=== block 1 ===
[src/rtl/fsab_credit_issuer.sv]
// Credit-gated request issuer for the FSAB: headers spend a credit from the
// downstream arbiter FIFO, and write bursts stream their data beats behind them.
module fsab_credit_issuer #(
  parameter int unsigned INITIAL_CREDITS = 4,
  parameter int unsigned LEN_MAX         = 8,
  parameter logic        WRITE_MODE      = 1'b1
) (
  input  logic        clk,
  input  logic        rst,
  input  logic        req_valid,
  output logic        req_ready,
  input  logic        req_mode,
  input  logic [3:0]  req_did,
  input  logic [3:0]  req_subdid,
  input  logic [30:0] req_addr,
  input  logic [3:0]  req_len,
  input  logic        wd_valid,
  output logic        wd_ready,
  input  logic [63:0] wd_data,
  input  logic [7:0]  wd_mask,
  output logic        out_valid,
  output logic        out_mode,
  output logic [3:0]  out_did,
  output logic [3:0]  out_subdid,
  output logic [30:0] out_addr,
  output logic [3:0]  out_len,
  output logic [63:0] out_data,
  output logic [7:0]  out_mask,
  input  logic        out_credit,
  output logic [2:0]  credits,
  output logic        busy,
  output logic        err_credit
);

  typedef enum logic {IDLE, WBEATS} state_t;

  localparam logic [2:0] CREDITS_INIT = 3'(INITIAL_CREDITS);
  localparam logic [3:0] LEN_LIMIT    = 4'(LEN_MAX);
  localparam logic       READ_MODE    = ~WRITE_MODE;

  state_t      state_q, state_d;
  logic [2:0]  credit_cnt_q, credit_cnt_d;
  logic [3:0]  beats_rem_q, beats_rem_d;
  logic        err_credit_q, err_credit_d;
  logic        out_valid_q, out_valid_d;
  logic        out_mode_q, out_mode_d;
  logic [3:0]  out_did_q, out_did_d;
  logic [3:0]  out_subdid_q, out_subdid_d;
  logic [30:0] out_addr_q, out_addr_d;
  logic [3:0]  out_len_q, out_len_d;
  logic [63:0] out_data_q, out_data_d;
  logic [7:0]  out_mask_q, out_mask_d;

  logic [3:0]  len_clamped;
  logic [3:0]  eff_len;
  logic        hdr_issue;

  // Oversize lengths clamp for both out_len and beat count; zero still sends one beat.
  always_comb begin
    len_clamped = (req_len > LEN_LIMIT) ? LEN_LIMIT : req_len;
    eff_len     = (len_clamped == 4'd0) ? 4'd1 : len_clamped;
  end

  // A write header is only taken together with its first data beat.
  always_comb begin
    req_ready = 1'b0;
    wd_ready  = 1'b0;
    if (state_q == IDLE) begin
      req_ready = (credit_cnt_q != 3'd0) && ((req_mode == READ_MODE) || wd_valid);
      wd_ready  = req_ready && (req_mode == WRITE_MODE);
    end else begin
      wd_ready  = 1'b1;
    end
  end

  assign hdr_issue = req_valid && req_ready;

  // A returned credit that would exceed the FIFO depth is dropped and flagged.
  always_comb begin
    credit_cnt_d = credit_cnt_q;
    err_credit_d = err_credit_q;
    if (hdr_issue && !out_credit) begin
      credit_cnt_d = credit_cnt_q - 3'd1;
    end else if (out_credit && !hdr_issue) begin
      if (credit_cnt_q == CREDITS_INIT) begin
        err_credit_d = 1'b1;
      end else begin
        credit_cnt_d = credit_cnt_q + 3'd1;
      end
    end
  end

  always_comb begin
    state_d      = state_q;
    beats_rem_d  = beats_rem_q;
    out_valid_d  = 1'b0;
    out_mode_d   = out_mode_q;
    out_did_d    = out_did_q;
    out_subdid_d = out_subdid_q;
    out_addr_d   = out_addr_q;
    out_len_d    = out_len_q;
    out_data_d   = out_data_q;
    out_mask_d   = out_mask_q;
    case (state_q)
      IDLE: begin
        if (hdr_issue) begin
          out_valid_d  = 1'b1;
          out_mode_d   = req_mode;
          out_did_d    = req_did;
          out_subdid_d = req_subdid;
          out_addr_d   = req_addr;
          out_len_d    = len_clamped;
          if (req_mode == WRITE_MODE) begin
            out_data_d = wd_data;
            out_mask_d = wd_mask;
            if (eff_len > 4'd1) begin
              state_d     = WBEATS;
              beats_rem_d = eff_len - 4'd1;
            end
          end else begin
            out_data_d = 64'd0;
            out_mask_d = 8'd0;
          end
        end
      end
      WBEATS: begin
        // Header fields stay latched; only data and mask advance per beat.
        if (wd_valid) begin
          out_valid_d = 1'b1;
          out_data_d  = wd_data;
          out_mask_d  = wd_mask;
          beats_rem_d = beats_rem_q - 4'd1;
          if (beats_rem_q == 4'd1) begin
            state_d = IDLE;
          end
        end
      end
      default: begin
        state_d = IDLE;
      end
    endcase
  end

  always_ff @(posedge clk) begin
    if (rst) begin
      state_q      <= IDLE;
      credit_cnt_q <= CREDITS_INIT;
      beats_rem_q  <= 4'd0;
      err_credit_q <= 1'b0;
      out_valid_q  <= 1'b0;
      out_mode_q   <= 1'b0;
      out_did_q    <= 4'd0;
      out_subdid_q <= 4'd0;
      out_addr_q   <= 31'd0;
      out_len_q    <= 4'd0;
      out_data_q   <= 64'd0;
      out_mask_q   <= 8'd0;
    end else begin
      state_q      <= state_d;
      credit_cnt_q <= credit_cnt_d;
      beats_rem_q  <= beats_rem_d;
      err_credit_q <= err_credit_d;
      out_valid_q  <= out_valid_d;
      out_mode_q   <= out_mode_d;
      out_did_q    <= out_did_d;
      out_subdid_q <= out_subdid_d;
      out_addr_q   <= out_addr_d;
      out_len_q    <= out_len_d;
      out_data_q   <= out_data_d;
      out_mask_q   <= out_mask_d;
    end
  end

  assign out_valid  = out_valid_q;
  assign out_mode   = out_mode_q;
  assign out_did    = out_did_q;
  assign out_subdid = out_subdid_q;
  assign out_addr   = out_addr_q;
  assign out_len    = out_len_q;
  assign out_data   = out_data_q;
  assign out_mask   = out_mask_q;
  assign credits    = credit_cnt_q;
  assign err_credit = err_credit_q;
  assign busy       = (state_q == WBEATS) || out_valid_q;

endmodule

[config.mk]
export PLATFORM = sky130hd
export DESIGN_NAME = fsab_credit_issuer
export DESIGN_NICKNAME = d
export VERILOG_FILES = /design/src/rtl/fsab_credit_issuer.sv
export SDC_FILE = /design/constraint.sdc
export NUM_CORES = 1
export LEC_CHECK = 0
export CAP_MARGIN = 20
export CORE_UTILIZATION = 28
export DETAILED_ROUTE_END_ITERATION = 7
export GPL_TIMING_DRIVEN = 1
export PLACE_DENSITY = 0.67
export SYNTH_ARGS = -nofsm -noshare
export SYNTH_HDL_FRONTEND = slang
export SYNTH_SLANG_ARGS = --single-unit
[constraint.sdc]
create_clock -name clk -period 2.2 [get_ports clk]
set_input_delay 0.33 -clock clk [delete_from_list [all_inputs] [get_ports clk]]
set_output_delay 0.33 -clock clk [all_outputs]
set_load 0.03 [all_outputs]
Figure 1. Met2 routing (block 1).
(3 px per um) Cells faint in the background.
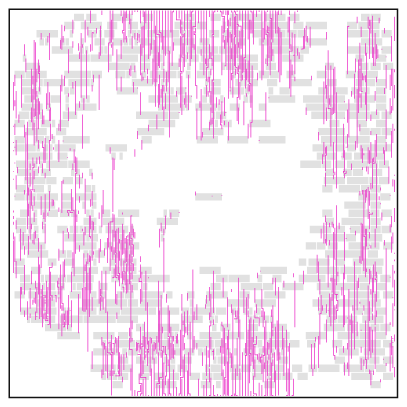
share of all routed wire: 48%
main direction: vertical
nets with wire on the layer: 731
longest straight run: 41.1 um
wire length on this layer: 6570 um

Figure 2. Wires at chosen ports, followed through buffers (block 1).
(3 px per um)
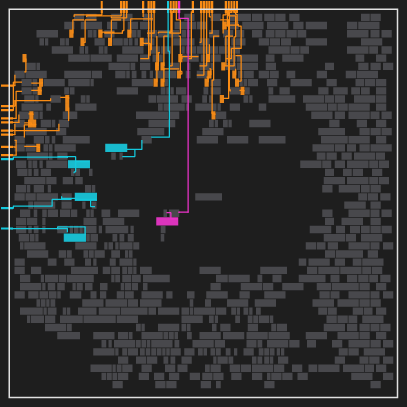
legend:
  out_len:
    colour: cyan
    bits: 4
    direction: output
    edge: 3 left, 1 top
    end_cells: 4
    buffers: 4
    wire: 171 um
  req_addr:
    colour: orange
    bits: 31
    direction: input
    edge: 22 top, 9 left
    end_cells: 31
    buffers: 31
    wire: 648 um
  out_mode:
    colour: magenta
    bits: 1
    direction: output
    edge: top
    end_cells: 1
    buffers: 1
    wire: 79.0 um

==> flow_summary_export.csv <==
group,metric,value,unit
grt,grtUsageMet1,17.7,%
synthesis,most_common_cell,"dfxtp_1",
status,status,"completed",
clocking,insertion_delay,0.40,ns
synthesis,synth_top_cell_by_area,"dfxtp_1",
sta,fmax,0.471,GHz
sta,hold_viol_final,0,
power,peakVddDrop,513,uV
cells_and_area,comb_area,1760,um2
synthesis,ys_sh_mux,0.222,%
worst_setup_path,path_cells,"buf_4 > or2_2 > clkdlybuf4s50_1",
cells_and_area,utilization,49.3,%
synthesis,postSynthSeqShare,55.9,%
cells_and_area,nFillCells,1433,
cells_and_area,antennaDiodeCount,0,
synthesis,synthAoiAreaFrac,20.0,%
cells_and_area,area_delta_synth_final,73.0,%
grt,met3_usage,5.74,%
clocking,cts_tree,"built",
clocking,cts_num_sinks,126,
cells_and_area,layout_top_cells,"clkdlybuf4s50_1 (241), dfxtp_1 (123), nand2_1 (109)",
run,cap_violations,0,
power,seq_power,2.51,mW
cells_and_area,final_cells,953,
grt,grt_usage,15.9,%
synthesis,yosysUniqueCellTypes,40,
cells_and_area,nonClkBufAreaFrac,33.7,%
hold_path,hold_start,"rst",
worst_setup_path,path_max_fanout,11,

=== block 2 ===
**config.mk**
```make
export PLATFORM = sky130hd
export DESIGN_NAME = id_ex_stage_flat
export DESIGN_NICKNAME = d
export VERILOG_FILES = /design/src/rtl/id_ex_if.sv /design/src/rtl/id_ex_stage.sv /design/src/flat_wrapper.sv
export SDC_FILE = /design/constraint.sdc
export NUM_CORES = 1
export LEC_CHECK = 0
export ABC_AREA = 1
export ABC_CLOCK_PERIOD_IN_PS = 4900
export CAP_MARGIN = 20
export CORE_UTILIZATION = 44
export CTS_CLUSTER_SIZE = 16
export DETAILED_ROUTE_END_ITERATION = 8
export GPL_ROUTABILITY_DRIVEN = 0
export PLACE_DENSITY = 0.87
export SLEW_MARGIN = 30
export SYNTH_ARGS = -nofsm -noshare
export SYNTH_HDL_FRONTEND = slang
export SYNTH_SLANG_ARGS = --single-unit
```
**constraint.sdc**
```tcl
create_clock -name clk -period 4.9 [get_ports clk]
set_clock_uncertainty 0.2 [all_clocks]
set_input_delay 0.98 -clock clk [delete_from_list [all_inputs] [get_ports clk]]
set_output_delay 0.98 -clock clk [all_outputs]
set_load 0.1 [all_outputs]
```
**src/rtl/id_ex_if.sv**
```systemverilog
// ID/EX stage bus: decoded ID-side fields in, registered EX-side fields out,
// plus the upstream hold and bubble count.
interface id_ex_if #(
    parameter int DATA_W = 32,
    parameter int CNT_W  = 16
);
    logic              stall;
    logic              flush;

    logic              id_valid;
    logic [DATA_W-1:0] id_pc_plus4;
    logic [DATA_W-1:0] id_rs_data;
    logic [DATA_W-1:0] id_rt_data;
    logic [15:0]       id_imm16;
    logic [DATA_W-1:0] id_imm_sext;
    logic [1:0]        id_imm_mode;
    logic [4:0]        id_rs;
    logic [4:0]        id_rt;
    logic [4:0]        id_rd;
    logic              id_reg_write;
    logic              id_mem_read;
    logic              id_mem_write;
    logic              id_mem_to_reg;
    logic              id_alu_src;
    logic              id_reg_dst;
    logic              id_branch;
    logic [3:0]        id_alu_op;

    logic              ex_valid;
    logic [DATA_W-1:0] ex_pc_plus4;
    logic [DATA_W-1:0] ex_rs_data;
    logic [DATA_W-1:0] ex_rt_data;
    logic [DATA_W-1:0] ex_imm;
    logic [4:0]        ex_rs;
    logic [4:0]        ex_rt;
    logic [4:0]        ex_rd;
    logic              ex_reg_write;
    logic              ex_mem_read;
    logic              ex_mem_write;
    logic              ex_mem_to_reg;
    logic              ex_alu_src;
    logic              ex_reg_dst;
    logic              ex_branch;
    logic [3:0]        ex_alu_op;

    logic              id_hold;
    logic [CNT_W-1:0]  bubble_cnt;

    modport master (
        output stall, flush,
        output id_valid, id_pc_plus4, id_rs_data, id_rt_data, id_imm16,
               id_imm_sext, id_imm_mode, id_rs, id_rt, id_rd,
               id_reg_write, id_mem_read, id_mem_write, id_mem_to_reg,
               id_alu_src, id_reg_dst, id_branch, id_alu_op,
        input  ex_valid, ex_pc_plus4, ex_rs_data, ex_rt_data, ex_imm,
               ex_rs, ex_rt, ex_rd,
               ex_reg_write, ex_mem_read, ex_mem_write, ex_mem_to_reg,
               ex_alu_src, ex_reg_dst, ex_branch, ex_alu_op,
        input  id_hold, bubble_cnt
    );

    modport slave (
        input  stall, flush,
        input  id_valid, id_pc_plus4, id_rs_data, id_rt_data, id_imm16,
               id_imm_sext, id_imm_mode, id_rs, id_rt, id_rd,
               id_reg_write, id_mem_read, id_mem_write, id_mem_to_reg,
               id_alu_src, id_reg_dst, id_branch, id_alu_op,
        output ex_valid, ex_pc_plus4, ex_rs_data, ex_rt_data, ex_imm,
               ex_rs, ex_rt, ex_rd,
               ex_reg_write, ex_mem_read, ex_mem_write, ex_mem_to_reg,
               ex_alu_src, ex_reg_dst, ex_branch, ex_alu_op,
        output id_hold, bubble_cnt
    );
endinterface

```
**src/rtl/id_ex_stage.sv**
```systemverilog
// ID/EX pipeline register with immediate select, load-use interlock and a
// saturating count of the interlock bubbles it inserts.
module id_ex_stage #(
    parameter int DATA_W = 32,
    parameter int CNT_W  = 16
) (
    input  logic  clk,
    input  logic  rst_n,
    id_ex_if.slave bus
);

    typedef struct packed {
        logic              valid;
        logic [DATA_W-1:0] pc_plus4;
        logic [DATA_W-1:0] rs_data;
        logic [DATA_W-1:0] rt_data;
        logic [DATA_W-1:0] imm;
        logic [4:0]        rs;
        logic [4:0]        rt;
        logic [4:0]        rd;
        logic              reg_write;
        logic              mem_read;
        logic              mem_write;
        logic              mem_to_reg;
        logic              alu_src;
        logic              reg_dst;
        logic              branch;
        logic [3:0]        alu_op;
    } ex_t;

    ex_t               ex_q, ex_d, id_pkt;
    logic [CNT_W-1:0]  cnt_q, cnt_d;
    logic [DATA_W-1:0] imm_sel;
    logic              rt_used;
    logic              lu_hazard;

    always_comb begin
        imm_sel = bus.id_imm_sext;
        case (bus.id_imm_mode)
            2'b01:   imm_sel = {{(DATA_W-16){1'b0}}, bus.id_imm16};
            2'b10:   imm_sel = {bus.id_imm16, {(DATA_W-16){1'b0}}};
            default: imm_sel = bus.id_imm_sext;
        endcase
    end

    always_comb begin
        id_pkt            = '0;
        id_pkt.valid      = 1'b1;
        id_pkt.pc_plus4   = bus.id_pc_plus4;
        id_pkt.rs_data    = bus.id_rs_data;
        id_pkt.rt_data    = bus.id_rt_data;
        id_pkt.imm        = imm_sel;
        id_pkt.rs         = bus.id_rs;
        id_pkt.rt         = bus.id_rt;
        id_pkt.rd         = bus.id_rd;
        id_pkt.reg_write  = bus.id_reg_write;
        id_pkt.mem_read   = bus.id_mem_read;
        id_pkt.mem_write  = bus.id_mem_write;
        id_pkt.mem_to_reg = bus.id_mem_to_reg;
        id_pkt.alu_src    = bus.id_alu_src;
        id_pkt.reg_dst    = bus.id_reg_dst;
        id_pkt.branch     = bus.id_branch;
        id_pkt.alu_op     = bus.id_alu_op;
    end

    // rt is a true source operand for R-type ops and for stores (store data).
    assign rt_used   = ~bus.id_alu_src | bus.id_mem_write;
    assign lu_hazard = ex_q.valid & ex_q.mem_read & (ex_q.rt != 5'd0) & bus.id_valid &
                       ((ex_q.rt == bus.id_rs) | ((ex_q.rt == bus.id_rt) & rt_used));

    assign bus.id_hold = bus.stall | (lu_hazard & ~bus.flush);

    always_comb begin
        ex_d  = ex_q;
        cnt_d = cnt_q;
        if (bus.flush) begin
            ex_d = '0;
        end else if (bus.stall) begin
            ex_d = ex_q;
        end else if (lu_hazard) begin
            ex_d  = '0;
            cnt_d = (cnt_q == '1) ? cnt_q : cnt_q + CNT_W'(1);
        end else if (bus.id_valid) begin
            ex_d = id_pkt;
        end else begin
            ex_d = '0;
        end
    end

    always_ff @(posedge clk or negedge rst_n) begin
        if (!rst_n) begin
            ex_q  <= '0;
            cnt_q <= '0;
        end else begin
            ex_q  <= ex_d;
            cnt_q <= cnt_d;
        end
    end

    assign bus.ex_valid      = ex_q.valid;
    assign bus.ex_pc_plus4   = ex_q.pc_plus4;
    assign bus.ex_rs_data    = ex_q.rs_data;
    assign bus.ex_rt_data    = ex_q.rt_data;
    assign bus.ex_imm        = ex_q.imm;
    assign bus.ex_rs         = ex_q.rs;
    assign bus.ex_rt         = ex_q.rt;
    assign bus.ex_rd         = ex_q.rd;
    assign bus.ex_reg_write  = ex_q.reg_write;
    assign bus.ex_mem_read   = ex_q.mem_read;
    assign bus.ex_mem_write  = ex_q.mem_write;
    assign bus.ex_mem_to_reg = ex_q.mem_to_reg;
    assign bus.ex_alu_src    = ex_q.alu_src;
    assign bus.ex_reg_dst    = ex_q.reg_dst;
    assign bus.ex_branch     = ex_q.branch;
    assign bus.ex_alu_op     = ex_q.alu_op;
    assign bus.bubble_cnt    = cnt_q;

endmodule
```
**src/flat_wrapper.sv**
```systemverilog
// flat-port wrapper written by rule: the top's interface ports become plain ports
module id_ex_stage_flat 
#(
    parameter int DATA_W = 32,
    parameter int CNT_W  = 16
)
  (clk, rst_n, bus_stall, bus_flush, bus_id_valid, bus_id_pc_plus4, bus_id_rs_data, bus_id_rt_data, bus_id_imm16, bus_id_imm_sext, bus_id_imm_mode, bus_id_rs, bus_id_rt, bus_id_rd, bus_id_reg_write, bus_id_mem_read, bus_id_mem_write, bus_id_mem_to_reg, bus_id_alu_src, bus_id_reg_dst, bus_id_branch, bus_id_alu_op, bus_ex_valid, bus_ex_pc_plus4, bus_ex_rs_data, bus_ex_rt_data, bus_ex_imm, bus_ex_rs, bus_ex_rt, bus_ex_rd, bus_ex_reg_write, bus_ex_mem_read, bus_ex_mem_write, bus_ex_mem_to_reg, bus_ex_alu_src, bus_ex_reg_dst, bus_ex_branch, bus_ex_alu_op, bus_id_hold, bus_bubble_cnt);
  id_ex_if #(.DATA_W(DATA_W), .CNT_W(CNT_W)) bus_i ();
  input  logic clk;
  input  logic rst_n;
  input wire logic [$bits(bus_i.stall)-1:0] bus_stall;
  input wire logic [$bits(bus_i.flush)-1:0] bus_flush;
  input wire logic [$bits(bus_i.id_valid)-1:0] bus_id_valid;
  input wire logic [$bits(bus_i.id_pc_plus4)-1:0] bus_id_pc_plus4;
  input wire logic [$bits(bus_i.id_rs_data)-1:0] bus_id_rs_data;
  input wire logic [$bits(bus_i.id_rt_data)-1:0] bus_id_rt_data;
  input wire logic [$bits(bus_i.id_imm16)-1:0] bus_id_imm16;
  input wire logic [$bits(bus_i.id_imm_sext)-1:0] bus_id_imm_sext;
  input wire logic [$bits(bus_i.id_imm_mode)-1:0] bus_id_imm_mode;
  input wire logic [$bits(bus_i.id_rs)-1:0] bus_id_rs;
  input wire logic [$bits(bus_i.id_rt)-1:0] bus_id_rt;
  input wire logic [$bits(bus_i.id_rd)-1:0] bus_id_rd;
  input wire logic [$bits(bus_i.id_reg_write)-1:0] bus_id_reg_write;
  input wire logic [$bits(bus_i.id_mem_read)-1:0] bus_id_mem_read;
  input wire logic [$bits(bus_i.id_mem_write)-1:0] bus_id_mem_write;
  input wire logic [$bits(bus_i.id_mem_to_reg)-1:0] bus_id_mem_to_reg;
  input wire logic [$bits(bus_i.id_alu_src)-1:0] bus_id_alu_src;
  input wire logic [$bits(bus_i.id_reg_dst)-1:0] bus_id_reg_dst;
  input wire logic [$bits(bus_i.id_branch)-1:0] bus_id_branch;
  input wire logic [$bits(bus_i.id_alu_op)-1:0] bus_id_alu_op;
  output wire logic [$bits(bus_i.ex_valid)-1:0] bus_ex_valid;
  output wire logic [$bits(bus_i.ex_pc_plus4)-1:0] bus_ex_pc_plus4;
  output wire logic [$bits(bus_i.ex_rs_data)-1:0] bus_ex_rs_data;
  output wire logic [$bits(bus_i.ex_rt_data)-1:0] bus_ex_rt_data;
  output wire logic [$bits(bus_i.ex_imm)-1:0] bus_ex_imm;
  output wire logic [$bits(bus_i.ex_rs)-1:0] bus_ex_rs;
  output wire logic [$bits(bus_i.ex_rt)-1:0] bus_ex_rt;
  output wire logic [$bits(bus_i.ex_rd)-1:0] bus_ex_rd;
  output wire logic [$bits(bus_i.ex_reg_write)-1:0] bus_ex_reg_write;
  output wire logic [$bits(bus_i.ex_mem_read)-1:0] bus_ex_mem_read;
  output wire logic [$bits(bus_i.ex_mem_write)-1:0] bus_ex_mem_write;
  output wire logic [$bits(bus_i.ex_mem_to_reg)-1:0] bus_ex_mem_to_reg;
  output wire logic [$bits(bus_i.ex_alu_src)-1:0] bus_ex_alu_src;
  output wire logic [$bits(bus_i.ex_reg_dst)-1:0] bus_ex_reg_dst;
  output wire logic [$bits(bus_i.ex_branch)-1:0] bus_ex_branch;
  output wire logic [$bits(bus_i.ex_alu_op)-1:0] bus_ex_alu_op;
  output wire logic [$bits(bus_i.id_hold)-1:0] bus_id_hold;
  output wire logic [$bits(bus_i.bubble_cnt)-1:0] bus_bubble_cnt;
  assign bus_i.stall = bus_stall;
  assign bus_i.flush = bus_flush;
  assign bus_i.id_valid = bus_id_valid;
  assign bus_i.id_pc_plus4 = bus_id_pc_plus4;
  assign bus_i.id_rs_data = bus_id_rs_data;
  assign bus_i.id_rt_data = bus_id_rt_data;
  assign bus_i.id_imm16 = bus_id_imm16;
  assign bus_i.id_imm_sext = bus_id_imm_sext;
  assign bus_i.id_imm_mode = bus_id_imm_mode;
  assign bus_i.id_rs = bus_id_rs;
  assign bus_i.id_rt = bus_id_rt;
  assign bus_i.id_rd = bus_id_rd;
  assign bus_i.id_reg_write = bus_id_reg_write;
  assign bus_i.id_mem_read = bus_id_mem_read;
  assign bus_i.id_mem_write = bus_id_mem_write;
  assign bus_i.id_mem_to_reg = bus_id_mem_to_reg;
  assign bus_i.id_alu_src = bus_id_alu_src;
  assign bus_i.id_reg_dst = bus_id_reg_dst;
  assign bus_i.id_branch = bus_id_branch;
  assign bus_i.id_alu_op = bus_id_alu_op;
  assign bus_ex_valid = bus_i.ex_valid;
  assign bus_ex_pc_plus4 = bus_i.ex_pc_plus4;
  assign bus_ex_rs_data = bus_i.ex_rs_data;
  assign bus_ex_rt_data = bus_i.ex_rt_data;
  assign bus_ex_imm = bus_i.ex_imm;
  assign bus_ex_rs = bus_i.ex_rs;
  assign bus_ex_rt = bus_i.ex_rt;
  assign bus_ex_rd = bus_i.ex_rd;
  assign bus_ex_reg_write = bus_i.ex_reg_write;
  assign bus_ex_mem_read = bus_i.ex_mem_read;
  assign bus_ex_mem_write = bus_i.ex_mem_write;
  assign bus_ex_mem_to_reg = bus_i.ex_mem_to_reg;
  assign bus_ex_alu_src = bus_i.ex_alu_src;
  assign bus_ex_reg_dst = bus_i.ex_reg_dst;
  assign bus_ex_branch = bus_i.ex_branch;
  assign bus_ex_alu_op = bus_i.ex_alu_op;
  assign bus_id_hold = bus_i.id_hold;
  assign bus_bubble_cnt = bus_i.bubble_cnt;
  id_ex_stage #(.DATA_W(DATA_W), .CNT_W(CNT_W)) u_core (.clk(clk), .rst_n(rst_n), .bus(bus_i));
endmodule
```
Figure 3. Routed metal, one colour a layer (block 2).
(4 px per um) Only two layers are drawn.
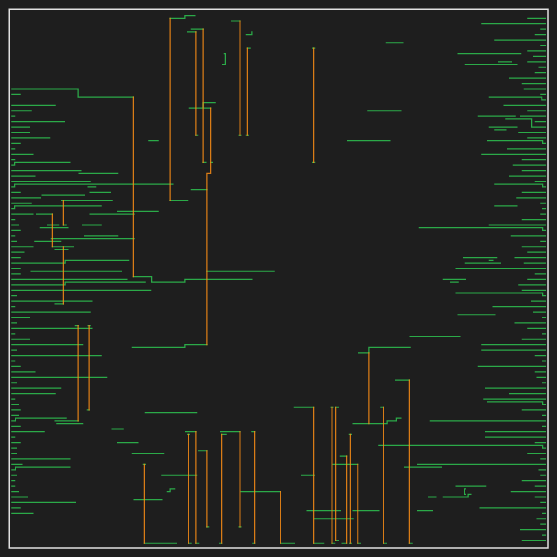
legend:
  met4:
    colour: orange
    wire_length: 810 um
  met3:
    colour: green
    wire_length: 1980 um
routed via count: 7601
DRT Wirelength: 24.5 mm
wire length per cell: 17.4 um

==> flow_summary_export.csv <==
group,metric,value,unit
worst_setup_path,end_kind,"output pin",
cells_and_area,layout_top_cells,"clkdlybuf4s50_1 (340), nand3_1 (267), nand2_1 (190)",
clocking,root_buffer,"clkbuf_16",
cells_and_area,comb_share,25.1,%
power,switching_share,31.3,%
synthesis,synthAoiAreaFrac,6.20,%
routing,viasPerCell,5.39,
cells_and_area,dominant_cells,"registers",
cells_and_area,final_cells,1409,
worst_setup_path,start_kind,"primary input",
grt,first_global_vias,7347,
worst_setup_path,path_max_fanout,7,
cells_and_area,comb_area,2970,um2
sta,min_period_over_period,76.7,%
sta,hold_viol_final,0,
grt,grtUsageMet1,32.6,%
routing,drc,0,
sta,worst_slew_pin_slew,1.03,ns
routing,drtIter0Drc,529,
cells_and_area,nClkBuffers,17,
sta,fmax,0.266,GHz
sta,layout_setup_ws,1.14,ns
status,status,"completed",
synthesis,synthAdderAreaFrac,0.487,%
worst_setup_path,reg2reg_depth,8,
worst_setup_path,r2r-end,"u_core.bus.ex_rt_data[4]",
hold_path,hp-class,"in2async",
Figure 4. Met2 routing (block 2).
(3 px per um) Cells faint in the background.
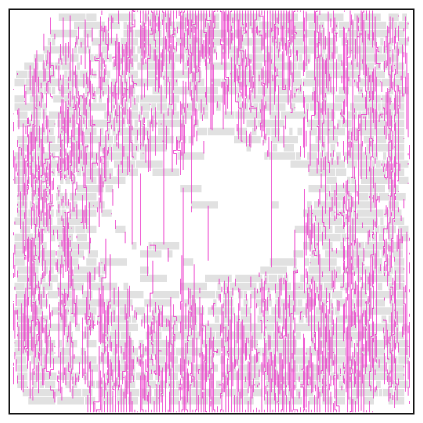
share of all routed wire: 51%
wire length on this layer: 12400 um
longest straight run: 61.0 um
main direction: vertical
met2 Use GR: 44.9%


=== block 3 ===
Figure 5. The clock network (block 3).
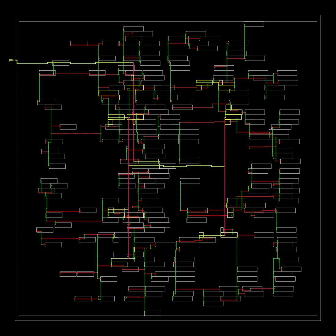
Figure 6. Routed metal, one colour a layer (block 3).
(3 px per um) Only two layers are drawn.
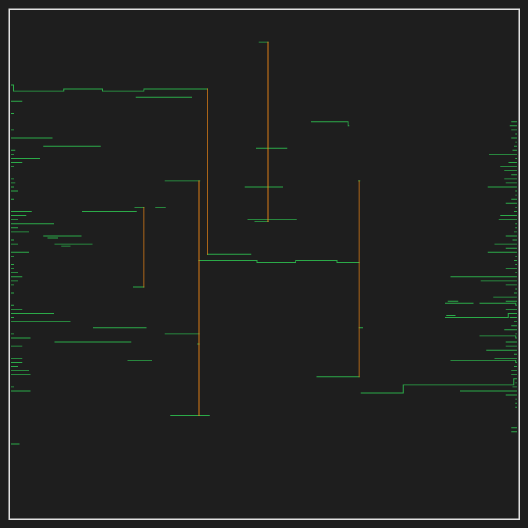
Figure 7. Zoomed window (block 3).
Window x 117 to 137, y 117 to 137 um. Cells in grey, sequential cells in the stronger grey; small squares are vias.
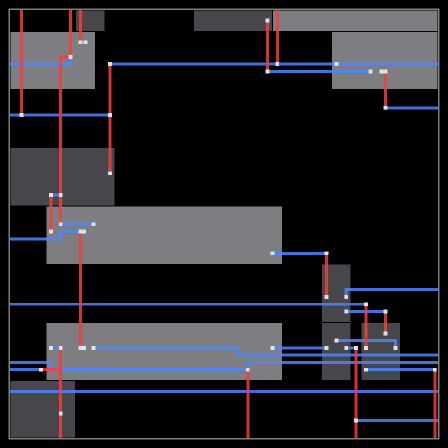
File: config.mk
export PLATFORM = sky130hd
export DESIGN_NAME = fetch_unit
export DESIGN_NICKNAME = d
export VERILOG_FILES = /design/src/rtl/fetch_pkg.sv /design/src/rtl/fetch_fifo.sv /design/src/rtl/fetch_unit.sv
export SDC_FILE = /design/constraint.sdc
export NUM_CORES = 1
export LEC_CHECK = 0
export ABC_AREA = 1
export CAP_MARGIN = 20
export CELL_PAD_IN_SITES_DETAIL_PLACEMENT = 0
export CELL_PAD_IN_SITES_GLOBAL_PLACEMENT = 2
export CORE_MARGIN = 2
export CORE_UTILIZATION = 31
export CTS_CLUSTER_DIAMETER = 40
export DETAILED_ROUTE_END_ITERATION = 12
export PLACE_DENSITY = 0.86
export SLEW_MARGIN = 20
export SYNTH_ARGS = -nofsm -noshare
export SYNTH_HDL_FRONTEND = slang
export SYNTH_SLANG_ARGS = --single-unit
File: constraint.sdc
create_clock -name clk -period 6.4 [get_ports clk]
set_input_delay 1.28 -clock clk [delete_from_list [all_inputs] [get_ports clk]]
set_output_delay 1.28 -clock clk [all_outputs]
set_load 0.1 [all_outputs]
File: src/rtl/fetch_pkg.sv
// Shared types and constants for the instruction-fetch stage.
// Holds the fetch FSM state type, decode field positions and FIFO entry layout.
package fetch_pkg;

    typedef enum logic [1:0] {
        IDLE = 2'd0,
        REQ  = 2'd1,
        WAIT = 2'd2,
        DROP = 2'd3
    } state_t;

    localparam int INSTR_W = 32;

    localparam int OP_MSB = 31;
    localparam int OP_LSB = 26;
    localparam int RS_MSB = 25;
    localparam int RS_LSB = 21;
    localparam int RT_MSB = 20;
    localparam int RT_LSB = 16;
    localparam int SH_MSB = 10;
    localparam int SH_LSB = 6;
    localparam int FN_MSB = 5;
    localparam int FN_LSB = 0;

    localparam logic [31:0] PC_STEP = 32'd4;

    typedef struct packed {
        logic [31:0]        pc;
        logic [INSTR_W-1:0] instr;
    } fetch_entry_t;

endpackage

File: src/rtl/fetch_fifo.sv
// Synchronous FIFO of {pc, instr} fetch entries with flush and occupancy count.
// Ports: clk, rst, flush, push, push_data, pop, head, count.
module fetch_fifo
    import fetch_pkg::*;
#(
    parameter int DEPTH = 2,
    localparam int AW = $clog2(DEPTH),
    localparam int CW = AW + 1
) (
    input  logic         clk,
    input  logic         rst,
    input  logic         flush,
    input  logic         push,
    input  fetch_entry_t push_data,
    input  logic         pop,
    output fetch_entry_t head,
    output logic [CW-1:0] count
);

    fetch_entry_t  mem [DEPTH];
    logic [AW-1:0] rd_ptr;
    logic [AW-1:0] wr_ptr;
    logic          do_pop;

    assign do_pop = pop && (count != '0);

    always_ff @(posedge clk or posedge rst) begin
        if (rst) begin
            rd_ptr <= '0;
            wr_ptr <= '0;
            count  <= '0;
        end else if (flush) begin
            rd_ptr <= '0;
            wr_ptr <= '0;
            count  <= '0;
        end else begin
            if (push)
                wr_ptr <= wr_ptr + AW'(1);
            if (do_pop)
                rd_ptr <= rd_ptr + AW'(1);
            count <= count + CW'(push) - CW'(do_pop);
        end
    end

    // Storage needs no reset: the top masks the head while empty.
    always_ff @(posedge clk) begin
        if (push && !flush)
            mem[wr_ptr] <= push_data;
    end

    assign head = mem[rd_ptr];

endmodule

File: src/rtl/fetch_unit.sv
// Instruction-fetch stage: req/gnt/rvalid imem fetch into a FIFO, decoded head to ID.
// Ports: imem_*, redirect_*, id_* handshake, decode fields; perf_* with FETCH_PERF_CNT_EN.
module fetch_unit
    import fetch_pkg::*;
#(
    parameter logic [31:0] RESET_PC   = 32'h0000_0000,
    parameter int          FIFO_DEPTH = 2
) (
    input  logic        clk,
    input  logic        rst,
    output logic        imem_req,
    output logic [31:0] imem_addr,
    input  logic        imem_gnt,
    input  logic        imem_rvalid,
    input  logic [31:0] imem_rdata,
    input  logic        redirect_valid,
    input  logic [31:0] redirect_pc,
    output logic        id_valid,
    input  logic        id_ready,
    output logic [31:0] id_instr,
    output logic [31:0] id_pc,
    output logic [5:0]  Op_code,
    output logic [4:0]  Rs,
    output logic [4:0]  Rt,
    output logic [4:0]  Shamt,
    output logic [5:0]  Funct
`ifdef FETCH_PERF_CNT_EN
    ,
    output logic [31:0] perf_stall_cycles,
    output logic [31:0] perf_flush_count
`endif
);

    localparam int CW = $clog2(FIFO_DEPTH) + 1;

    state_t        state;
    state_t        state_nx;
    logic [31:0]   pc;
    logic [31:0]   pc_req;
    logic [CW-1:0] count;
    fetch_entry_t  head;
    fetch_entry_t  push_data;
    logic          push;
    logic          pop;
    logic          has_space;
    logic          granted;

    // Only IDLE launches a fetch and only one is ever in flight,
    // so checking here reserves the slot for the pending response.
    assign has_space = count < CW'(FIFO_DEPTH);
    assign granted   = (state == REQ) && imem_gnt;
    assign imem_req  = (state == REQ);
    assign imem_addr = pc;
    assign push      = (state == WAIT) && imem_rvalid && !redirect_valid;
    assign pop       = id_valid && id_ready;
    assign push_data = '{pc: pc_req, instr: imem_rdata};

    always_comb begin
        state_nx = state;
        unique case (state)
            IDLE: if (!redirect_valid && has_space) state_nx = REQ;
            REQ: begin
                if (imem_gnt)
                    state_nx = redirect_valid ? DROP : WAIT;
                else if (redirect_valid)
                    state_nx = IDLE;
            end
            WAIT: begin
                if (imem_rvalid)
                    state_nx = IDLE;
                else if (redirect_valid)
                    state_nx = DROP;
            end
            // A redirect here still waits out the killed response.
            DROP: if (imem_rvalid) state_nx = IDLE;
            default: state_nx = IDLE;
        endcase
    end

    always_ff @(posedge clk or posedge rst) begin
        if (rst) begin
            state  <= IDLE;
            pc     <= RESET_PC;
            pc_req <= RESET_PC;
        end else begin
            state <= state_nx;
            if (redirect_valid)
                pc <= redirect_pc & ~32'h3;
            else if (granted)
                pc <= pc + PC_STEP;
            if (granted)
                pc_req <= pc;
        end
    end

    fetch_fifo #(.DEPTH(FIFO_DEPTH)) u_fifo (
        .clk      (clk),
        .rst      (rst),
        .flush    (redirect_valid),
        .push     (push),
        .push_data(push_data),
        .pop      (pop),
        .head     (head),
        .count    (count)
    );

    assign id_valid = (count != '0);
    assign id_instr = id_valid ? head.instr : '0;
    assign id_pc    = id_valid ? head.pc : '0;
    assign Op_code  = id_instr[OP_MSB:OP_LSB];
    assign Rs       = id_instr[RS_MSB:RS_LSB];
    assign Rt       = id_instr[RT_MSB:RT_LSB];
    assign Shamt    = id_instr[SH_MSB:SH_LSB];
    assign Funct    = id_instr[FN_MSB:FN_LSB];

`ifdef FETCH_PERF_CNT_EN
    always_ff @(posedge clk or posedge rst) begin
        if (rst) begin
            perf_stall_cycles <= '0;
            perf_flush_count  <= '0;
        end else begin
            if (!id_valid && state != DROP)
                perf_stall_cycles <= perf_stall_cycles + 32'd1;
            if (redirect_valid)
                perf_flush_count <= perf_flush_count + 32'd1;
        end
    end
`endif

endmodule

==> flow_summary_export.csv <==
group,metric,value,unit
cells_and_area,dominant_cells,"registers",
hold_path,hold_depth,0,
grt,busiest_layer,"met2",
power,p_seq_share,29.6,%
routing,dr_total_vias,6199,
cells_and_area,nMultiInputCombCells,553,
placement,dp.cells,1345,
worst_setup_path,critPathCapture,"id_pc[29]",
synthesis,ys_ff,190,
clocking,cts.clk_slew.worst_paths,0.07,ns
synthesis,syn-instance-count,871,
sta,fin_crit,4.50,ns
synthesis,postSynthSeqShare,63.3,%
worst_setup_path,reg2reg_slack,3.91,ns
cells_and_area,nNetsFinal,1096,
power,peakVddDrop,174,uV
die,die_x,169,um
status,status,"completed",
die,core,27000,um2
synthesis,area_leaders,"edfxtp_1 (44%), dfrtp_1 (19%), nand2_1 (13%)",
worst_setup_path,crit_cells,4,
worst_setup_path,end_kind,"output pin",
sta,setup_tns,0,ns
worst_setup_path,crit_required,5.12,ns
Notes on Figure 5 above:
CTS sink count: 190
Flop Count: 190
clkbuf count: 21
Clk power: 1.01 mW
Num CTS Buffers: 17

Notes on Figure 6 above:
legend:
  met4:
    colour: orange
    wire_length: 285 um
  met3:
    colour: green
    wire_length: 928 um
wire length per cell: 15.4 um
DRT Wirelength: 21.2 mm

Notes on Figure 7 above:
legend:
  met2:
    colour: red
  met1:
    colour: blue
cells with their middle in the window: 7
sequential cells in the window: 2
netlist names of flops here include: u_fifo.mem (2)
most frequent: nand2_1 (2), edfxtp_1 (2)


=== block 4 ===
Figure 8. Zoomed window (block 4).
Window x 106 to 126, y 106 to 126 um. Cells in grey, sequential cells in the stronger grey; small squares are vias.
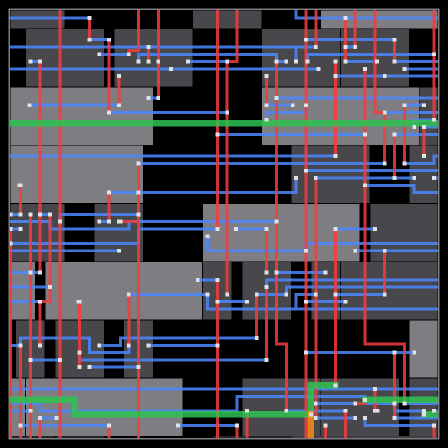
Figure 9. The clock network (block 4).
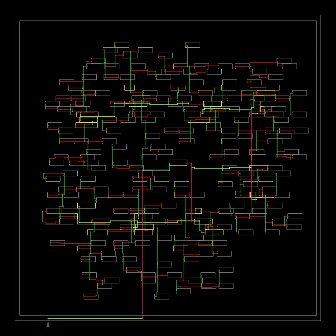
<file path="config.mk">
export PLATFORM = sky130hd
export DESIGN_NAME = multi_word_adder
export DESIGN_NICKNAME = d
export VERILOG_FILES = /design/src/rtl/math_pkg.sv /design/src/rtl/lookahead_carry_adder.sv /design/src/rtl/multi_word_adder.sv
export SDC_FILE = /design/constraint.sdc
export NUM_CORES = 1
export LEC_CHECK = 0
export CELL_PAD_IN_SITES_DETAIL_PLACEMENT = 0
export CELL_PAD_IN_SITES_GLOBAL_PLACEMENT = 1
export CORE_MARGIN = 2
export CORE_UTILIZATION = 38
export DETAILED_ROUTE_END_ITERATION = 8
export GPL_TIMING_DRIVEN = 1
export HOLD_SLACK_MARGIN = 0.15
export PLACE_DENSITY = 0.84
export SETUP_SLACK_MARGIN = 0.3
export SYNTH_ARGS = -nofsm -noshare
export SYNTH_HDL_FRONTEND = slang
export SYNTH_HIERARCHICAL = 1
export SYNTH_SLANG_ARGS = --single-unit
</file>
<file path="constraint.sdc">
create_clock -name clk_i -period 10.25 [get_ports clk_i]
set_clock_uncertainty 0.1 [all_clocks]
set_input_delay 2.05 -clock clk_i [delete_from_list [all_inputs] [get_ports clk_i]]
set_output_delay 2.05 -clock clk_i [all_outputs]
set_load 0.05 [all_outputs]
</file>
<file path="src/rtl/math_pkg.sv">
// Shared types and helpers for the multi-word adder: FSM state encoding and
// the slice-counter width calculation.
package math_pkg;

    typedef enum logic [1:0] {
        StIdle,
        StBusy,
        StDone
    } mwa_state_e;

    // Counter must be at least one bit wide even when only one slice exists.
    function automatic int unsigned cnt_width(input int unsigned n);
        return (n <= 1) ? 1 : $clog2(n);
    endfunction

endpackage

</file>
<file path="src/rtl/lookahead_carry_adder.sv">
// Combinational adder with carries formed from generate/propagate terms rather
// than a chained carry vector.
module lookahead_carry_adder #(
    parameter int unsigned Width = 16
) (
    input  logic [Width-1:0] a_i,
    input  logic [Width-1:0] b_i,
    input  logic             c_i,
    output logic [Width-1:0] s_o,
    output logic             c_o
);

    logic [Width-1:0] gen;
    logic [Width-1:0] prop;
    logic [Width-1:0] carry_in;
    logic             carry_acc;

    always_comb begin
        gen       = a_i & b_i;
        prop      = a_i ^ b_i;
        carry_in  = '0;
        carry_acc = 1'b0;
        // carry into bit i = g[i-1] | p[i-1]&g[i-2] | ... | p[i-1..0]&c_i
        for (int i = 0; i < int'(Width); i++) begin
            carry_acc = c_i;
            for (int j = 0; j < i; j++) begin
                carry_acc = gen[j] | (prop[j] & carry_acc);
            end
            carry_in[i] = carry_acc;
        end
        s_o = prop ^ carry_in;
        c_o = gen[Width-1] | (prop[Width-1] & carry_in[Width-1]);
    end

endmodule

</file>
<file path="src/rtl/multi_word_adder.sv">
// Sequential wide adder: operands are latched on accept and summed one
// D_WIDTH slice per cycle, with a registered result and valid/ready handshake.
module multi_word_adder
    import math_pkg::*;
#(
    parameter int unsigned D_WIDTH = 16,
    parameter int unsigned N_WORDS = 4
) (
    input  logic                       clk_i,
    input  logic                       rst_n_i,
    input  logic [D_WIDTH*N_WORDS-1:0] a_i,
    input  logic [D_WIDTH*N_WORDS-1:0] b_i,
    input  logic                       c_i,
    input  logic                       in_valid_i,
    output logic                       in_ready_o,
    output logic [D_WIDTH*N_WORDS-1:0] s_o,
    output logic                       c_o,
    output logic                       out_valid_o,
    input  logic                       out_ready_i
);

    localparam int unsigned TotalW = D_WIDTH * N_WORDS;
    localparam int unsigned CntW   = cnt_width(N_WORDS);
    localparam logic [CntW-1:0] LastCnt = CntW'(N_WORDS - 1);

    mwa_state_e        state_q;
    logic [CntW-1:0]   cnt_q;
    logic              carry_q;
    logic [TotalW-1:0] a_q;
    logic [TotalW-1:0] b_q;
    logic [TotalW-1:0] s_q;
    logic              c_q;
    logic              out_valid_q;
    logic              ready_en_q;

    logic [D_WIDTH-1:0] slice_a;
    logic [D_WIDTH-1:0] slice_b;
    logic [D_WIDTH-1:0] slice_s;
    logic               slice_c;

    assign slice_a = a_q[int'(cnt_q)*D_WIDTH +: D_WIDTH];
    assign slice_b = b_q[int'(cnt_q)*D_WIDTH +: D_WIDTH];

    lookahead_carry_adder #(
        .Width (D_WIDTH)
    ) u_slice_adder (
        .a_i (slice_a),
        .b_i (slice_b),
        .c_i (carry_q),
        .s_o (slice_s),
        .c_o (slice_c)
    );

    // ready_en_q keeps in_ready_o low through reset and until the first edge after it.
    assign in_ready_o  = (state_q == StIdle) && ready_en_q;
    assign s_o         = s_q;
    assign c_o         = c_q;
    assign out_valid_o = out_valid_q;

    always_ff @(posedge clk_i) begin
        if (!rst_n_i) begin
            state_q     <= StIdle;
            cnt_q       <= '0;
            carry_q     <= 1'b0;
            a_q         <= '0;
            b_q         <= '0;
            s_q         <= '0;
            c_q         <= 1'b0;
            out_valid_q <= 1'b0;
            ready_en_q  <= 1'b0;
        end else begin
            ready_en_q <= 1'b1;
            unique case (state_q)
                StIdle: begin
                    if (in_valid_i && in_ready_o) begin
                        a_q     <= a_i;
                        b_q     <= b_i;
                        carry_q <= c_i;
                        cnt_q   <= '0;
                        state_q <= StBusy;
                    end
                end
                StBusy: begin
                    s_q[int'(cnt_q)*D_WIDTH +: D_WIDTH] <= slice_s;
                    carry_q <= slice_c;
                    if (cnt_q == LastCnt) begin
                        c_q     <= slice_c;
                        state_q <= StDone;
                    end else begin
                        cnt_q <= cnt_q + 1'b1;
                    end
                end
                StDone: begin
                    // First DONE cycle raises valid; the handshake completes only once it is seen.
                    if (out_valid_q && out_ready_i) begin
                        out_valid_q <= 1'b0;
                        state_q     <= StIdle;
                    end else begin
                        out_valid_q <= 1'b1;
                    end
                end
                default: state_q <= StIdle;
            endcase
        end
    end

endmodule
</file>
==> flow_summary_export.csv <==
group,metric,value,unit
clocking,htree_levels,4,
power,total_power,1.69,mW
clocking,postCtsHoldBufs,0,
status,status,"completed",
cells_and_area,nNetsFinal,1197,
cells_and_area,nonClkBufAreaFrac,18.1,%
grt,grtUsageMet1,26.6,%
routing,viasPerCell,5.16,
worst_setup_path,reg2reg_depth,24,
cells_and_area,nMultiInputCombCells,606,
sta,min_period_over_period,80.7,%
placement,placed_area,10700,um2
cells_and_area,regArea,4010,um2
die,io_pins,200,
routing,highest_layer,"met4",
power,p_clk,0.665,mW
power,power_frac_comb,12.1,%
power,power.density,150,nW/um2
placement,dp.cells,1308,
sta,setup_viol,0,
routing,wl_met3,1.17,mm
synthesis,async_reset_ff_share,0,%
synthesis,most_common_cell,"nand2_1",
Notes on Figure 8 above:
legend:
  met1:
    colour: blue
  met4:
    colour: orange
  met3:
    colour: green
  met2:
    colour: red
netlist names of flops here include: s_o (6)
most frequent: dfxtp_1 (6), nand2_1 (5)
cells with their middle in the window: 24
sequential cells in the window: 6

Notes on Figure 9 above:
clkbuf count: 20
CTS sink count: 200


=== block 5 ===
### src/rtl/imem_loader.sv
// Boot loader: framed byte stream in, 32-bit instruction-memory writes out.
// Keeps the CPU in reset until the payload checksum has been verified.
module imem_loader #(
  parameter int ADDR_W    = 10,
  parameter int MAX_WORDS = 1024
) (
  input  logic              Clk,
  input  logic              Reset,
  input  logic              load_start,
  input  logic              byte_valid,
  input  logic [7:0]        byte_data,
  output logic              byte_ready,
  output logic              im_we,
  output logic [ADDR_W-1:0] im_addr,
  output logic [31:0]       im_wdata,
  output logic              cpu_hold,
  output logic              done,
  output logic              error
);

  localparam int CW = ADDR_W + 1;
  localparam logic [16:0] MAXW = 17'(MAX_WORDS);

  typedef enum logic [2:0] {
    IDLE,
    LEN_HI,
    LEN_LO,
    DATA,
    CHECK,
    DONE,
    ERR
  } state_t;

  state_t      state;
  logic [7:0]  len_hi;
  logic [7:0]  csum;
  logic [1:0]  idx;
  logic [23:0] word;
  logic [CW-1:0] wcnt;
  logic [CW-1:0] last;

  logic        xfer;
  logic        restart;
  logic [15:0] n_len;
  logic        len_ok;
  logic [31:0] full_word;

  assign xfer      = byte_valid & byte_ready;
  assign restart   = load_start &&
                     (state == IDLE || state == DONE || state == ERR);
  assign n_len     = {len_hi, byte_data};
  assign len_ok    = (n_len != 16'd0) && ({1'b0, n_len} <= MAXW);
  assign full_word = {word, byte_data};

  always_ff @(posedge Clk) begin
    if (Reset) begin
      state      <= IDLE;
      byte_ready <= 1'b0;
      im_we      <= 1'b0;
      im_addr    <= '0;
      im_wdata   <= '0;
      cpu_hold   <= 1'b1;
      done       <= 1'b0;
      error      <= 1'b0;
      len_hi     <= '0;
      csum       <= '0;
      idx        <= '0;
      word       <= '0;
      wcnt       <= '0;
      last       <= '0;
    end else begin
      im_we <= 1'b0;
      if (restart) begin
        state      <= LEN_HI;
        byte_ready <= 1'b1;
        cpu_hold   <= 1'b1;
        done       <= 1'b0;
        error      <= 1'b0;
        csum       <= '0;
        idx        <= '0;
        wcnt       <= '0;
      end else begin
        unique case (state)
          LEN_HI: begin
            if (xfer) begin
              len_hi <= byte_data;
              state  <= LEN_LO;
            end
          end
          LEN_LO: begin
            if (xfer) begin
              last <= CW'(n_len - 16'd1);
              if (len_ok) begin
                state <= DATA;
              end else begin
                state      <= ERR;
                byte_ready <= 1'b0;
                error      <= 1'b1;
              end
            end
          end
          DATA: begin
            if (xfer) begin
              csum <= csum + byte_data;
              word <= full_word[23:0];
              idx  <= idx + 2'd1;
              // Byte 3 completes a word: write it next cycle.
              if (idx == 2'd3) begin
                im_we    <= 1'b1;
                im_addr  <= wcnt[ADDR_W-1:0];
                im_wdata <= full_word;
                wcnt     <= wcnt + CW'(1);
                if (wcnt == last) state <= CHECK;
              end
            end
          end
          CHECK: begin
            if (xfer) begin
              byte_ready <= 1'b0;
              if (byte_data == csum) begin
                state    <= DONE;
                cpu_hold <= 1'b0;
                done     <= 1'b1;
              end else begin
                state <= ERR;
                error <= 1'b1;
              end
            end
          end
          default: begin
          end
        endcase
      end
    end
  end

endmodule

### config.mk
export PLATFORM = sky130hd
export DESIGN_NAME = imem_loader
export DESIGN_NICKNAME = d
export VERILOG_FILES = /design/src/rtl/imem_loader.sv
export SDC_FILE = /design/constraint.sdc
export NUM_CORES = 1
export LEC_CHECK = 0
export CORE_UTILIZATION = 40
export CTS_CLUSTER_DIAMETER = 50
export DETAILED_ROUTE_END_ITERATION = 10
export SETUP_SLACK_MARGIN = 0.2
export SYNTH_ARGS = -nofsm -noshare
export SYNTH_HDL_FRONTEND = slang
export SYNTH_SLANG_ARGS = --single-unit
### constraint.sdc
create_clock -name Clk -period 3.54 [get_ports Clk]
set_input_delay 0.708 -clock Clk [delete_from_list [all_inputs] [get_ports Clk]]
set_output_delay 0.708 -clock Clk [all_outputs]
set_load 0.1 [all_outputs]
==> flow_summary_export.csv <==
group,metric,value,unit
hold_path,hold_start,"im_wdata[1]",
cells_and_area,comb_share,38.8,%
die,initCoreUtil,41.9,%
synthesis,synthAdderAreaFrac,3.24,%
grt,grt_max_degree,89,
power,switching_share,22.5,%
power,p_int,2.40,mW
die,die_x,112,um
power,peakVddDrop,225,uV
synthesis,edf_count,0,
synthesis,yosys_warnings,0,
placement,dpl.hpwl,7.68,mm
worst_setup_path,cpPeakStageDelay,0.72,ns
worst_setup_path,reg2reg_depth,5,
status,status,"finished with violations",
sta,setup_tns,0,ns
grt,busiest_layer,"met2",
routing,drc,5,
sta,relSlewSlack,33.8,%
power,power_frac_comb,4.0,%
sta,worst_slew_pin_slew,0.989,ns
cells_and_area,area_delta_synth_final,26.2,%
clocking,htree_levels,4,
clocking,cts.clk_slew.worst_paths,0.06,ns
cells_and_area,nMultiInputCombCells,429,
synthesis,ys_sh_mux,1.85,%
grt,grt-ovfl-total,0,
synthesis,synth_nets,613,
status,violations,"DRC",
Figure 10. Routed metal, one colour a layer (block 5).
(4 px per um) Only two layers are drawn.
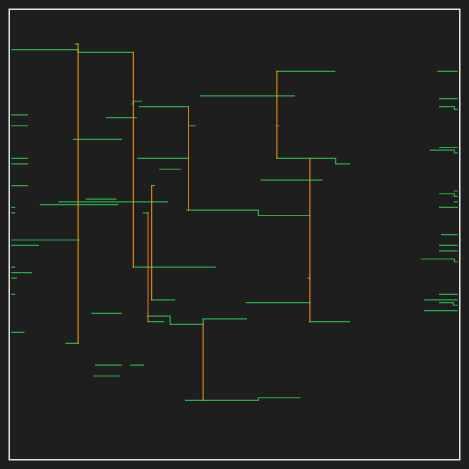
legend:
  met4:
    colour: orange
    wire_length: 292 um
  met3:
    colour: green
    wire_length: 525 um
DRT Wirelength: 11.3 mm
gr usage total: 19.2%
routed via count: 4118
wire length per cell: 14.2 um


=== block 6 ===
`config.mk`:
```
export PLATFORM = sky130hd
export DESIGN_NAME = path_replayer
export DESIGN_NICKNAME = d
export VERILOG_FILES = /design/src/rtl/path_replayer.sv
export SDC_FILE = /design/constraint.sdc
export NUM_CORES = 1
export LEC_CHECK = 0
export CORE_MARGIN = 5
export CORE_UTILIZATION = 48
export DETAILED_ROUTE_END_ITERATION = 6
export PLACE_DENSITY = 0.82
export SYNTH_ARGS = -nofsm -noshare
export SYNTH_HDL_FRONTEND = slang
export SYNTH_SLANG_ARGS = --single-unit
```
`constraint.sdc`:
```
create_clock -name clk -period 2.4 [get_ports clk]
set_input_delay 0.24 -clock clk [delete_from_list [all_inputs] [get_ports clk]]
set_output_delay 0.24 -clock clk [all_outputs]
set_load 0.01 [all_outputs]
```
`src/rtl/path_replayer.sv`:
```
// Replays the solver's path stack bottom-to-top as a valid/ready move stream,
// tracking the rat position and trapping any move that would leave the maze.
module path_replayer #(
    parameter int DEPTH   = 256,
    parameter int PTR_W   = 8,
    parameter int COORD_W = 4
) (
    input  logic               clk,
    input  logic               rst,
    input  logic               run,
    input  logic [PTR_W:0]     path_len,
    output logic               rd_en,
    output logic [PTR_W-1:0]   rd_addr,
    input  logic [1:0]         rd_data,
    output logic [1:0]         move,
    output logic               move_valid,
    input  logic               move_ready,
    output logic [COORD_W-1:0] x,
    output logic [COORD_W-1:0] y,
    output logic               busy,
    output logic               done,
    output logic               err
);

    typedef enum logic [2:0] {
        S_IDLE,
        S_READ,
        S_LATCH,
        S_SHOW,
        S_DONE,
        S_ERR
    } state_t;

    localparam logic [PTR_W:0]     LP_DEPTH  = (PTR_W+1)'(DEPTH);
    localparam logic [PTR_W:0]     LP_IDX1   = (PTR_W+1)'(1);
    localparam logic [COORD_W-1:0] LP_MAX    = '1;
    localparam logic [COORD_W-1:0] LP_C1     = COORD_W'(1);

    state_t               r_state;
    state_t               w_next;
    logic [PTR_W:0]       r_idx;
    logic [PTR_W:0]       r_len;
    logic [1:0]           r_move;
    logic [COORD_W-1:0]   r_x;
    logic [COORD_W-1:0]   r_y;
    logic                 w_start;
    logic                 w_accept;
    logic                 w_oob;
    logic                 w_last;
    logic [PTR_W:0]       w_idx_inc;

    assign w_idx_inc = r_idx + LP_IDX1;
    assign w_last    = (w_idx_inc == r_len);
    assign w_accept  = (r_state == S_SHOW) && move_ready;

    // A move is illegal if it would step off the edge of the grid.
    always_comb begin
        w_oob = 1'b0;
        unique case (r_move)
            2'b00: w_oob = (r_y == '0);
            2'b01: w_oob = (r_x == LP_MAX);
            2'b10: w_oob = (r_x == '0);
            2'b11: w_oob = (r_y == LP_MAX);
        endcase
    end

    always_comb begin
        w_next  = r_state;
        w_start = 1'b0;
        unique case (r_state)
            S_IDLE, S_DONE, S_ERR: begin
                if (run) begin
                    if (path_len > LP_DEPTH) begin
                        w_next = S_ERR;
                    end else if (path_len == '0) begin
                        w_next = S_DONE;
                    end else begin
                        w_next  = S_READ;
                        w_start = 1'b1;
                    end
                end
            end
            S_READ:  w_next = S_LATCH;
            S_LATCH: w_next = S_SHOW;
            S_SHOW: begin
                if (w_accept) begin
                    if (w_oob)       w_next = S_ERR;
                    else if (w_last) w_next = S_DONE;
                    else             w_next = S_READ;
                end
            end
            default: w_next = S_IDLE;
        endcase
    end

    always_ff @(posedge clk or negedge rst) begin
        if (!rst) begin
            r_state <= S_IDLE;
        end else begin
            r_state <= w_next;
        end
    end

    always_ff @(posedge clk or negedge rst) begin
        if (!rst) begin
            r_idx  <= '0;
            r_len  <= '0;
            r_move <= '0;
            r_x    <= '0;
            r_y    <= '0;
        end else begin
            if (w_start) begin
                r_len <= path_len;
                r_idx <= '0;
                r_x   <= '0;
                r_y   <= '0;
            end
            if (r_state == S_LATCH) begin
                r_move <= rd_data;
            end
            if (w_accept && !w_oob) begin
                unique case (r_move)
                    2'b00: r_y <= r_y - LP_C1;
                    2'b01: r_x <= r_x + LP_C1;
                    2'b10: r_x <= r_x - LP_C1;
                    2'b11: r_y <= r_y + LP_C1;
                endcase
                if (!w_last) begin
                    r_idx <= w_idx_inc;
                end
            end
        end
    end

    assign rd_en      = (r_state == S_READ);
    assign rd_addr    = r_idx[PTR_W-1:0];
    assign move       = r_move;
    assign move_valid = (r_state == S_SHOW);
    assign x          = r_x;
    assign y          = r_y;
    assign busy       = (r_state == S_READ) || (r_state == S_LATCH) ||
                        (r_state == S_SHOW);
    assign done       = (r_state == S_DONE);
    assign err        = (r_state == S_ERR);

endmodule

```
==> flow_summary_export.csv <==
group,metric,value,unit
status,status,"completed",
grt,first_global_vias,1975,
cells_and_area,layout_top_cells,"clkdlybuf4s50_1 (37), nand2_1 (34), buf_4 (33)",
die,initCoreUtil,48.8,%
clocking,cts_tree,"built",
grt,grt_pass1_wl,8.96,mm
synthesis,xor_area_share,6.16,%
routing,detail_route.wl_per_cell,15.5,um
die,nWellTaps,52,
routing,viasPerCell,5.63,
routing,wl_met3,251,um
worst_setup_path,r2r-end,"r_idx[6]",
sta,fin_crit,2.36,ns
cells_and_area,regArea,777,um2
routing,ant_nets,0,
synthesis,yosysUniqueCellTypes,49,
synthesis,postSynthSeqShare,36.8,%
Figure 11. Met2 routing (block 6).
(4 px per um) Cells faint in the background.
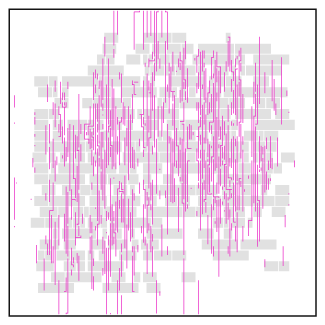
wire length on this layer: 2760 um
longest straight run: 27.5 um
main direction: vertical
share of all routed wire: 51%

Figure 12. The clock network (block 6).
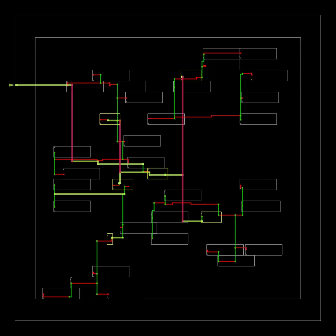
Clk power: 0.378 mW
clkbuf count: 6
CTS sink count: 31


=== block 7 ===
Figure 13. Zoomed window (block 7).
Window x 84 to 104, y 84 to 104 um. Cells in grey, sequential cells in the stronger grey; small squares are vias.
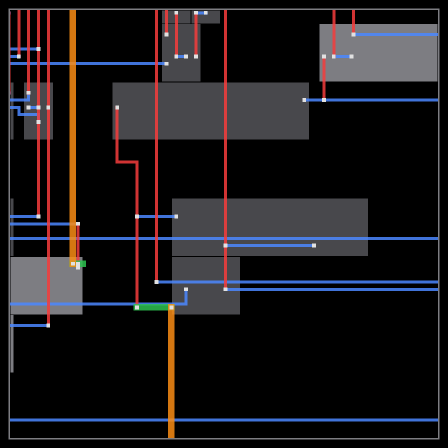
`src/rtl/reg_bus_arbiter_pkg.sv`:
```
// reg_bus_arbiter_pkg: shared FSM encoding, grant constants and round-robin helper for the register bus arbiter
package reg_bus_arbiter_pkg;
  typedef enum logic [2:0] {IDLE, RD_ADDR, RD_WAIT, WR, BLK_START, BLK_WR, BLK_HOLD, BLK_END} state_t;
  localparam int IDX_W = 2;
  localparam logic [IDX_W-1:0] GRANT_NONE = 2'd3;
  localparam logic [IDX_W-1:0] REQ_FW = 2'd0;
  localparam logic [IDX_W-1:0] REQ_ETH = 2'd1;
  localparam logic [IDX_W-1:0] REQ_PS = 2'd2;
  function automatic logic [IDX_W-1:0] rr_next(input logic [IDX_W-1:0] i, input int n);
    return (int'(i) == n - 1) ? '0 : i + 1'b1;
  endfunction
endpackage

```
`src/rtl/reg_bus_arbiter_if.sv`:
```
// reg_bus_arbiter_if: requester handshake plus register bus; master is the arbiter, slave is requesters and register space
interface reg_bus_arbiter_if #(parameter int NUM_REQ = 3);
  logic [NUM_REQ-1:0] req_valid, req_write, req_blk, req_last, req_done, req_err;
  logic [16*NUM_REQ-1:0] req_addr;
  logic [32*NUM_REQ-1:0] req_wdata;
  logic [31:0] req_rdata;
  logic [1:0] grant_id;
  logic [15:0] reg_raddr, reg_waddr;
  logic [31:0] reg_wdata, reg_rdata;
  logic reg_wen, blk_wstart, blk_wen, reg_rwait;
  modport master (
    input req_valid, req_write, req_blk, req_last, req_addr, req_wdata, reg_rdata, reg_rwait,
    output req_done, req_err, req_rdata, grant_id, reg_raddr, reg_waddr, reg_wdata, reg_wen, blk_wstart, blk_wen
  );
  modport slave (
    output req_valid, req_write, req_blk, req_last, req_addr, req_wdata, reg_rdata, reg_rwait,
    input req_done, req_err, req_rdata, grant_id, reg_raddr, reg_waddr, reg_wdata, reg_wen, blk_wstart, blk_wen
  );
endinterface

```
`src/rtl/reg_bus_arbiter_rr_select.sv`:
```
// rr_select: combinational round-robin pick of the first valid index at or after ptr, wrapping modulo N
module rr_select
  import reg_bus_arbiter_pkg::*;
#(
  parameter int N = 3
) (
  input  logic [N-1:0]     valid,
  input  logic [IDX_W-1:0] ptr,
  output logic             hit,
  output logic [IDX_W-1:0] idx
);
  logic [IDX_W-1:0] k;
  always_comb begin
    hit = |valid;
    idx = '0;
    k = '0;
    for (int i = N - 1; i >= 0; i--) begin
      k = IDX_W'((int'(ptr) + i) % N);
      if (valid[k]) idx = k;
    end
  end
endmodule

```
`src/rtl/reg_bus_arbiter.sv`:
```
// reg_bus_arbiter: serializes requester reads/writes/block writes onto the register bus; REG_ARB_TIMEOUT_EN adds a read timeout
module reg_bus_arbiter
  import reg_bus_arbiter_pkg::*;
#(
  parameter int NUM_REQ = 3
`ifdef REG_ARB_TIMEOUT_EN
  , parameter int RWAIT_MAX = 15
`endif
) (
  input logic sysclk,
  input logic reset,
  reg_bus_arbiter_if.master bus
);
  state_t state;
  logic [IDX_W-1:0] rr_ptr, pick, g;
  logic hit;
  logic [15:0] addr_s [NUM_REQ];
  logic [31:0] data_s [NUM_REQ];
  for (genvar i = 0; i < NUM_REQ; i++) begin : g_slice
    assign addr_s[i] = bus.req_addr[16*i +: 16];
    assign data_s[i] = bus.req_wdata[32*i +: 32];
  end
  assign g = bus.grant_id;
  // a requester whose done is still showing has not yet had the chance to drop valid
  rr_select #(.N(NUM_REQ)) u_rr (.valid(bus.req_valid & ~bus.req_done), .ptr(rr_ptr), .hit(hit), .idx(pick));
`ifdef REG_ARB_TIMEOUT_EN
  localparam int CW = $clog2(RWAIT_MAX + 1);
  logic [CW-1:0] cnt;
`else
  assign bus.req_err = '0;
`endif
  always_ff @(posedge sysclk) begin
    if (reset) begin
      state <= IDLE;
      rr_ptr <= '0;
      bus.grant_id <= GRANT_NONE;
      bus.req_done <= '0;
      bus.req_rdata <= '0;
      bus.reg_raddr <= '0;
      bus.reg_waddr <= '0;
      bus.reg_wdata <= '0;
      bus.reg_wen <= 1'b0;
      bus.blk_wstart <= 1'b0;
      bus.blk_wen <= 1'b0;
`ifdef REG_ARB_TIMEOUT_EN
      bus.req_err <= '0;
      cnt <= '0;
`endif
    end else begin
      bus.req_done <= '0;
      bus.reg_wen <= 1'b0;
      bus.blk_wstart <= 1'b0;
      bus.blk_wen <= 1'b0;
`ifdef REG_ARB_TIMEOUT_EN
      bus.req_err <= '0;
`endif
      case (state)
        IDLE: if (hit) begin
          bus.grant_id <= pick;
          rr_ptr <= rr_next(pick, NUM_REQ);
          state <= !bus.req_write[pick] ? RD_ADDR : bus.req_blk[pick] ? BLK_START : WR;
        end
        RD_ADDR: begin
          bus.reg_raddr <= addr_s[g];
          state <= RD_WAIT;
`ifdef REG_ARB_TIMEOUT_EN
          cnt <= '0;
`endif
        end
        RD_WAIT: if (!bus.reg_rwait) begin
          bus.req_done[g] <= 1'b1;
          bus.req_rdata <= bus.reg_rdata;
          bus.grant_id <= GRANT_NONE;
          state <= IDLE;
        end
`ifdef REG_ARB_TIMEOUT_EN
        else if (cnt == CW'(RWAIT_MAX - 1)) begin
          bus.req_done[g] <= 1'b1;
          bus.req_err[g] <= 1'b1;
          bus.req_rdata <= '0;
          bus.grant_id <= GRANT_NONE;
          state <= IDLE;
        end else cnt <= cnt + 1'b1;
`endif
        WR: begin
          bus.reg_waddr <= addr_s[g];
          bus.reg_wdata <= data_s[g];
          bus.reg_wen <= 1'b1;
          bus.req_done[g] <= 1'b1;
          bus.grant_id <= GRANT_NONE;
          state <= IDLE;
        end
        BLK_START: begin
          bus.blk_wstart <= 1'b1;
          state <= BLK_WR;
        end
        BLK_WR, BLK_HOLD: if (bus.req_valid[g]) begin
          bus.reg_waddr <= addr_s[g];
          bus.reg_wdata <= data_s[g];
          bus.reg_wen <= 1'b1;
          bus.req_done[g] <= 1'b1;
          state <= bus.req_last[g] ? BLK_END : BLK_WR;
        end else state <= BLK_HOLD;
        BLK_END: begin
          bus.blk_wen <= 1'b1;
          bus.grant_id <= GRANT_NONE;
          state <= IDLE;
        end
        default: state <= IDLE;
      endcase
    end
  end
endmodule

```
`src/flat_wrapper.sv`:
```
// flat-port wrapper written by rule: the top's interface ports become plain ports
module reg_bus_arbiter_flat import reg_bus_arbiter_pkg::*;
#(
  parameter int NUM_REQ = 3

)
  (sysclk, reset, bus_req_valid, bus_req_write, bus_req_blk, bus_req_last, bus_req_addr, bus_req_wdata, bus_reg_rdata, bus_reg_rwait, bus_req_done, bus_req_err, bus_req_rdata, bus_grant_id, bus_reg_raddr, bus_reg_waddr, bus_reg_wdata, bus_reg_wen, bus_blk_wstart, bus_blk_wen);
  reg_bus_arbiter_if #(.NUM_REQ(NUM_REQ)) bus_i ();
  input logic sysclk;
  input logic reset;
  input wire logic [$bits(bus_i.req_valid)-1:0] bus_req_valid;
  input wire logic [$bits(bus_i.req_write)-1:0] bus_req_write;
  input wire logic [$bits(bus_i.req_blk)-1:0] bus_req_blk;
  input wire logic [$bits(bus_i.req_last)-1:0] bus_req_last;
  input wire logic [$bits(bus_i.req_addr)-1:0] bus_req_addr;
  input wire logic [$bits(bus_i.req_wdata)-1:0] bus_req_wdata;
  input wire logic [$bits(bus_i.reg_rdata)-1:0] bus_reg_rdata;
  input wire logic [$bits(bus_i.reg_rwait)-1:0] bus_reg_rwait;
  output wire logic [$bits(bus_i.req_done)-1:0] bus_req_done;
  output wire logic [$bits(bus_i.req_err)-1:0] bus_req_err;
  output wire logic [$bits(bus_i.req_rdata)-1:0] bus_req_rdata;
  output wire logic [$bits(bus_i.grant_id)-1:0] bus_grant_id;
  output wire logic [$bits(bus_i.reg_raddr)-1:0] bus_reg_raddr;
  output wire logic [$bits(bus_i.reg_waddr)-1:0] bus_reg_waddr;
  output wire logic [$bits(bus_i.reg_wdata)-1:0] bus_reg_wdata;
  output wire logic [$bits(bus_i.reg_wen)-1:0] bus_reg_wen;
  output wire logic [$bits(bus_i.blk_wstart)-1:0] bus_blk_wstart;
  output wire logic [$bits(bus_i.blk_wen)-1:0] bus_blk_wen;
  assign bus_i.req_valid = bus_req_valid;
  assign bus_i.req_write = bus_req_write;
  assign bus_i.req_blk = bus_req_blk;
  assign bus_i.req_last = bus_req_last;
  assign bus_i.req_addr = bus_req_addr;
  assign bus_i.req_wdata = bus_req_wdata;
  assign bus_i.reg_rdata = bus_reg_rdata;
  assign bus_i.reg_rwait = bus_reg_rwait;
  assign bus_req_done = bus_i.req_done;
  assign bus_req_err = bus_i.req_err;
  assign bus_req_rdata = bus_i.req_rdata;
  assign bus_grant_id = bus_i.grant_id;
  assign bus_reg_raddr = bus_i.reg_raddr;
  assign bus_reg_waddr = bus_i.reg_waddr;
  assign bus_reg_wdata = bus_i.reg_wdata;
  assign bus_reg_wen = bus_i.reg_wen;
  assign bus_blk_wstart = bus_i.blk_wstart;
  assign bus_blk_wen = bus_i.blk_wen;
  reg_bus_arbiter #(.NUM_REQ(NUM_REQ)) u_core (.sysclk(sysclk), .reset(reset), .bus(bus_i));
endmodule
```
`config.mk`:
```
export PLATFORM = sky130hd
export DESIGN_NAME = reg_bus_arbiter_flat
export DESIGN_NICKNAME = d
export VERILOG_FILES = /design/src/rtl/reg_bus_arbiter_pkg.sv /design/src/rtl/reg_bus_arbiter_if.sv /design/src/rtl/reg_bus_arbiter_rr_select.sv /design/src/rtl/reg_bus_arbiter.sv /design/src/flat_wrapper.sv
export SDC_FILE = /design/constraint.sdc
export NUM_CORES = 1
export LEC_CHECK = 0
export CORE_UTILIZATION = 35
export CTS_CLUSTER_SIZE = 8
export DETAILED_ROUTE_END_ITERATION = 8
export DONT_BUFFER_PORTS = 1
export RECOVER_POWER = 50
export REMOVE_ABC_BUFFERS = 1
export SYNTH_ARGS = -nofsm -noshare
export SYNTH_HDL_FRONTEND = slang
export SYNTH_HIERARCHICAL = 1
export SYNTH_SLANG_ARGS = --single-unit
```
`constraint.sdc`:
```
create_clock -name sysclk -period 3.5 [get_ports sysclk]
set_input_delay 0.7 -clock sysclk [delete_from_list [all_inputs] [get_ports sysclk]]
set_output_delay 0.7 -clock sysclk [all_outputs]
set_load 0.01 [all_outputs]
```
==> flow_summary_export.csv <==
group,metric,value,unit
status,status,"finished with violations",
status,violations,"capacitance limit, slew limit",
placement,gp_congestion,0.820,
routing,route.met2.wl,7.40,mm
sta,skew,0.00464,ns
power,power.switching,1.68,mW
routing,drc,0,
placement,port_buffers,0,
synthesis,area_leaders,"dfxtp_1 (41%), mux2i_1 (16%), nand2_1 (9.5%)",
clocking,insertion_delay,0.34,ns
sta,drv_slew,69,
synthesis,ys_sh_mux,16.0,%
run,cap_violations,1,
clocking,post-cts-setup-buffer-count,0,
worst_setup_path,cp_slowest_cell,"o311ai_1",
Notes on Figure 13 above:
legend:
  met1:
    colour: blue
  met4:
    colour: orange
  met2:
    colour: red
  met3:
    colour: green
cells with their middle in the window: 6
netlist names of flops here include: u_core/bus.req_rdata (1)
sequential cells in the window: 1
most frequent: clkbuf_16 (2)


=== block 8 ===
Figure 14. Zoomed window (block 8).
Window x 94 to 114, y 94 to 114 um. Cells in grey, sequential cells in the stronger grey; small squares are vias.
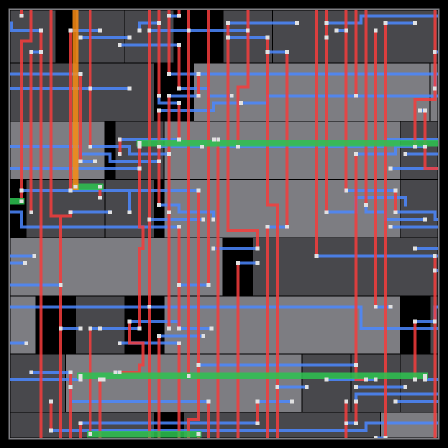
Figure 15. The clock network (block 8).
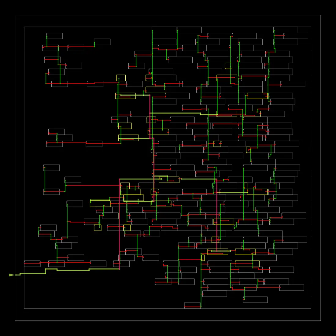
===== src/rtl/mult16u_rr_scheduler.sv =====
// Round-robin front end that shares one pipelined unsigned multiplier among NUM_REQ clients.
// Issue is credit-limited so every product always finds a slot in the in-order response FIFO.
module mult16u_rr_scheduler #(
  parameter int NUM_REQ      = 4,
  parameter int WIDTH        = 16,
  parameter int MULT_LATENCY = 2,
  parameter int FIFO_DEPTH   = 4
) (
  input  logic                       clk,
  input  logic                       rst,
  input  logic [NUM_REQ-1:0]         req_valid,
  output logic [NUM_REQ-1:0]         req_ready,
  input  logic [NUM_REQ*WIDTH-1:0]   req_a,
  input  logic [NUM_REQ*WIDTH-1:0]   req_b,
  output logic                       mul_valid,
  output logic [WIDTH-1:0]           mul_a,
  output logic [WIDTH-1:0]           mul_b,
  input  logic [2*WIDTH-1:0]         mul_p,
  output logic                       rsp_valid,
  input  logic                       rsp_ready,
  output logic [2*WIDTH-1:0]         rsp_data,
  output logic [$clog2(NUM_REQ)-1:0] rsp_id
);
  localparam int IW = $clog2(NUM_REQ);
  localparam int AW = $clog2(FIFO_DEPTH);
  localparam int CW = AW + 1;

  logic [IW-1:0]        rr_ptr_r;
  logic                 mul_valid_r;
  logic [WIDTH-1:0]     mul_a_r;
  logic [WIDTH-1:0]     mul_b_r;
  logic [MULT_LATENCY:0] tag_vld_r;
  logic [IW-1:0]        tag_id_r [MULT_LATENCY+1];
  logic [2*WIDTH-1:0]   data_mem_r [FIFO_DEPTH];
  logic [IW-1:0]        id_mem_r [FIFO_DEPTH];
  logic [AW-1:0]        wr_ptr_r;
  logic [AW-1:0]        rd_ptr_r;
  logic [CW-1:0]        count_r;
  logic [CW-1:0]        inflight_r;
  logic                 can_issue_s;
  logic                 found_s;
  logic                 hit_s;
  logic                 accept_s;
  logic                 push_s;
  logic                 pop_s;
  logic                 rsp_valid_s;
  logic [IW-1:0]        idx_s;
  logic [IW-1:0]        grant_id_s;
  logic [NUM_REQ-1:0]   req_ready_s;

  // A same-cycle pop frees its credit only once count_r has updated
  assign can_issue_s = ({1'b0, inflight_r} + {1'b0, count_r}) < (CW+1)'(FIFO_DEPTH);
  assign accept_s    = found_s && can_issue_s && !rst;
  assign push_s      = tag_vld_r[MULT_LATENCY];
  assign rsp_valid_s = (count_r != '0);
  assign pop_s       = rsp_valid_s && rsp_ready;

  // Round-robin search for the first valid requester starting at rr_ptr_r
  always_comb begin
    found_s    = 1'b0;
    hit_s      = 1'b0;
    idx_s      = '0;
    grant_id_s = '0;
    for (int k = 0; k < NUM_REQ; k++) begin
      idx_s      = IW'((int'(rr_ptr_r) + k) % NUM_REQ);
      hit_s      = !found_s && req_valid[idx_s];
      grant_id_s = hit_s ? idx_s : grant_id_s;
      found_s    = found_s | hit_s;
    end
  end

  // One-hot accept strobe toward the granted requester
  always_comb begin
    req_ready_s = '0;
    if (accept_s) begin
      req_ready_s[grant_id_s] = 1'b1;
    end else begin
      req_ready_s = '0;
    end
  end

  // Operand register, round-robin pointer and the id/valid tag pipe tracking the multiplier
  always_ff @(posedge clk) begin
    if (rst) begin
      rr_ptr_r    <= '0;
      mul_valid_r <= 1'b0;
      mul_a_r     <= '0;
      mul_b_r     <= '0;
      tag_vld_r   <= '0;
      for (int k = 0; k <= MULT_LATENCY; k++) tag_id_r[k] <= '0;
    end else begin
      mul_valid_r <= accept_s;
      tag_vld_r   <= {tag_vld_r[MULT_LATENCY-1:0], accept_s};
      tag_id_r[0] <= grant_id_s;
      for (int k = 1; k <= MULT_LATENCY; k++) tag_id_r[k] <= tag_id_r[k-1];
      if (accept_s) begin
        mul_a_r  <= req_a[int'(grant_id_s)*WIDTH +: WIDTH];
        mul_b_r  <= req_b[int'(grant_id_s)*WIDTH +: WIDTH];
        rr_ptr_r <= (grant_id_s == IW'(NUM_REQ-1)) ? '0 : grant_id_s + IW'(1);
      end
    end
  end

  // Requests accepted but not yet written into the response FIFO
  always_ff @(posedge clk) begin
    if (rst) begin
      inflight_r <= '0;
    end else begin
      case ({accept_s, push_s})
        2'b10:   inflight_r <= inflight_r + CW'(1);
        2'b01:   inflight_r <= inflight_r - CW'(1);
        default: inflight_r <= inflight_r;
      endcase
    end
  end

  // Response FIFO; push into an empty FIFO becomes visible the next cycle
  always_ff @(posedge clk) begin
    if (rst) begin
      wr_ptr_r <= '0;
      rd_ptr_r <= '0;
      count_r  <= '0;
      for (int k = 0; k < FIFO_DEPTH; k++) begin
        data_mem_r[k] <= '0;
        id_mem_r[k]   <= '0;
      end
    end else begin
      if (push_s) begin
        data_mem_r[wr_ptr_r] <= mul_p;
        id_mem_r[wr_ptr_r]   <= tag_id_r[MULT_LATENCY];
        wr_ptr_r             <= wr_ptr_r + AW'(1);
      end
      if (pop_s) begin
        rd_ptr_r <= rd_ptr_r + AW'(1);
      end
      case ({push_s, pop_s})
        2'b10:   count_r <= count_r + CW'(1);
        2'b01:   count_r <= count_r - CW'(1);
        default: count_r <= count_r;
      endcase
    end
  end

  // Credit accounting must make a push into a full FIFO impossible
  assert property (@(posedge clk) disable iff (rst) !(push_s && (count_r == CW'(FIFO_DEPTH))));

  assign req_ready = req_ready_s;
  assign mul_valid = mul_valid_r;
  assign mul_a     = mul_a_r;
  assign mul_b     = mul_b_r;
  assign rsp_valid = rsp_valid_s;
  assign rsp_data  = data_mem_r[rd_ptr_r];
  assign rsp_id    = id_mem_r[rd_ptr_r];

endmodule

===== config.mk =====
export PLATFORM = sky130hd
export DESIGN_NAME = mult16u_rr_scheduler
export DESIGN_NICKNAME = d
export VERILOG_FILES = /design/src/rtl/mult16u_rr_scheduler.sv
export SDC_FILE = /design/constraint.sdc
export NUM_CORES = 1
export LEC_CHECK = 0
export CAP_MARGIN = 20
export CORE_MARGIN = 4
export CORE_UTILIZATION = 53
export DETAILED_ROUTE_END_ITERATION = 12
export PLACE_DENSITY = 0.9
export SETUP_SLACK_MARGIN = 0.1
export SYNTH_ARGS = -nofsm -noshare
export SYNTH_HDL_FRONTEND = slang
export SYNTH_SLANG_ARGS = --single-unit

===== constraint.sdc =====
create_clock -name clk -period 4.05 [get_ports clk]
set_input_delay 1.215 -clock clk [delete_from_list [all_inputs] [get_ports clk]]
set_output_delay 1.215 -clock clk [all_outputs]
set_load 0.01 [all_outputs]

==> flow_summary_export.csv <==
group,metric,value,unit
synthesis,synth_nets,878,
routing,drtIter0Drc,283,
cells_and_area,largest_register,"data_mem_r",
grt,grt_usage,23.4,%
synthesis,most_common_cell,"and2_1",
synthesis,yosys_warnings,0,
placement,gp_congestion,0.796,
worst_setup_path,r2r-end,"inflight_r[2]",
grt,busiest_layer,"met2",
worst_setup_path,path_cells,"dlygate4sd2_1 > nor2b_2 > or3_4 > a21o_4 > ha_1 > and2_1 > buf_2",
power,seq_power,2.38,mW
sta,hold_ws,0.439,ns
sta,rsz0062_at_grt,"false",
cells_and_area,clkCellAreaFrac,4.72,%
cells_and_area,sh_seq_area,42.4,%
status,status,"completed",
routing,wl_met3,1.98,mm
sta,setup_viol,0,
About Figure 14:
legend:
  met3:
    colour: green
  met1:
    colour: blue
  met2:
    colour: red
  met4:
    colour: orange
cells with their middle in the window: 20
most frequent: and2_1 (10), edfxtp_1 (6), clkbuf_16 (2)
netlist names of flops here include: data_mem_r (6)
sequential cells in the window: 6

About Figure 15:
Num CTS Buffers: 17
Clk power: 1.63 mW
clkbuf count: 17
CTS sink count: 191


=== block 9 ===
Figure 16. Routed metal, one colour a layer (block 9).
(2 px per um) Only two layers are drawn.
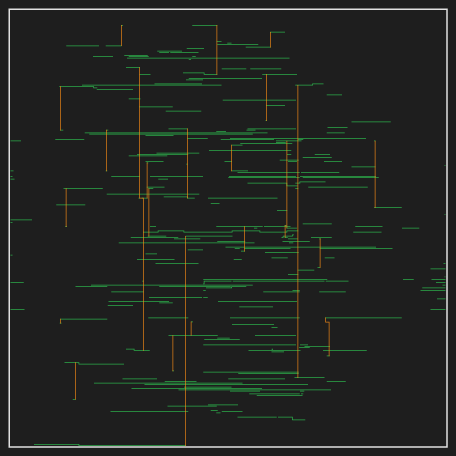
Figure 17. Wires at chosen ports, followed through buffers (block 9).
(1.5 px per um)
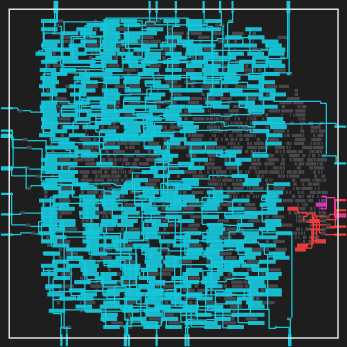
Figure 18. Zoomed window (block 9).
Window x 154 to 174, y 154 to 174 um. Cells in grey, sequential cells in the stronger grey; small squares are vias.
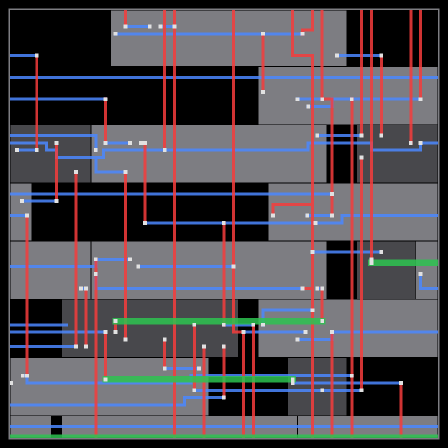
`src/rtl/wb_uart_tx.sv`:
```
// wb_uart_tx: write-back FIFO serialised 8N1 LSB byte first; define WB_TX_SYNC_EN to prefix each word with a 0xA5 sync byte
module wb_uart_tx #(
  parameter int DATA_W = 32,
  parameter int DEPTH = 16,
  parameter int CLKS_PER_BIT = 16
) (
  input  logic                     clk,
  input  logic                     rst,
  input  logic                     we,
  input  logic [DATA_W-1:0]        rwd,
  output logic                     txd,
  output logic                     busy,
  output logic                     ovf,
  output logic [$clog2(DEPTH):0]   count
);
`ifdef WB_TX_SYNC_EN
  localparam int NB = DATA_W/8 + 1;
`else
  localparam int NB = DATA_W/8;
`endif
  localparam int AW = $clog2(DEPTH);
  localparam int CW = $clog2(CLKS_PER_BIT);
  localparam int BW = $clog2(NB+1);
  typedef enum logic [1:0] {IDLE, START, DATA, STOP} state_t;
  state_t r_state, w_next;
  logic [DATA_W-1:0] r_mem [DEPTH];
  logic [AW-1:0] r_wp, r_rp;
  logic [AW:0] r_count;
  logic [NB*8-1:0] r_sh, w_load;
  logic [CW-1:0] r_baud;
  logic [2:0] r_bit, w_bit;
  logic [BW-1:0] r_byte;
  logic r_txd, r_ovf, w_tick, w_pop, w_push, w_txd;
  always_comb begin
    w_tick = r_baud == CW'(CLKS_PER_BIT-1);
    w_pop = r_state == IDLE && r_count != '0;
    w_push = we && (r_count != (AW+1)'(DEPTH) || w_pop);
    w_next = r_state == IDLE ? (w_pop ? START : IDLE) :
             !w_tick ? r_state :
             r_state == START ? DATA :
             r_state == DATA ? (r_bit == 3'd7 ? STOP : DATA) :
             r_byte == BW'(NB-1) ? IDLE : START;
    w_bit = (r_state == DATA && w_tick) ? r_bit + 3'd1 : r_bit;
    w_txd = w_next == START ? 1'b0 : w_next == DATA ? r_sh[w_bit] : 1'b1;
`ifdef WB_TX_SYNC_EN
    w_load = {r_mem[r_rp], 8'hA5};
`else
    w_load = r_mem[r_rp];
`endif
  end
  always_ff @(posedge clk)
    if (!rst && w_push) r_mem[r_wp] <= rwd;
  always_ff @(posedge clk) begin
    if (rst) begin
      r_state <= IDLE;
      r_wp <= '0;
      r_rp <= '0;
      r_count <= '0;
      r_baud <= '0;
      r_bit <= '0;
      r_byte <= '0;
      r_sh <= '0;
      r_txd <= 1'b1;
      r_ovf <= 1'b0;
    end else begin
      r_state <= w_next;
      r_baud <= (w_next != r_state || w_tick) ? '0 : r_baud + CW'(1);
      r_txd <= w_txd;
      r_ovf <= r_ovf | (we & ~w_push);
      r_count <= r_count + (AW+1)'(w_push) - (AW+1)'(w_pop);
      if (w_push) r_wp <= r_wp + AW'(1);
      if (w_pop) begin
        r_rp <= r_rp + AW'(1);
        r_sh <= w_load;
        r_bit <= '0;
        r_byte <= '0;
      end else begin
        r_bit <= w_bit;
        if (r_state == STOP && w_tick) begin
          r_sh <= r_sh >> 8;
          r_byte <= r_byte + BW'(1);
        end
      end
    end
  end
  assign txd = r_txd;
  assign busy = r_state != IDLE;
  assign ovf = r_ovf;
  assign count = r_count;
endmodule
```
`config.mk`:
```
export PLATFORM = sky130hd
export DESIGN_NAME = wb_uart_tx
export DESIGN_NICKNAME = d
export VERILOG_FILES = /design/src/rtl/wb_uart_tx.sv
export SDC_FILE = /design/constraint.sdc
export NUM_CORES = 1
export LEC_CHECK = 0
export CORE_MARGIN = 4
export CORE_UTILIZATION = 50
export CTS_BUF_LIST = sky130_fd_sc_hd__clkbuf_4
export CTS_CLUSTER_SIZE = 30
export DETAILED_ROUTE_END_ITERATION = 7
export PLACE_DENSITY = 0.68
export SLEW_MARGIN = 40
export SYNTH_ARGS = -nofsm -noshare
export SYNTH_HDL_FRONTEND = slang
export SYNTH_SLANG_ARGS = --single-unit
```
`constraint.sdc`:
```
create_clock -name clk -period 3.6 [get_ports clk]
set_clock_uncertainty 0.05 [all_clocks]
set_input_delay 1.08 -clock clk [delete_from_list [all_inputs] [get_ports clk]]
set_output_delay 1.08 -clock clk [all_outputs]
set_load 0.01 [all_outputs]
```
==> flow_summary_export.csv <==
group,metric,value,unit
die,die_h,218,um
routing,ant_nets,0,
sta,relSlewSlack,45.1,%
cells_and_area,design_area,25400,um2
synthesis,ys_ff,575,
cells_and_area,signal_buffers,78,
placement,dp.cells,1674,
worst_setup_path,path_max_fanout,6,
worst_setup_path,cp-startpoint,"r_state[1]",
power,power_frac_comb,22.2,%
power,peakVddDrop,305,uV
power,power.density,661,nW/um2
hold_path,hold_start,"r_baud[0]",
die,nWellTaps,585,
sta,setup_viol,0,
grt,grt_pass1_wl,70.7,mm
clocking,root_buffer,"clkbuf_4",
clocking,cts.repair.resized,1,
worst_setup_path,crit_required,2.47,ns
cells_and_area,final_cells,1931,
hold_path,min_to,"r_baud[0]",
routing,drtPass1Iterations,5,
die,core,43400,um2
die,dieArea,47600,um2
cells_and_area,dominant_cells,"registers",
routing,drc,0,
synthesis,common_cells,"edfxtp_1 (512), mux4_2 (160), nor2_1 (67), dfxtp_1 (63), nand2_1 (46)",
power,p_seq_share,46.6,%
status,status,"completed",
## Picture notes: Figure 16
legend:
  met3:
    colour: green
    wire_length: 3970 um
  met4:
    colour: orange
    wire_length: 785 um
routed via count: 11000
wire length per cell: 24.1 um

## Picture notes: Figure 17
legend:
  rwd:
    colour: cyan
    bits: 32
    direction: input
    edge: 11 top, 10 bottom, 9 left, 2 right
    end_cells: 512
    buffers: 32
    wire: 8870 um
  ovf:
    colour: magenta
    bits: 1
    direction: output
    edge: right
    end_cells: 1
    buffers: 1
    wire: 34.5 um
  count:
    colour: red
    bits: 5
    direction: output
    edge: right
    end_cells: 5
    buffers: 5
    wire: 207 um
I/O pin cnt: 43
buffers added on ports: 42

## Picture notes: Figure 18
legend:
  met3:
    colour: green
  met2:
    colour: red
  met1:
    colour: blue
cells with their middle in the window: 10
most frequent: edfxtp_1 (7)
netlist names of flops here include: r_mem (7)
sequential cells in the window: 7


=== block 10 ===
### config.mk
export PLATFORM = sky130hd
export DESIGN_NAME = min_weight_solution_sink_flat
export DESIGN_NICKNAME = d
export VERILOG_FILES = /design/src/rtl/min_weight_solution_sink_pkg.sv /design/src/rtl/min_weight_solution_sink_if.sv /design/src/rtl/min_weight_solution_sink_popcount.sv /design/src/rtl/min_weight_solution_sink.sv /design/src/flat_wrapper.sv
export SDC_FILE = /design/constraint.sdc
export NUM_CORES = 1
export LEC_CHECK = 0
export CAP_MARGIN = 20
export CORE_MARGIN = 2
export CORE_UTILIZATION = 54
export CTS_CLUSTER_DIAMETER = 80
export CTS_CLUSTER_SIZE = 30
export DETAILED_ROUTE_END_ITERATION = 16
export PLACE_DENSITY_LB_ADDON = 0.3
export SLEW_MARGIN = 20
export SYNTH_ARGS = -nofsm -noshare
export SYNTH_HDL_FRONTEND = slang
export SYNTH_SLANG_ARGS = --single-unit
### constraint.sdc
create_clock -name clk -period 4.7 [get_ports clk]
set_input_delay 0.47 -clock clk [delete_from_list [all_inputs] [get_ports clk]]
set_output_delay 0.47 -clock clk [all_outputs]
set_load 0.02 [all_outputs]
### src/rtl/min_weight_solution_sink_pkg.sv
// rtl/min_weight_solution_sink_pkg.sv - shared types and constants for the minimum-weight solution sink
package solution_sink_pkg;

    localparam int DATA_WIDTH_DEFAULT = 8;

    typedef enum logic [1:0] {
        COLLECT = 2'd0,
        FLUSH   = 2'd1,
        REPORT  = 2'd2
    } sink_state_t;

    // Bits needed to hold a popcount of n bits (0..n inclusive).
    function automatic int weight_width(input int n);
        return $clog2(n + 1);
    endfunction

endpackage

### src/rtl/min_weight_solution_sink_if.sv
// rtl/min_weight_solution_sink_if.sv - AXI-stream interface carrying the enumerator solution stream
//
// Signals: tvalid, tready, tdata[DATA_WIDTH], tlast.
// master drives tvalid/tdata/tlast, slave drives tready.
interface axi_stream_if
    import solution_sink_pkg::*;
#(
    parameter int DATA_WIDTH = DATA_WIDTH_DEFAULT
) ();
    logic                  tvalid;
    logic                  tready;
    logic [DATA_WIDTH-1:0] tdata;
    logic                  tlast;

    modport master (output tvalid, output tdata, output tlast, input tready);
    modport slave  (input tvalid, input tdata, input tlast, output tready);
endinterface

### src/rtl/min_weight_solution_sink_popcount.sv
// rtl/min_weight_solution_sink_popcount.sv - combinational population count
//
// Ports: in[N] vector to count, count[$clog2(N+1)] number of set bits.
module popcount
    import solution_sink_pkg::*;
#(
    parameter int N = DATA_WIDTH_DEFAULT
) (
    input  logic [N-1:0]                in,
    output logic [weight_width(N)-1:0]  count
);
    always_comb begin
        count = '0;
        for (int i = 0; i < N; i++) begin
            count = count + $bits(count)'(in[i]);
        end
    end
endmodule

### src/rtl/min_weight_solution_sink.sv
// rtl/min_weight_solution_sink.sv - finds the minimum-Hamming-weight vector in each solution frame
//
// Optional feature macro: MIN_WEIGHT_TOTAL_EN (adds total_weight running sum).
// Ports:
//   clk, rst_n        clock, synchronous active-low reset
//   solution_stream   axi_stream_if slave; one frame = beats up to and including tlast
//   vars_mask         1 = variable bit, 0 = padding; latched on the first beat of a frame
//   result_valid/ready  result handshake
//   result_weight     minimum popcount in the frame
//   result_vector     masked vector achieving the minimum (earliest on ties)
//   result_count      beats in the frame, saturating
//   total_weight      sum of reported weights (MIN_WEIGHT_TOTAL_EN only)
module min_weight_solution_sink
    import solution_sink_pkg::*;
#(
    parameter int DATA_WIDTH = DATA_WIDTH_DEFAULT,
    parameter int COUNT_W    = 16
`ifdef MIN_WEIGHT_TOTAL_EN
    ,
    parameter int TOTAL_W    = 32
`endif
) (
    input  logic                                clk,
    input  logic                                rst_n,
    axi_stream_if.slave                         solution_stream,
    input  logic [DATA_WIDTH-1:0]               vars_mask,
    output logic                                result_valid,
    input  logic                                result_ready,
    output logic [weight_width(DATA_WIDTH)-1:0] result_weight,
    output logic [DATA_WIDTH-1:0]               result_vector,
    output logic [COUNT_W-1:0]                  result_count
`ifdef MIN_WEIGHT_TOTAL_EN
    ,
    output logic [TOTAL_W-1:0]                  total_weight
`endif
);
    localparam int WEIGHT_W = weight_width(DATA_WIDTH);

    sink_state_t state, state_next;

    logic                  accept;
    logic                  result_hs;
    logic                  frame_first;
    logic [DATA_WIDTH-1:0] mask_q;
    logic [DATA_WIDTH-1:0] mask_eff;

    logic [DATA_WIDTH-1:0] s_data;
    logic                  s_last;
    logic                  s_valid;
    logic                  s_first;

    logic [WEIGHT_W-1:0]   w;
    logic [WEIGHT_W-1:0]   best_weight;
    logic [DATA_WIDTH-1:0] best_vector;
    logic [COUNT_W-1:0]    best_count;

    assign accept    = solution_stream.tvalid && solution_stream.tready;
    assign result_hs = result_valid && result_ready;
    // The mask is only taken from the port on a frame's first beat.
    assign mask_eff  = frame_first ? vars_mask : mask_q;

    always_ff @(posedge clk) begin
        if (!rst_n) begin
            state <= COLLECT;
        end else begin
            state <= state_next;
        end
    end

    always_comb begin
        state_next             = state;
        solution_stream.tready = 1'b0;
        case (state)
            COLLECT: begin
                solution_stream.tready = rst_n;
                if (accept && solution_stream.tlast) begin
                    state_next = FLUSH;
                end
            end
            FLUSH: begin
                if (s_valid && s_last) begin
                    state_next = REPORT;
                end
            end
            REPORT: begin
                if (result_hs) begin
                    state_next = COLLECT;
                end
            end
            default: state_next = COLLECT;
        endcase
    end

    // Stage 1: register the accepted, masked beat.
    always_ff @(posedge clk) begin
        if (!rst_n) begin
            s_valid     <= 1'b0;
            s_data      <= '0;
            s_last      <= 1'b0;
            s_first     <= 1'b0;
            mask_q      <= '0;
            frame_first <= 1'b1;
        end else begin
            s_valid <= accept;
            if (accept) begin
                s_data      <= solution_stream.tdata & mask_eff;
                s_last      <= solution_stream.tlast;
                s_first     <= frame_first;
                frame_first <= 1'b0;
                if (frame_first) begin
                    mask_q <= vars_mask;
                end
            end
            if (result_hs) begin
                frame_first <= 1'b1;
            end
        end
    end

    popcount #(.N(DATA_WIDTH)) u_popcount (
        .in    (s_data),
        .count (w)
    );

    // Stage 2: track the running minimum; strict less-than keeps the earliest on ties.
    always_ff @(posedge clk) begin
        if (!rst_n || result_hs) begin
            best_weight <= '0;
            best_vector <= '0;
            best_count  <= '0;
        end else if (s_valid) begin
            if (s_first || (w < best_weight)) begin
                best_weight <= w;
                best_vector <= s_data;
            end
            if (s_first) begin
                best_count <= COUNT_W'(1);
            end else if (!(&best_count)) begin
                best_count <= best_count + COUNT_W'(1);
            end
        end
    end

    // Result registers load once on REPORT entry and stay stable until accepted.
    always_ff @(posedge clk) begin
        if (!rst_n) begin
            result_valid  <= 1'b0;
            result_weight <= '0;
            result_vector <= '0;
            result_count  <= '0;
        end else if ((state == REPORT) && !result_valid) begin
            result_valid  <= 1'b1;
            result_weight <= best_weight;
            result_vector <= best_vector;
            result_count  <= best_count;
        end else if (result_hs) begin
            result_valid  <= 1'b0;
        end
    end

`ifdef MIN_WEIGHT_TOTAL_EN
    always_ff @(posedge clk) begin
        if (!rst_n) begin
            total_weight <= '0;
        end else if (result_hs) begin
            total_weight <= total_weight + TOTAL_W'(result_weight);
        end
    end
`endif

endmodule

### src/flat_wrapper.sv
// flat-port wrapper written by rule: the top's interface ports become plain ports
module min_weight_solution_sink_flat import solution_sink_pkg::*;
#(
    parameter int DATA_WIDTH = DATA_WIDTH_DEFAULT,
    parameter int COUNT_W    = 16

)
  (clk, rst_n, vars_mask, result_valid, result_ready, result_weight, result_vector, result_count, solution_stream_tvalid, solution_stream_tdata, solution_stream_tlast, solution_stream_tready);
  axi_stream_if #(.DATA_WIDTH(DATA_WIDTH)) solution_stream_i ();
  input  logic clk;
  input  logic rst_n;
  input  logic [DATA_WIDTH-1:0] vars_mask;
  output logic result_valid;
  input  logic result_ready;
  output logic [weight_width(DATA_WIDTH)-1:0] result_weight;
  output logic [DATA_WIDTH-1:0] result_vector;
  output logic [COUNT_W-1:0] result_count;
  input wire logic [$bits(solution_stream_i.tvalid)-1:0] solution_stream_tvalid;
  input wire logic [$bits(solution_stream_i.tdata)-1:0] solution_stream_tdata;
  input wire logic [$bits(solution_stream_i.tlast)-1:0] solution_stream_tlast;
  output wire logic [$bits(solution_stream_i.tready)-1:0] solution_stream_tready;
  assign solution_stream_i.tvalid = solution_stream_tvalid;
  assign solution_stream_i.tdata = solution_stream_tdata;
  assign solution_stream_i.tlast = solution_stream_tlast;
  assign solution_stream_tready = solution_stream_i.tready;
  min_weight_solution_sink #(.DATA_WIDTH(DATA_WIDTH), .COUNT_W(COUNT_W)) u_core (.clk(clk), .rst_n(rst_n), .solution_stream(solution_stream_i), .vars_mask(vars_mask), .result_valid(result_valid), .result_ready(result_ready), .result_weight(result_weight), .result_vector(result_vector), .result_count(result_count));
endmodule
==> flow_summary_export.csv <==
group,metric,value,unit
synthesis,edf_count,0,
synthesis,synth_top_cell_by_area,"dfxtp_1",
worst_setup_path,end_kind,"flip-flop",
sta,min_period_over_period,87.6,%
cells_and_area,design_area,4300,um2
run,cap_violations,0,
routing,highest_layer,"met4",
clocking,postCtsHoldBufs,0,
synthesis,ys_area,3590,um2
sta,setup_tns,0,ns
synthesis,mappedNetlistArea,3590,um2
sta,relSlewSlack,35.0,%
grt,grtUsageMet2,38.5,%
status,status,"completed",
hold_path,hold_depth,2,
power,p_clk,0.507,mW
clocking,cts.clk_slew.worst_paths,0.08,ns
cells_and_area,nFillCells,542,
hold_path,hp-class,"reg2reg",
worst_setup_path,cpMostUsedCell,"fa_1",
power,total_power,1.29,mW
clocking,htree_levels,3,
cells_and_area,nonClkBufAreaFrac,12.2,%
placement,port_buffers,50,
clocking,cts_tree,"built",
Figure 19. Zoomed window (block 10).
Window x 54 to 74, y 54 to 74 um. Cells in grey, sequential cells in the stronger grey; small squares are vias.
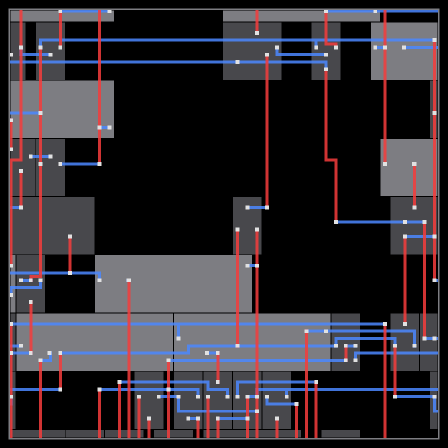
legend:
  met1:
    colour: blue
  met2:
    colour: red
cells with their middle in the window: 19
sequential cells in the window: 4
netlist names of flops here include: u_core.best_count (3), u_core.result_weight (1)
most frequent: nand2_1 (11), dfxtp_1 (4), a21boi_0 (2)

Figure 20. Routed metal, one colour a layer (block 10).
(6 px per um) Only two layers are drawn.
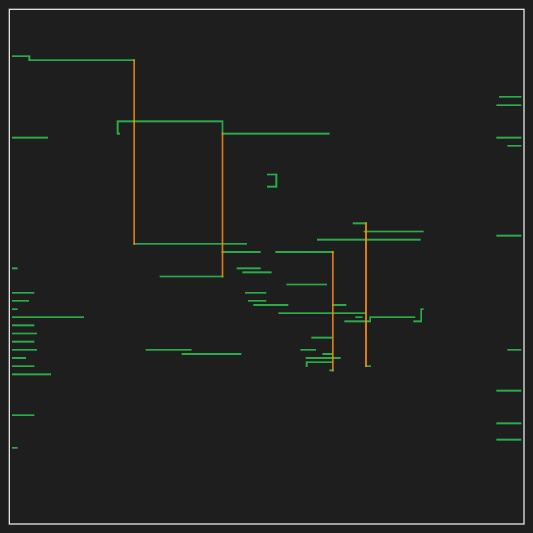
legend:
  met3:
    colour: green
    wire_length: 319 um
  met4:
    colour: orange
    wire_length: 97.9 um
gr usage total: 21.7%
routed via count: 3052
DRT Wirelength: 7.54 mm
wire length per cell: 14.0 um


=== block 11 ===
Figure 21. The clock network (block 11).
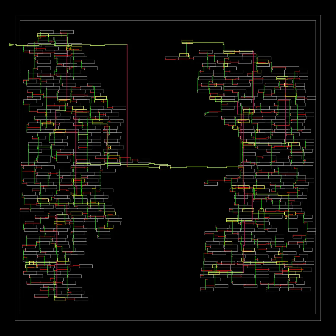
Figure 22. Routed metal, one colour a layer (block 11).
(2 px per um) Only two layers are drawn.
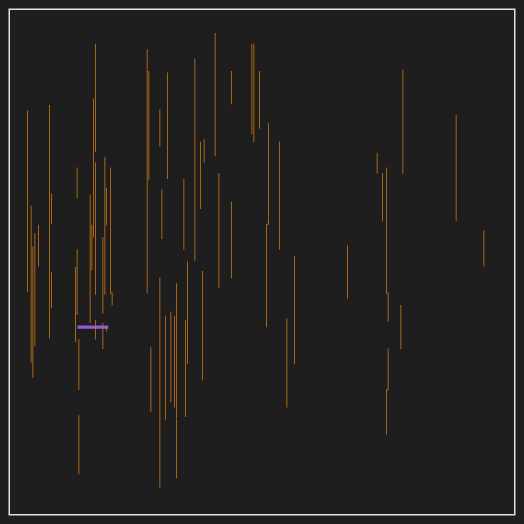
Figure 23. Met2 routing (block 11).
(1.5 px per um) Cells faint in the background.
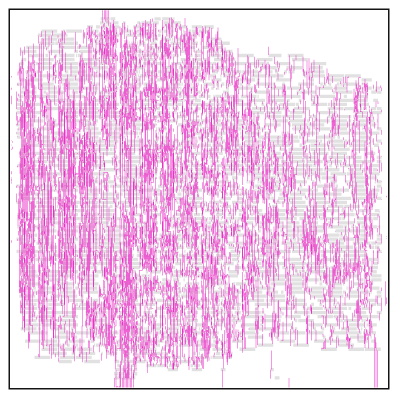
### src/rtl/gemm_stream.sv
`default_nettype none
// ============================================================================
// Module   : gemm_stream
// Purpose  : Streaming matrix-vector unit. Computes y = W*x (mod 2^DATA_W) over
//            valid/ready streams. Weights are double-buffered: a shadow buffer
//            is swapped in only after the pipeline drains.
// Options  : GEMM_STREAM_PERF_EN adds perf_vec / perf_stall counters.
// Revision : 1.0
// ============================================================================
module gemm_stream #(
    parameter int SA_SIZE = 4,
    parameter int DATA_W  = 8
) (
    input  logic                      clk,
    input  logic                      reset,
    input  logic                      w_valid,
    output logic                      w_ready,
    input  logic [SA_SIZE*DATA_W-1:0] w_row,
    input  logic                      in_valid,
    output logic                      in_ready,
    input  logic [SA_SIZE*DATA_W-1:0] in_data,
    input  logic                      in_last,
    output logic                      out_valid,
    input  logic                      out_ready,
    output logic [SA_SIZE*DATA_W-1:0] out_data,
    output logic                      out_last,
`ifdef GEMM_STREAM_PERF_EN
    output logic [31:0]               perf_vec,
    output logic [31:0]               perf_stall,
`endif
    output logic                      busy
);

    localparam int LAT   = 2 * SA_SIZE;
    // The output register is the final stage, so the internal pipe is one shorter.
    localparam int DEPTH = LAT - 1;
    localparam int VEC_W = SA_SIZE * DATA_W;
    localparam int CNT_W = (SA_SIZE > 1) ? $clog2(SA_SIZE) : 1;
    localparam int INF_W = $clog2(LAT + 1);

    typedef enum logic [1:0] {
        NOWT  = 2'd0,
        SWAP  = 2'd1,
        RUN   = 2'd2,
        DRAIN = 2'd3
    } state_t;

    state_t           state;
    logic [VEC_W-1:0] shadow    [SA_SIZE];
    logic [VEC_W-1:0] weights   [SA_SIZE];
    logic [CNT_W-1:0] row_cnt;
    logic             pend;
    logic [VEC_W-1:0] data_pipe [DEPTH];
    logic [DEPTH-1:0] v_pipe;
    logic [DEPTH-1:0] last_pipe;

    logic             stall;
    logic             accept;
    logic             advance;
    logic             w_fire;
    logic             last_beat;
    logic [INF_W-1:0] inflight;
    logic [VEC_W-1:0] product;

    assign stall     = out_valid && !out_ready;
    assign w_ready   = !pend;
    assign in_ready  = (state == RUN) && !stall && !pend;
    assign accept    = in_valid && in_ready;
    assign advance   = !stall && (accept || (inflight != '0) || (state == DRAIN));
    assign w_fire    = w_valid && w_ready;
    assign last_beat = w_fire && (row_cnt == CNT_W'(SA_SIZE - 1));
    assign busy      = (inflight != '0) || out_valid || pend;

    always_comb begin
        inflight = '0;
        for (int k = 0; k < DEPTH; k++) begin
            inflight = inflight + INF_W'(v_pipe[k]);
        end
    end

    // Products are truncated per term; the sum is only needed modulo 2^DATA_W.
    always_comb begin
        logic [DATA_W-1:0] acc;
        acc     = '0;
        product = '0;
        for (int i = 0; i < SA_SIZE; i++) begin
            acc = '0;
            for (int j = 0; j < SA_SIZE; j++) begin
                acc = acc + DATA_W'(weights[i][j*DATA_W +: DATA_W] * in_data[j*DATA_W +: DATA_W]);
            end
            product[i*DATA_W +: DATA_W] = acc;
        end
    end

    always_ff @(posedge clk) begin
        if (reset) begin
            state   <= NOWT;
            pend    <= 1'b0;
            row_cnt <= '0;
            for (int k = 0; k < SA_SIZE; k++) begin
                shadow[k]  <= '0;
                weights[k] <= '0;
            end
        end else begin
            if (w_fire) begin
                shadow[row_cnt] <= w_row;
                if (last_beat) begin
                    row_cnt <= '0;
                    pend    <= 1'b1;
                end else begin
                    row_cnt <= row_cnt + 1'b1;
                end
            end
            case (state)
                NOWT: begin
                    if (pend) state <= SWAP;
                end
                SWAP: begin
                    for (int k = 0; k < SA_SIZE; k++) begin
                        weights[k] <= shadow[k];
                        shadow[k]  <= '0;
                    end
                    pend  <= 1'b0;
                    state <= RUN;
                end
                RUN: begin
                    if (pend || last_beat) state <= DRAIN;
                end
                DRAIN: begin
                    if ((inflight == '0) && !out_valid) state <= SWAP;
                end
                default: state <= NOWT;
            endcase
        end
    end

    always_ff @(posedge clk) begin
        if (reset) begin
            v_pipe    <= '0;
            last_pipe <= '0;
            for (int k = 0; k < DEPTH; k++) begin
                data_pipe[k] <= '0;
            end
            out_valid <= 1'b0;
            out_data  <= '0;
            out_last  <= 1'b0;
        end else if (!stall) begin
            if (advance) begin
                for (int k = DEPTH - 1; k > 0; k--) begin
                    data_pipe[k] <= data_pipe[k-1];
                    v_pipe[k]    <= v_pipe[k-1];
                    last_pipe[k] <= last_pipe[k-1];
                end
                data_pipe[0] <= accept ? product : '0;
                v_pipe[0]    <= accept;
                last_pipe[0] <= in_last && accept;
                if (v_pipe[DEPTH-1]) begin
                    out_valid <= 1'b1;
                    out_data  <= data_pipe[DEPTH-1];
                    out_last  <= last_pipe[DEPTH-1];
                end else begin
                    out_valid <= 1'b0;
                end
            end else begin
                out_valid <= 1'b0;
            end
        end
    end

`ifdef GEMM_STREAM_PERF_EN
    always_ff @(posedge clk) begin
        if (reset || (state == SWAP)) begin
            perf_vec   <= '0;
            perf_stall <= '0;
        end else begin
            if (out_valid && out_ready && (perf_vec != '1)) perf_vec <= perf_vec + 32'd1;
            if (stall && (perf_stall != '1)) perf_stall <= perf_stall + 32'd1;
        end
    end
`endif

endmodule
`default_nettype wire

### config.mk
export PLATFORM = sky130hd
export DESIGN_NAME = gemm_stream
export DESIGN_NICKNAME = d
export VERILOG_FILES = /design/src/rtl/gemm_stream.sv
export SDC_FILE = /design/constraint.sdc
export NUM_CORES = 2
export LEC_CHECK = 0
export CORE_MARGIN = 4
export CORE_UTILIZATION = 60
export CTS_CLUSTER_DIAMETER = 60
export CTS_CLUSTER_SIZE = 20
export DETAILED_ROUTE_END_ITERATION = 10
export GPL_ROUTABILITY_DRIVEN = 0
export PLACE_DENSITY = 0.78
export SLEW_MARGIN = 20
export SYNTH_ARGS = -nofsm -noshare
export SYNTH_HDL_FRONTEND = slang
export SYNTH_SLANG_ARGS = --single-unit
export TNS_END_PERCENT = 5
### constraint.sdc
create_clock -name clk -period 21.9 [get_ports clk]
set_clock_uncertainty 0.15 [all_clocks]
set_input_delay 4.38 -clock clk [delete_from_list [all_inputs] [get_ports clk]]
set_output_delay 4.38 -clock clk [all_outputs]
set_load 0.005 [all_outputs]
==> flow_summary_export.csv <==
group,metric,value,unit
synthesis,xor_area_share,6.45,%
sta,worst_slew_pin_slew,1.07,ns
routing,drtIter0Drc,2050,
run,warning_count,39,
grt,grt_max_degree,150,
worst_setup_path,crit_cells,19,
status,status,"completed",
grt,grt_usage,25.4,%
clocking,cts_tree,"built",
routing,ant_nets,0,
cells_and_area,utilization,65.6,%
routing,met1_length,32.0,mm
placement,dp.cells,3914,
synthesis,ys_area,35700,um2
synthesis,synth_top_cell_by_area,"edfxtp_1",
worst_setup_path,path_max_fanout,20,
clocking,cts_num_sinks,533,
Notes on Figure 21 above:
clock latency (worst-skew pair): 0.56 ns
clkbuf count: 48
Flop Count: 533
Num CTS Buffers: 39

Notes on Figure 22 above:
legend:
  met4:
    colour: orange
    wire_length: 2950 um
  met5:
    colour: purple
    wire_length: 13.8 um
wire length per cell: 19.9 um
routed via count: 21700
DRT Wirelength: 79.4 mm

Notes on Figure 23 above:
nets with wire on the layer: 3174
longest straight run: 70.7 um
share of all routed wire: 47%
met2 Use GR: 41.4%


=== block 12 ===
`config.mk`:
```
export PLATFORM = sky130hd
export DESIGN_NAME = count_monitor
export DESIGN_NICKNAME = d
export VERILOG_FILES = /design/src/rtl/count_monitor.sv
export SDC_FILE = /design/constraint.sdc
export NUM_CORES = 1
export LEC_CHECK = 0
export CORE_UTILIZATION = 40
export DETAILED_ROUTE_END_ITERATION = 6
export GPL_TIMING_DRIVEN = 0
export PLACE_DENSITY_LB_ADDON = 0.12
export SLEW_MARGIN = 20
export SYNTH_ARGS = -nofsm -noshare
export SYNTH_HDL_FRONTEND = slang
export SYNTH_SLANG_ARGS = --single-unit
```
`constraint.sdc`:
```
create_clock -name clk -period 3.1 [get_ports clk]
set_input_delay 0.62 -clock clk [delete_from_list [all_inputs] [get_ports clk]]
set_output_delay 0.62 -clock clk [all_outputs]
set_load 0.01 [all_outputs]
```
`src/rtl/count_monitor.sv`:
```
// count_monitor: checks a wrapping MAX_COUNT->0 counter stream, locks after LOCK_LEN good samples, pulses on errors; outputs registered, 1 clk latency, no backpressure.
// Define COUNT_MONITOR_ERR_CNT_EN to build the saturating err_count register; otherwise err_count is tied to 0.
module count_monitor #(
  parameter int MAX_COUNT = 5,
  parameter int LOCK_LEN  = 3,
  localparam int W = $clog2(MAX_COUNT) + 1
) (
  input  logic         clk,
  input  logic         reset_n,
  input  logic         in_valid,
  input  logic [W-1:0] in_count,
  input  logic         clear,
  output logic         locked,
  output logic         err_pulse,
  output logic [W-1:0] expected,
  output logic [15:0]  err_count
);

  localparam logic [W-1:0] MAX_V  = W'(MAX_COUNT);
  localparam logic [3:0]   LOCK_V = 4'(LOCK_LEN);

  typedef enum logic [1:0] {UNLOCKED, ACQUIRE, LOCKED} state_t;

  state_t     state;
  logic [3:0] match_cnt;
  logic       hit;
  logic       oor;

  // expected is always in range, so a hit can never be an out-of-range sample
  assign hit = (in_count == expected);
  assign oor = (in_count > MAX_V);

  function automatic logic [W-1:0] succ(input logic [W-1:0] v);
    succ = (v == MAX_V) ? '0 : v + 1'b1;
  endfunction

  always_ff @(posedge clk or negedge reset_n) begin
    if (!reset_n) begin
      state     <= UNLOCKED;
      match_cnt <= '0;
      locked    <= 1'b0;
      err_pulse <= 1'b0;
      expected  <= '0;
    end else if (clear) begin
      state     <= UNLOCKED;
      match_cnt <= '0;
      locked    <= 1'b0;
      err_pulse <= 1'b0;
      expected  <= '0;
    end else begin
      err_pulse <= 1'b0;
      if (in_valid) begin
        case (state)
          UNLOCKED: begin
            if (!oor) begin
              expected  <= succ(in_count);
              match_cnt <= 4'd1;
              if (LOCK_LEN == 1) begin
                state  <= LOCKED;
                locked <= 1'b1;
              end else begin
                state <= ACQUIRE;
              end
            end
          end
          ACQUIRE: begin
            if (hit) begin
              expected  <= succ(in_count);
              match_cnt <= match_cnt + 4'd1;
              if (match_cnt + 4'd1 == LOCK_V) begin
                state  <= LOCKED;
                locked <= 1'b1;
              end
            end else if (!oor) begin
              // a broken run restarts from the new sample
              expected  <= succ(in_count);
              match_cnt <= 4'd1;
            end else begin
              state     <= UNLOCKED;
              match_cnt <= '0;
            end
          end
          LOCKED: begin
            if (hit) begin
              expected <= succ(in_count);
            end else begin
              state     <= UNLOCKED;
              match_cnt <= '0;
              locked    <= 1'b0;
              err_pulse <= 1'b1;
            end
          end
          default: begin
            state     <= UNLOCKED;
            match_cnt <= '0;
            locked    <= 1'b0;
          end
        endcase
      end
    end
  end

`ifdef COUNT_MONITOR_ERR_CNT_EN
  logic [15:0] err_cnt_q;

  always_ff @(posedge clk or negedge reset_n) begin
    if (!reset_n) begin
      err_cnt_q <= '0;
    end else if (clear) begin
      err_cnt_q <= '0;
    end else if (in_valid && state == LOCKED && !hit && err_cnt_q != 16'hFFFF) begin
      err_cnt_q <= err_cnt_q + 16'd1;
    end
  end

  assign err_count = err_cnt_q;
`else
  assign err_count = '0;
`endif

endmodule

```
==> flow_summary_export.csv <==
group,metric,value,unit
power,leakage,0.621,nW
power,power_frac_comb,36.4,%
power,peakVddDrop,214,uV
power,powerComb,0.177,mW
synthesis,synth_top_cell_by_area,"dfrtp_1",
cells_and_area,nonClkBufAreaFrac,19.1,%
status,status,"completed",
cells_and_area,regArea,300,um2
clocking,cts_max_path_buffers,2,
synthesis,edf_count,0,
power,power.switching,0.171,mW
placement,placed_area,1260,um2
clocking,post-cts-setup-buffer-count,0,
hold_path,hold_start,"expected[0]",
sta,fin_crit,2.71,ns
cells_and_area,layout_top_cells,"buf_4 (17), conb_1 (16), dfrtp_1 (12)",
die,nWellTaps,30,
die,io_pins,30,
routing,drtPass1Iterations,4,
Figure 24. Routed metal, one colour a layer (block 12).
(12 px per um) Only two layers are drawn.
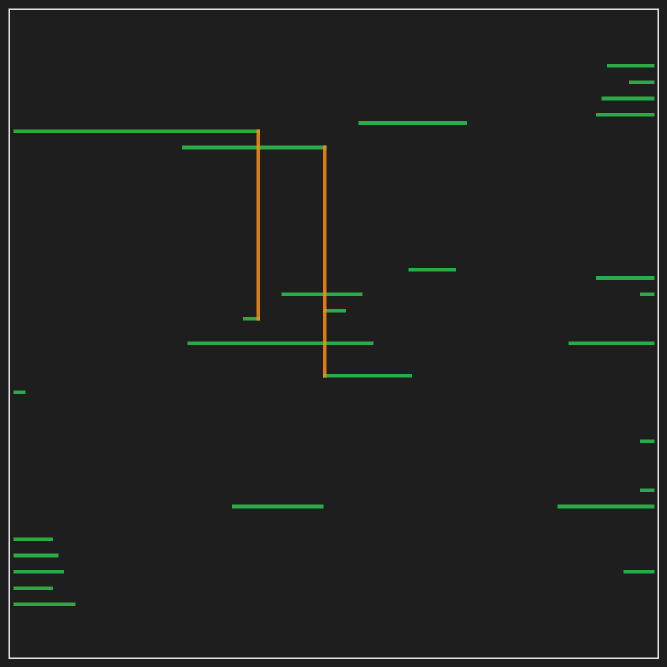
legend:
  met3:
    colour: green
    wire_length: 140 um
  met4:
    colour: orange
    wire_length: 34.7 um
wire length per cell: 13.2 um
DRT Wirelength: 2.41 mm

Figure 25. The clock network (block 12).
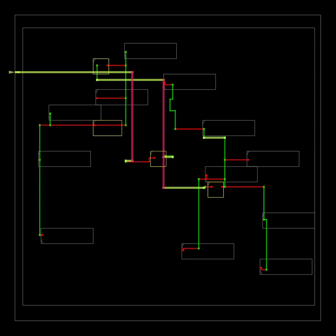
Flop Count: 12
CTS sink count: 12
Worst Skew: 0.0101 ns
clock latency (worst-skew pair): 0.29 ns

Figure 26. Zoomed window (block 12).
Window x 30 to 50, y 30 to 50 um. Cells in grey, sequential cells in the stronger grey; small squares are vias.
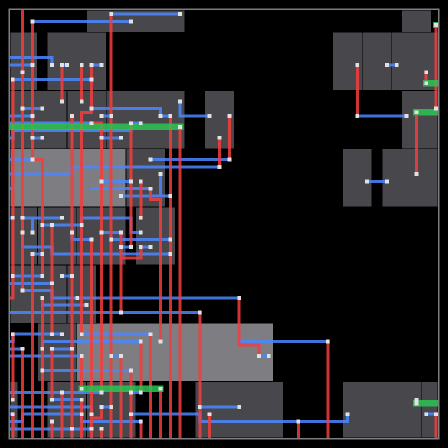
legend:
  met3:
    colour: green
  met1:
    colour: blue
  met2:
    colour: red
cells with their middle in the window: 25
sequential cells in the window: 2
most frequent: a21oi_1 (3), buf_4 (3), conb_1 (3)
netlist names of flops here include: match_cnt (2)


=== block 13 ===
[src/rtl/btb_ctrl_pkg.sv]
// Shared types for the BTB update path: the queued update record
// and the requester id used by the round-robin arbiter.
package btb_ctrl_pkg;

    typedef struct packed {
        logic [31:0] pc;
        logic [31:0] target;
    } btb_upd_t;

    typedef enum logic {
        REQ_EX = 1'b0,
        REQ_ID = 1'b1
    } btb_req_e;

endpackage

[src/rtl/sync_fifo.sv]
// Synchronous FIFO with a clear, used as the BTB update queue.
// Ports: clk/rst, push+din, pop, clear, dout (head), full, empty, count.
module sync_fifo
    import btb_ctrl_pkg::*;
#(
    parameter type T     = btb_upd_t,
    parameter int  DEPTH = 4
) (
    input  logic                       clk,
    input  logic                       rst,
    input  logic                       push,
    input  T                           din,
    input  logic                       pop,
    input  logic                       clear,
    output T                           dout,
    output logic                       full,
    output logic                       empty,
    output logic [$clog2(DEPTH+1)-1:0] count
);

    localparam int AW = $clog2(DEPTH);
    localparam int CW = $clog2(DEPTH+1);
    localparam logic [CW-1:0] FULL_CNT = CW'(DEPTH);

    T              mem [DEPTH];
    logic [AW-1:0] wr_ptr;
    logic [AW-1:0] rd_ptr;
    logic [CW-1:0] cnt_q;

    // Storage is not reset; the count alone says what is valid.
    always_ff @(posedge clk) begin
        if (push) begin
            mem[wr_ptr] <= din;
        end
    end

    // Pointers wrap naturally because DEPTH is a power of two.
    always_ff @(posedge clk) begin
        if (rst || clear) begin
            wr_ptr <= '0;
            rd_ptr <= '0;
            cnt_q  <= '0;
        end else begin
            if (push) begin
                wr_ptr <= wr_ptr + AW'(1);
            end
            if (pop) begin
                rd_ptr <= rd_ptr + AW'(1);
            end
            unique case ({push, pop})
                2'b10:   cnt_q <= cnt_q + CW'(1);
                2'b01:   cnt_q <= cnt_q - CW'(1);
                default: cnt_q <= cnt_q;
            endcase
        end
    end

    assign dout  = mem[rd_ptr];
    assign count = cnt_q;
    assign full  = (cnt_q == FULL_CNT);
    assign empty = (cnt_q == '0);

endmodule

[src/rtl/btb_update_scheduler.sv]
// Arbitrates EX resolved branches and ID jumps onto the single BTB
// write port: round-robin grant, duplicate filter, queue, 1/cycle drain.
// Ports: ex_*/id_* request sides, flush/hold controls, btb_update_*
// write port, occupancy (queued entries), filtered_count (dups dropped).
module btb_update_scheduler
    import btb_ctrl_pkg::*;
#(
    parameter int DEPTH = 4,
    parameter int CNT_W = 16
) (
    input  logic                       clk,
    input  logic                       rst,
    input  logic                       ex_valid,
    output logic                       ex_ready,
    input  logic [31:0]                ex_pc,
    input  logic [31:0]                ex_target,
    input  logic                       ex_is_branch,
    input  logic                       id_valid,
    output logic                       id_ready,
    input  logic [31:0]                id_pc,
    input  logic [31:0]                id_target,
    input  logic                       flush,
    input  logic                       hold,
    output logic                       btb_update_en,
    output logic [31:0]                btb_update_pc,
    output logic [31:0]                btb_update_target,
    output logic                       btb_update_is_branch,
    output logic [$clog2(DEPTH+1)-1:0] occupancy,
    output logic [CNT_W-1:0]           filtered_count
);

    localparam int OW = $clog2(DEPTH+1);
    localparam logic [OW-1:0] FULL_CNT = OW'(DEPTH);

    btb_req_e        rr_q;
    logic            last_valid_q;
    btb_upd_t        last_q;
    logic [CNT_W-1:0] cnt_q;

    logic     can_accept;
    logic     grant_ex;
    logic     grant_id;
    logic     accepted;
    logic     req_is_branch;
    logic     dup;
    logic     push;
    logic     pop;
    btb_upd_t req;
    btb_upd_t head;
    logic     fifo_full;
    logic     fifo_empty;

    // Full blocks acceptance even if the head drains this cycle,
    // keeping ready independent of the drain path.
    assign can_accept = (occupancy < FULL_CNT) && !flush;

    assign grant_ex = ex_valid && can_accept
                   && (!id_valid || rr_q == REQ_EX);
    assign grant_id = id_valid && can_accept
                   && (!ex_valid || rr_q == REQ_ID);

    assign ex_ready = grant_ex;
    assign id_ready = grant_id;
    assign accepted = grant_ex || grant_id;

    always_comb begin
        req           = '0;
        req_is_branch = 1'b0;
        if (grant_ex) begin
            req.pc        = ex_pc;
            req.target    = ex_target;
            req_is_branch = ex_is_branch;
        end else if (grant_id) begin
            req.pc        = id_pc;
            req.target    = id_target;
            req_is_branch = 1'b1;
        end
    end

    // Non-branches are swallowed without touching the filter history.
    assign dup  = last_valid_q && (req == last_q);
    assign push = accepted && req_is_branch && !dup;
    assign pop  = !fifo_empty && !hold && !flush;

    sync_fifo #(
        .T     (btb_upd_t),
        .DEPTH (DEPTH)
    ) u_fifo (
        .clk   (clk),
        .rst   (rst),
        .push  (push),
        .din   (req),
        .pop   (pop),
        .clear (flush),
        .dout  (head),
        .full  (fifo_full),
        .empty (fifo_empty),
        .count (occupancy)
    );

    always_ff @(posedge clk) begin
        if (rst) begin
            rr_q         <= REQ_EX;
            last_valid_q <= 1'b0;
            last_q       <= '0;
            cnt_q        <= '0;
        end else begin
            if (grant_ex) begin
                rr_q <= REQ_ID;
            end else if (grant_id) begin
                rr_q <= REQ_EX;
            end
            if (flush) begin
                last_valid_q <= 1'b0;
            end else if (push) begin
                last_valid_q <= 1'b1;
                last_q       <= req;
            end
            if (accepted && req_is_branch && dup && cnt_q != '1) begin
                cnt_q <= cnt_q + CNT_W'(1);
            end
        end
    end

    // Data is gated so the port reads all-zero whenever idle.
    assign btb_update_en        = pop;
    assign btb_update_pc        = pop ? head.pc : 32'h0;
    assign btb_update_target    = pop ? head.target : 32'h0;
    assign btb_update_is_branch = pop;
    assign filtered_count       = cnt_q;

endmodule

[config.mk]
export PLATFORM = sky130hd
export DESIGN_NAME = btb_update_scheduler
export DESIGN_NICKNAME = d
export VERILOG_FILES = /design/src/rtl/btb_ctrl_pkg.sv /design/src/rtl/sync_fifo.sv /design/src/rtl/btb_update_scheduler.sv
export SDC_FILE = /design/constraint.sdc
export NUM_CORES = 1
export LEC_CHECK = 0
export CAP_MARGIN = 20
export CORE_MARGIN = 2
export CORE_UTILIZATION = 38
export DETAILED_ROUTE_END_ITERATION = 16
export GPL_TIMING_DRIVEN = 0
export PLACE_DENSITY = 0.62
export SYNTH_ARGS = -nofsm -noshare
export SYNTH_HDL_FRONTEND = slang
export SYNTH_HIERARCHICAL = 1
export SYNTH_SLANG_ARGS = --single-unit
[constraint.sdc]
create_clock -name clk -period 15.4 [get_ports clk]
set_input_delay 3.08 -clock clk [delete_from_list [all_inputs] [get_ports clk]]
set_output_delay 3.08 -clock clk [all_outputs]
set_load 0.005 [all_outputs]
Figure 27. Wires at chosen ports, followed through buffers (block 13).
(2 px per um)
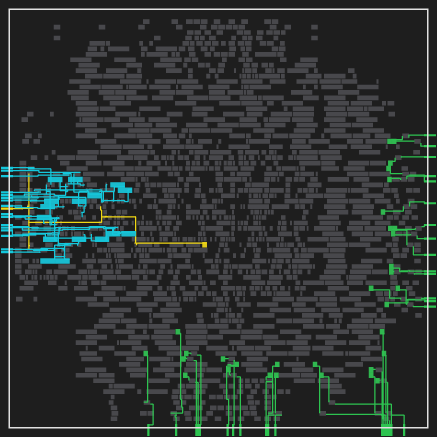
legend:
  ex_ready:
    colour: yellow
    bits: 1
    direction: output
    edge: left
    end_cells: 1
    buffers: 2
    wire: 164 um
  btb_update_pc:
    colour: green
    bits: 32
    direction: output
    edge: 18 bottom, 14 right
    end_cells: 32
    buffers: 32
    wire: 927 um
  filtered_count:
    colour: cyan
    bits: 16
    direction: output
    edge: left
    end_cells: 16
    buffers: 16
    wire: 929 um
buffers added on ports: 220
I/O pin cnt: 222

Figure 28. The clock network (block 13).
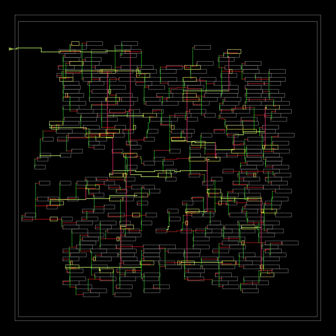
CTS sink count: 347
Clk power: 0.930 mW
clock latency (worst-skew pair): 0.52 ns

Figure 29. Met2 routing (block 13).
(2 px per um) Cells faint in the background.
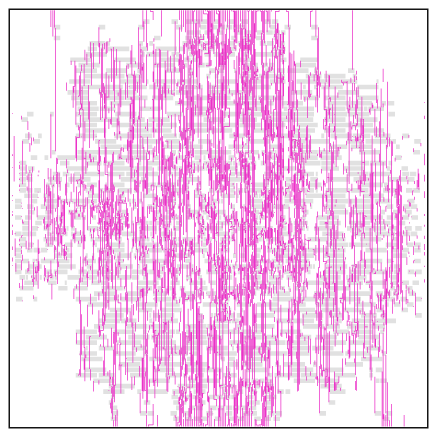
share of all routed wire: 47%
wire length on this layer: 22.3 mm
main direction: vertical
nets with wire on the layer: 1379
longest straight run: 88.9 um

==> flow_summary_export.csv <==
group,metric,value,unit
status,status,"completed",
routing,routed_wl,47.3,mm
routing,met1_length,20.0,mm
sta,min_period_over_period,60.0,%
power,total_power,2.20,mW
die,fp-row-count,74,
hold_path,hold_start,"last_q[40]",
placement,pre_cts_ws,6.11,ns
grt,grtUsageMet1,29.0,%
routing,detail_route.wl_per_cell,24.1,um
cells_and_area,nClkBuffers,56,
cells_and_area,antennaDiodeCount,0,
power,power.switching,0.495,mW
cells_and_area,ff_count,347,
sta,setup_tns,0,ns
worst_setup_path,crit_type,"in2out",
worst_setup_path,cp-startpoint,"flush",


==> layout pictures side by side <==
Zoomed window.
(a)
Window x 74 to 94, y 74 to 94 um. Cells in grey, sequential cells in the stronger grey; small squares are vias.
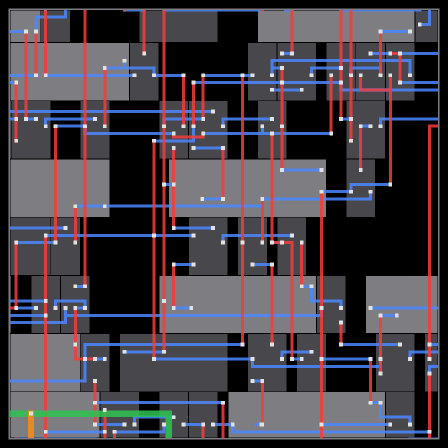
(b)
Window x 47 to 67, y 47 to 67 um. Cells in grey, sequential cells in the stronger grey; small squares are vias.
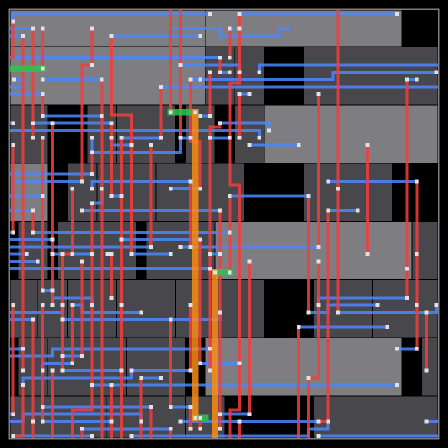
(c)
Window x 91 to 111, y 91 to 111 um. Cells in grey, sequential cells in the stronger grey; small squares are vias.
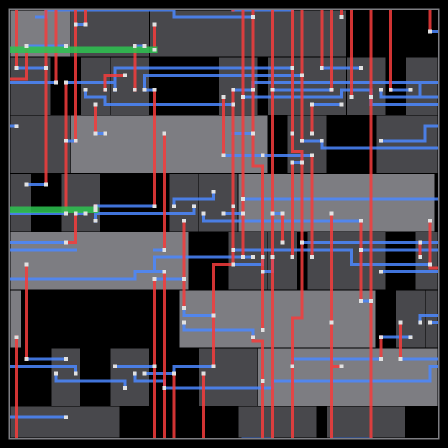
(d)
Window x 146 to 166, y 146 to 166 um. Cells in grey, sequential cells in the stronger grey; small squares are vias.
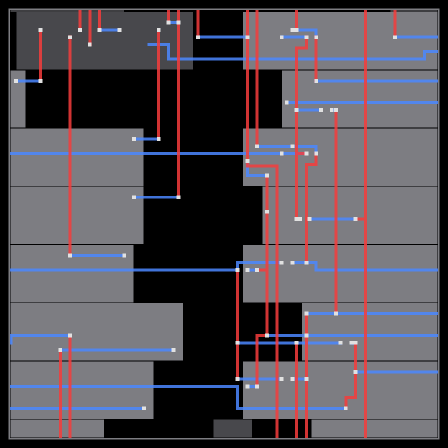
(e)
Window x 179 to 199, y 179 to 199 um. Cells in grey, sequential cells in the stronger grey; small squares are vias.
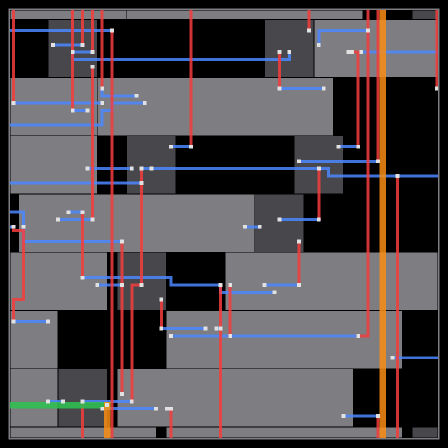
(f)
Window x 87 to 107, y 87 to 107 um. Cells in grey, sequential cells in the stronger grey; small squares are vias.
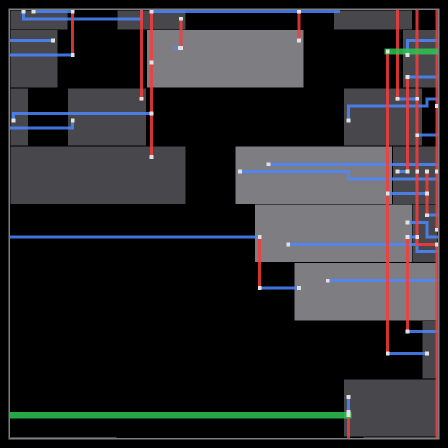
block 13: (d)
block 5: (a)
block 11: (e)
block 6: (b)
block 1: (f)
block 2: (c)

Key to (c):
legend:
  met2:
    colour: red
  met3:
    colour: green
  met1:
    colour: blue
netlist names of flops here include: u_core.bus.ex_pc_plus4 (3)
sequential cells in the window: 5
most frequent: nand3_1 (9), clkdlybuf4s50_1 (7)
cells with their middle in the window: 29


==> layout pictures side by side <==
Met2 routing.
shot_01.png
(6 px per um) Cells faint in the background.
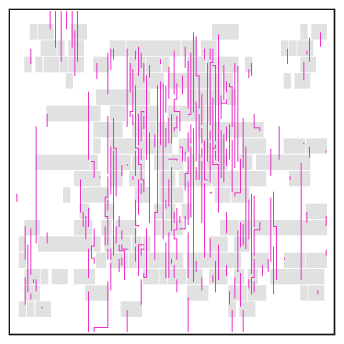
shot_02.png
(2 px per um) Cells faint in the background.
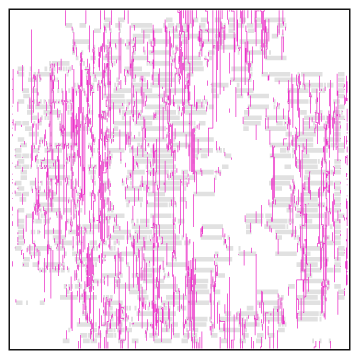
shot_03.png
(3 px per um) Cells faint in the background.
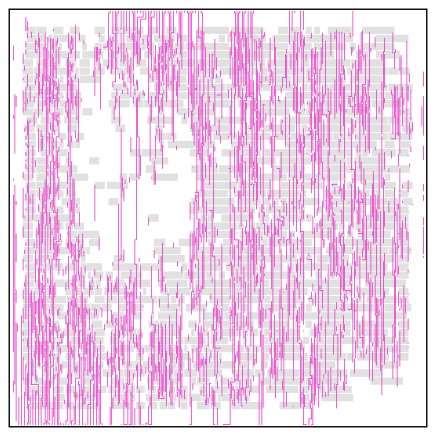
shot_04.png
(1.5 px per um) Cells faint in the background.
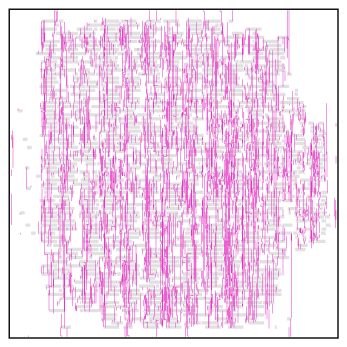
shot_05.png
(2 px per um) Cells faint in the background.
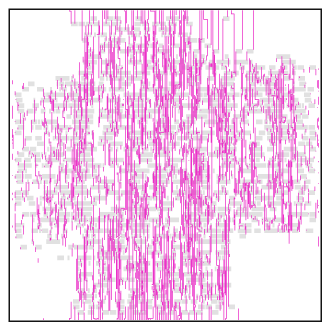
shot_06.png
(3 px per um) Cells faint in the background.
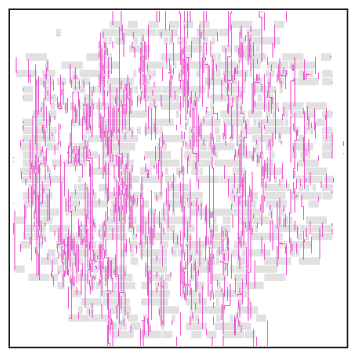
- smallest die: shot_01.png
- shot_04.png = block 9
- shot_06.png = block 5
- shot_03.png = block 8
- shot_05.png = block 4
- shot_01.png = block 12
- shot_02.png = block 3

Power figures rest on the tool's default switching activity, not on a simulated workload.
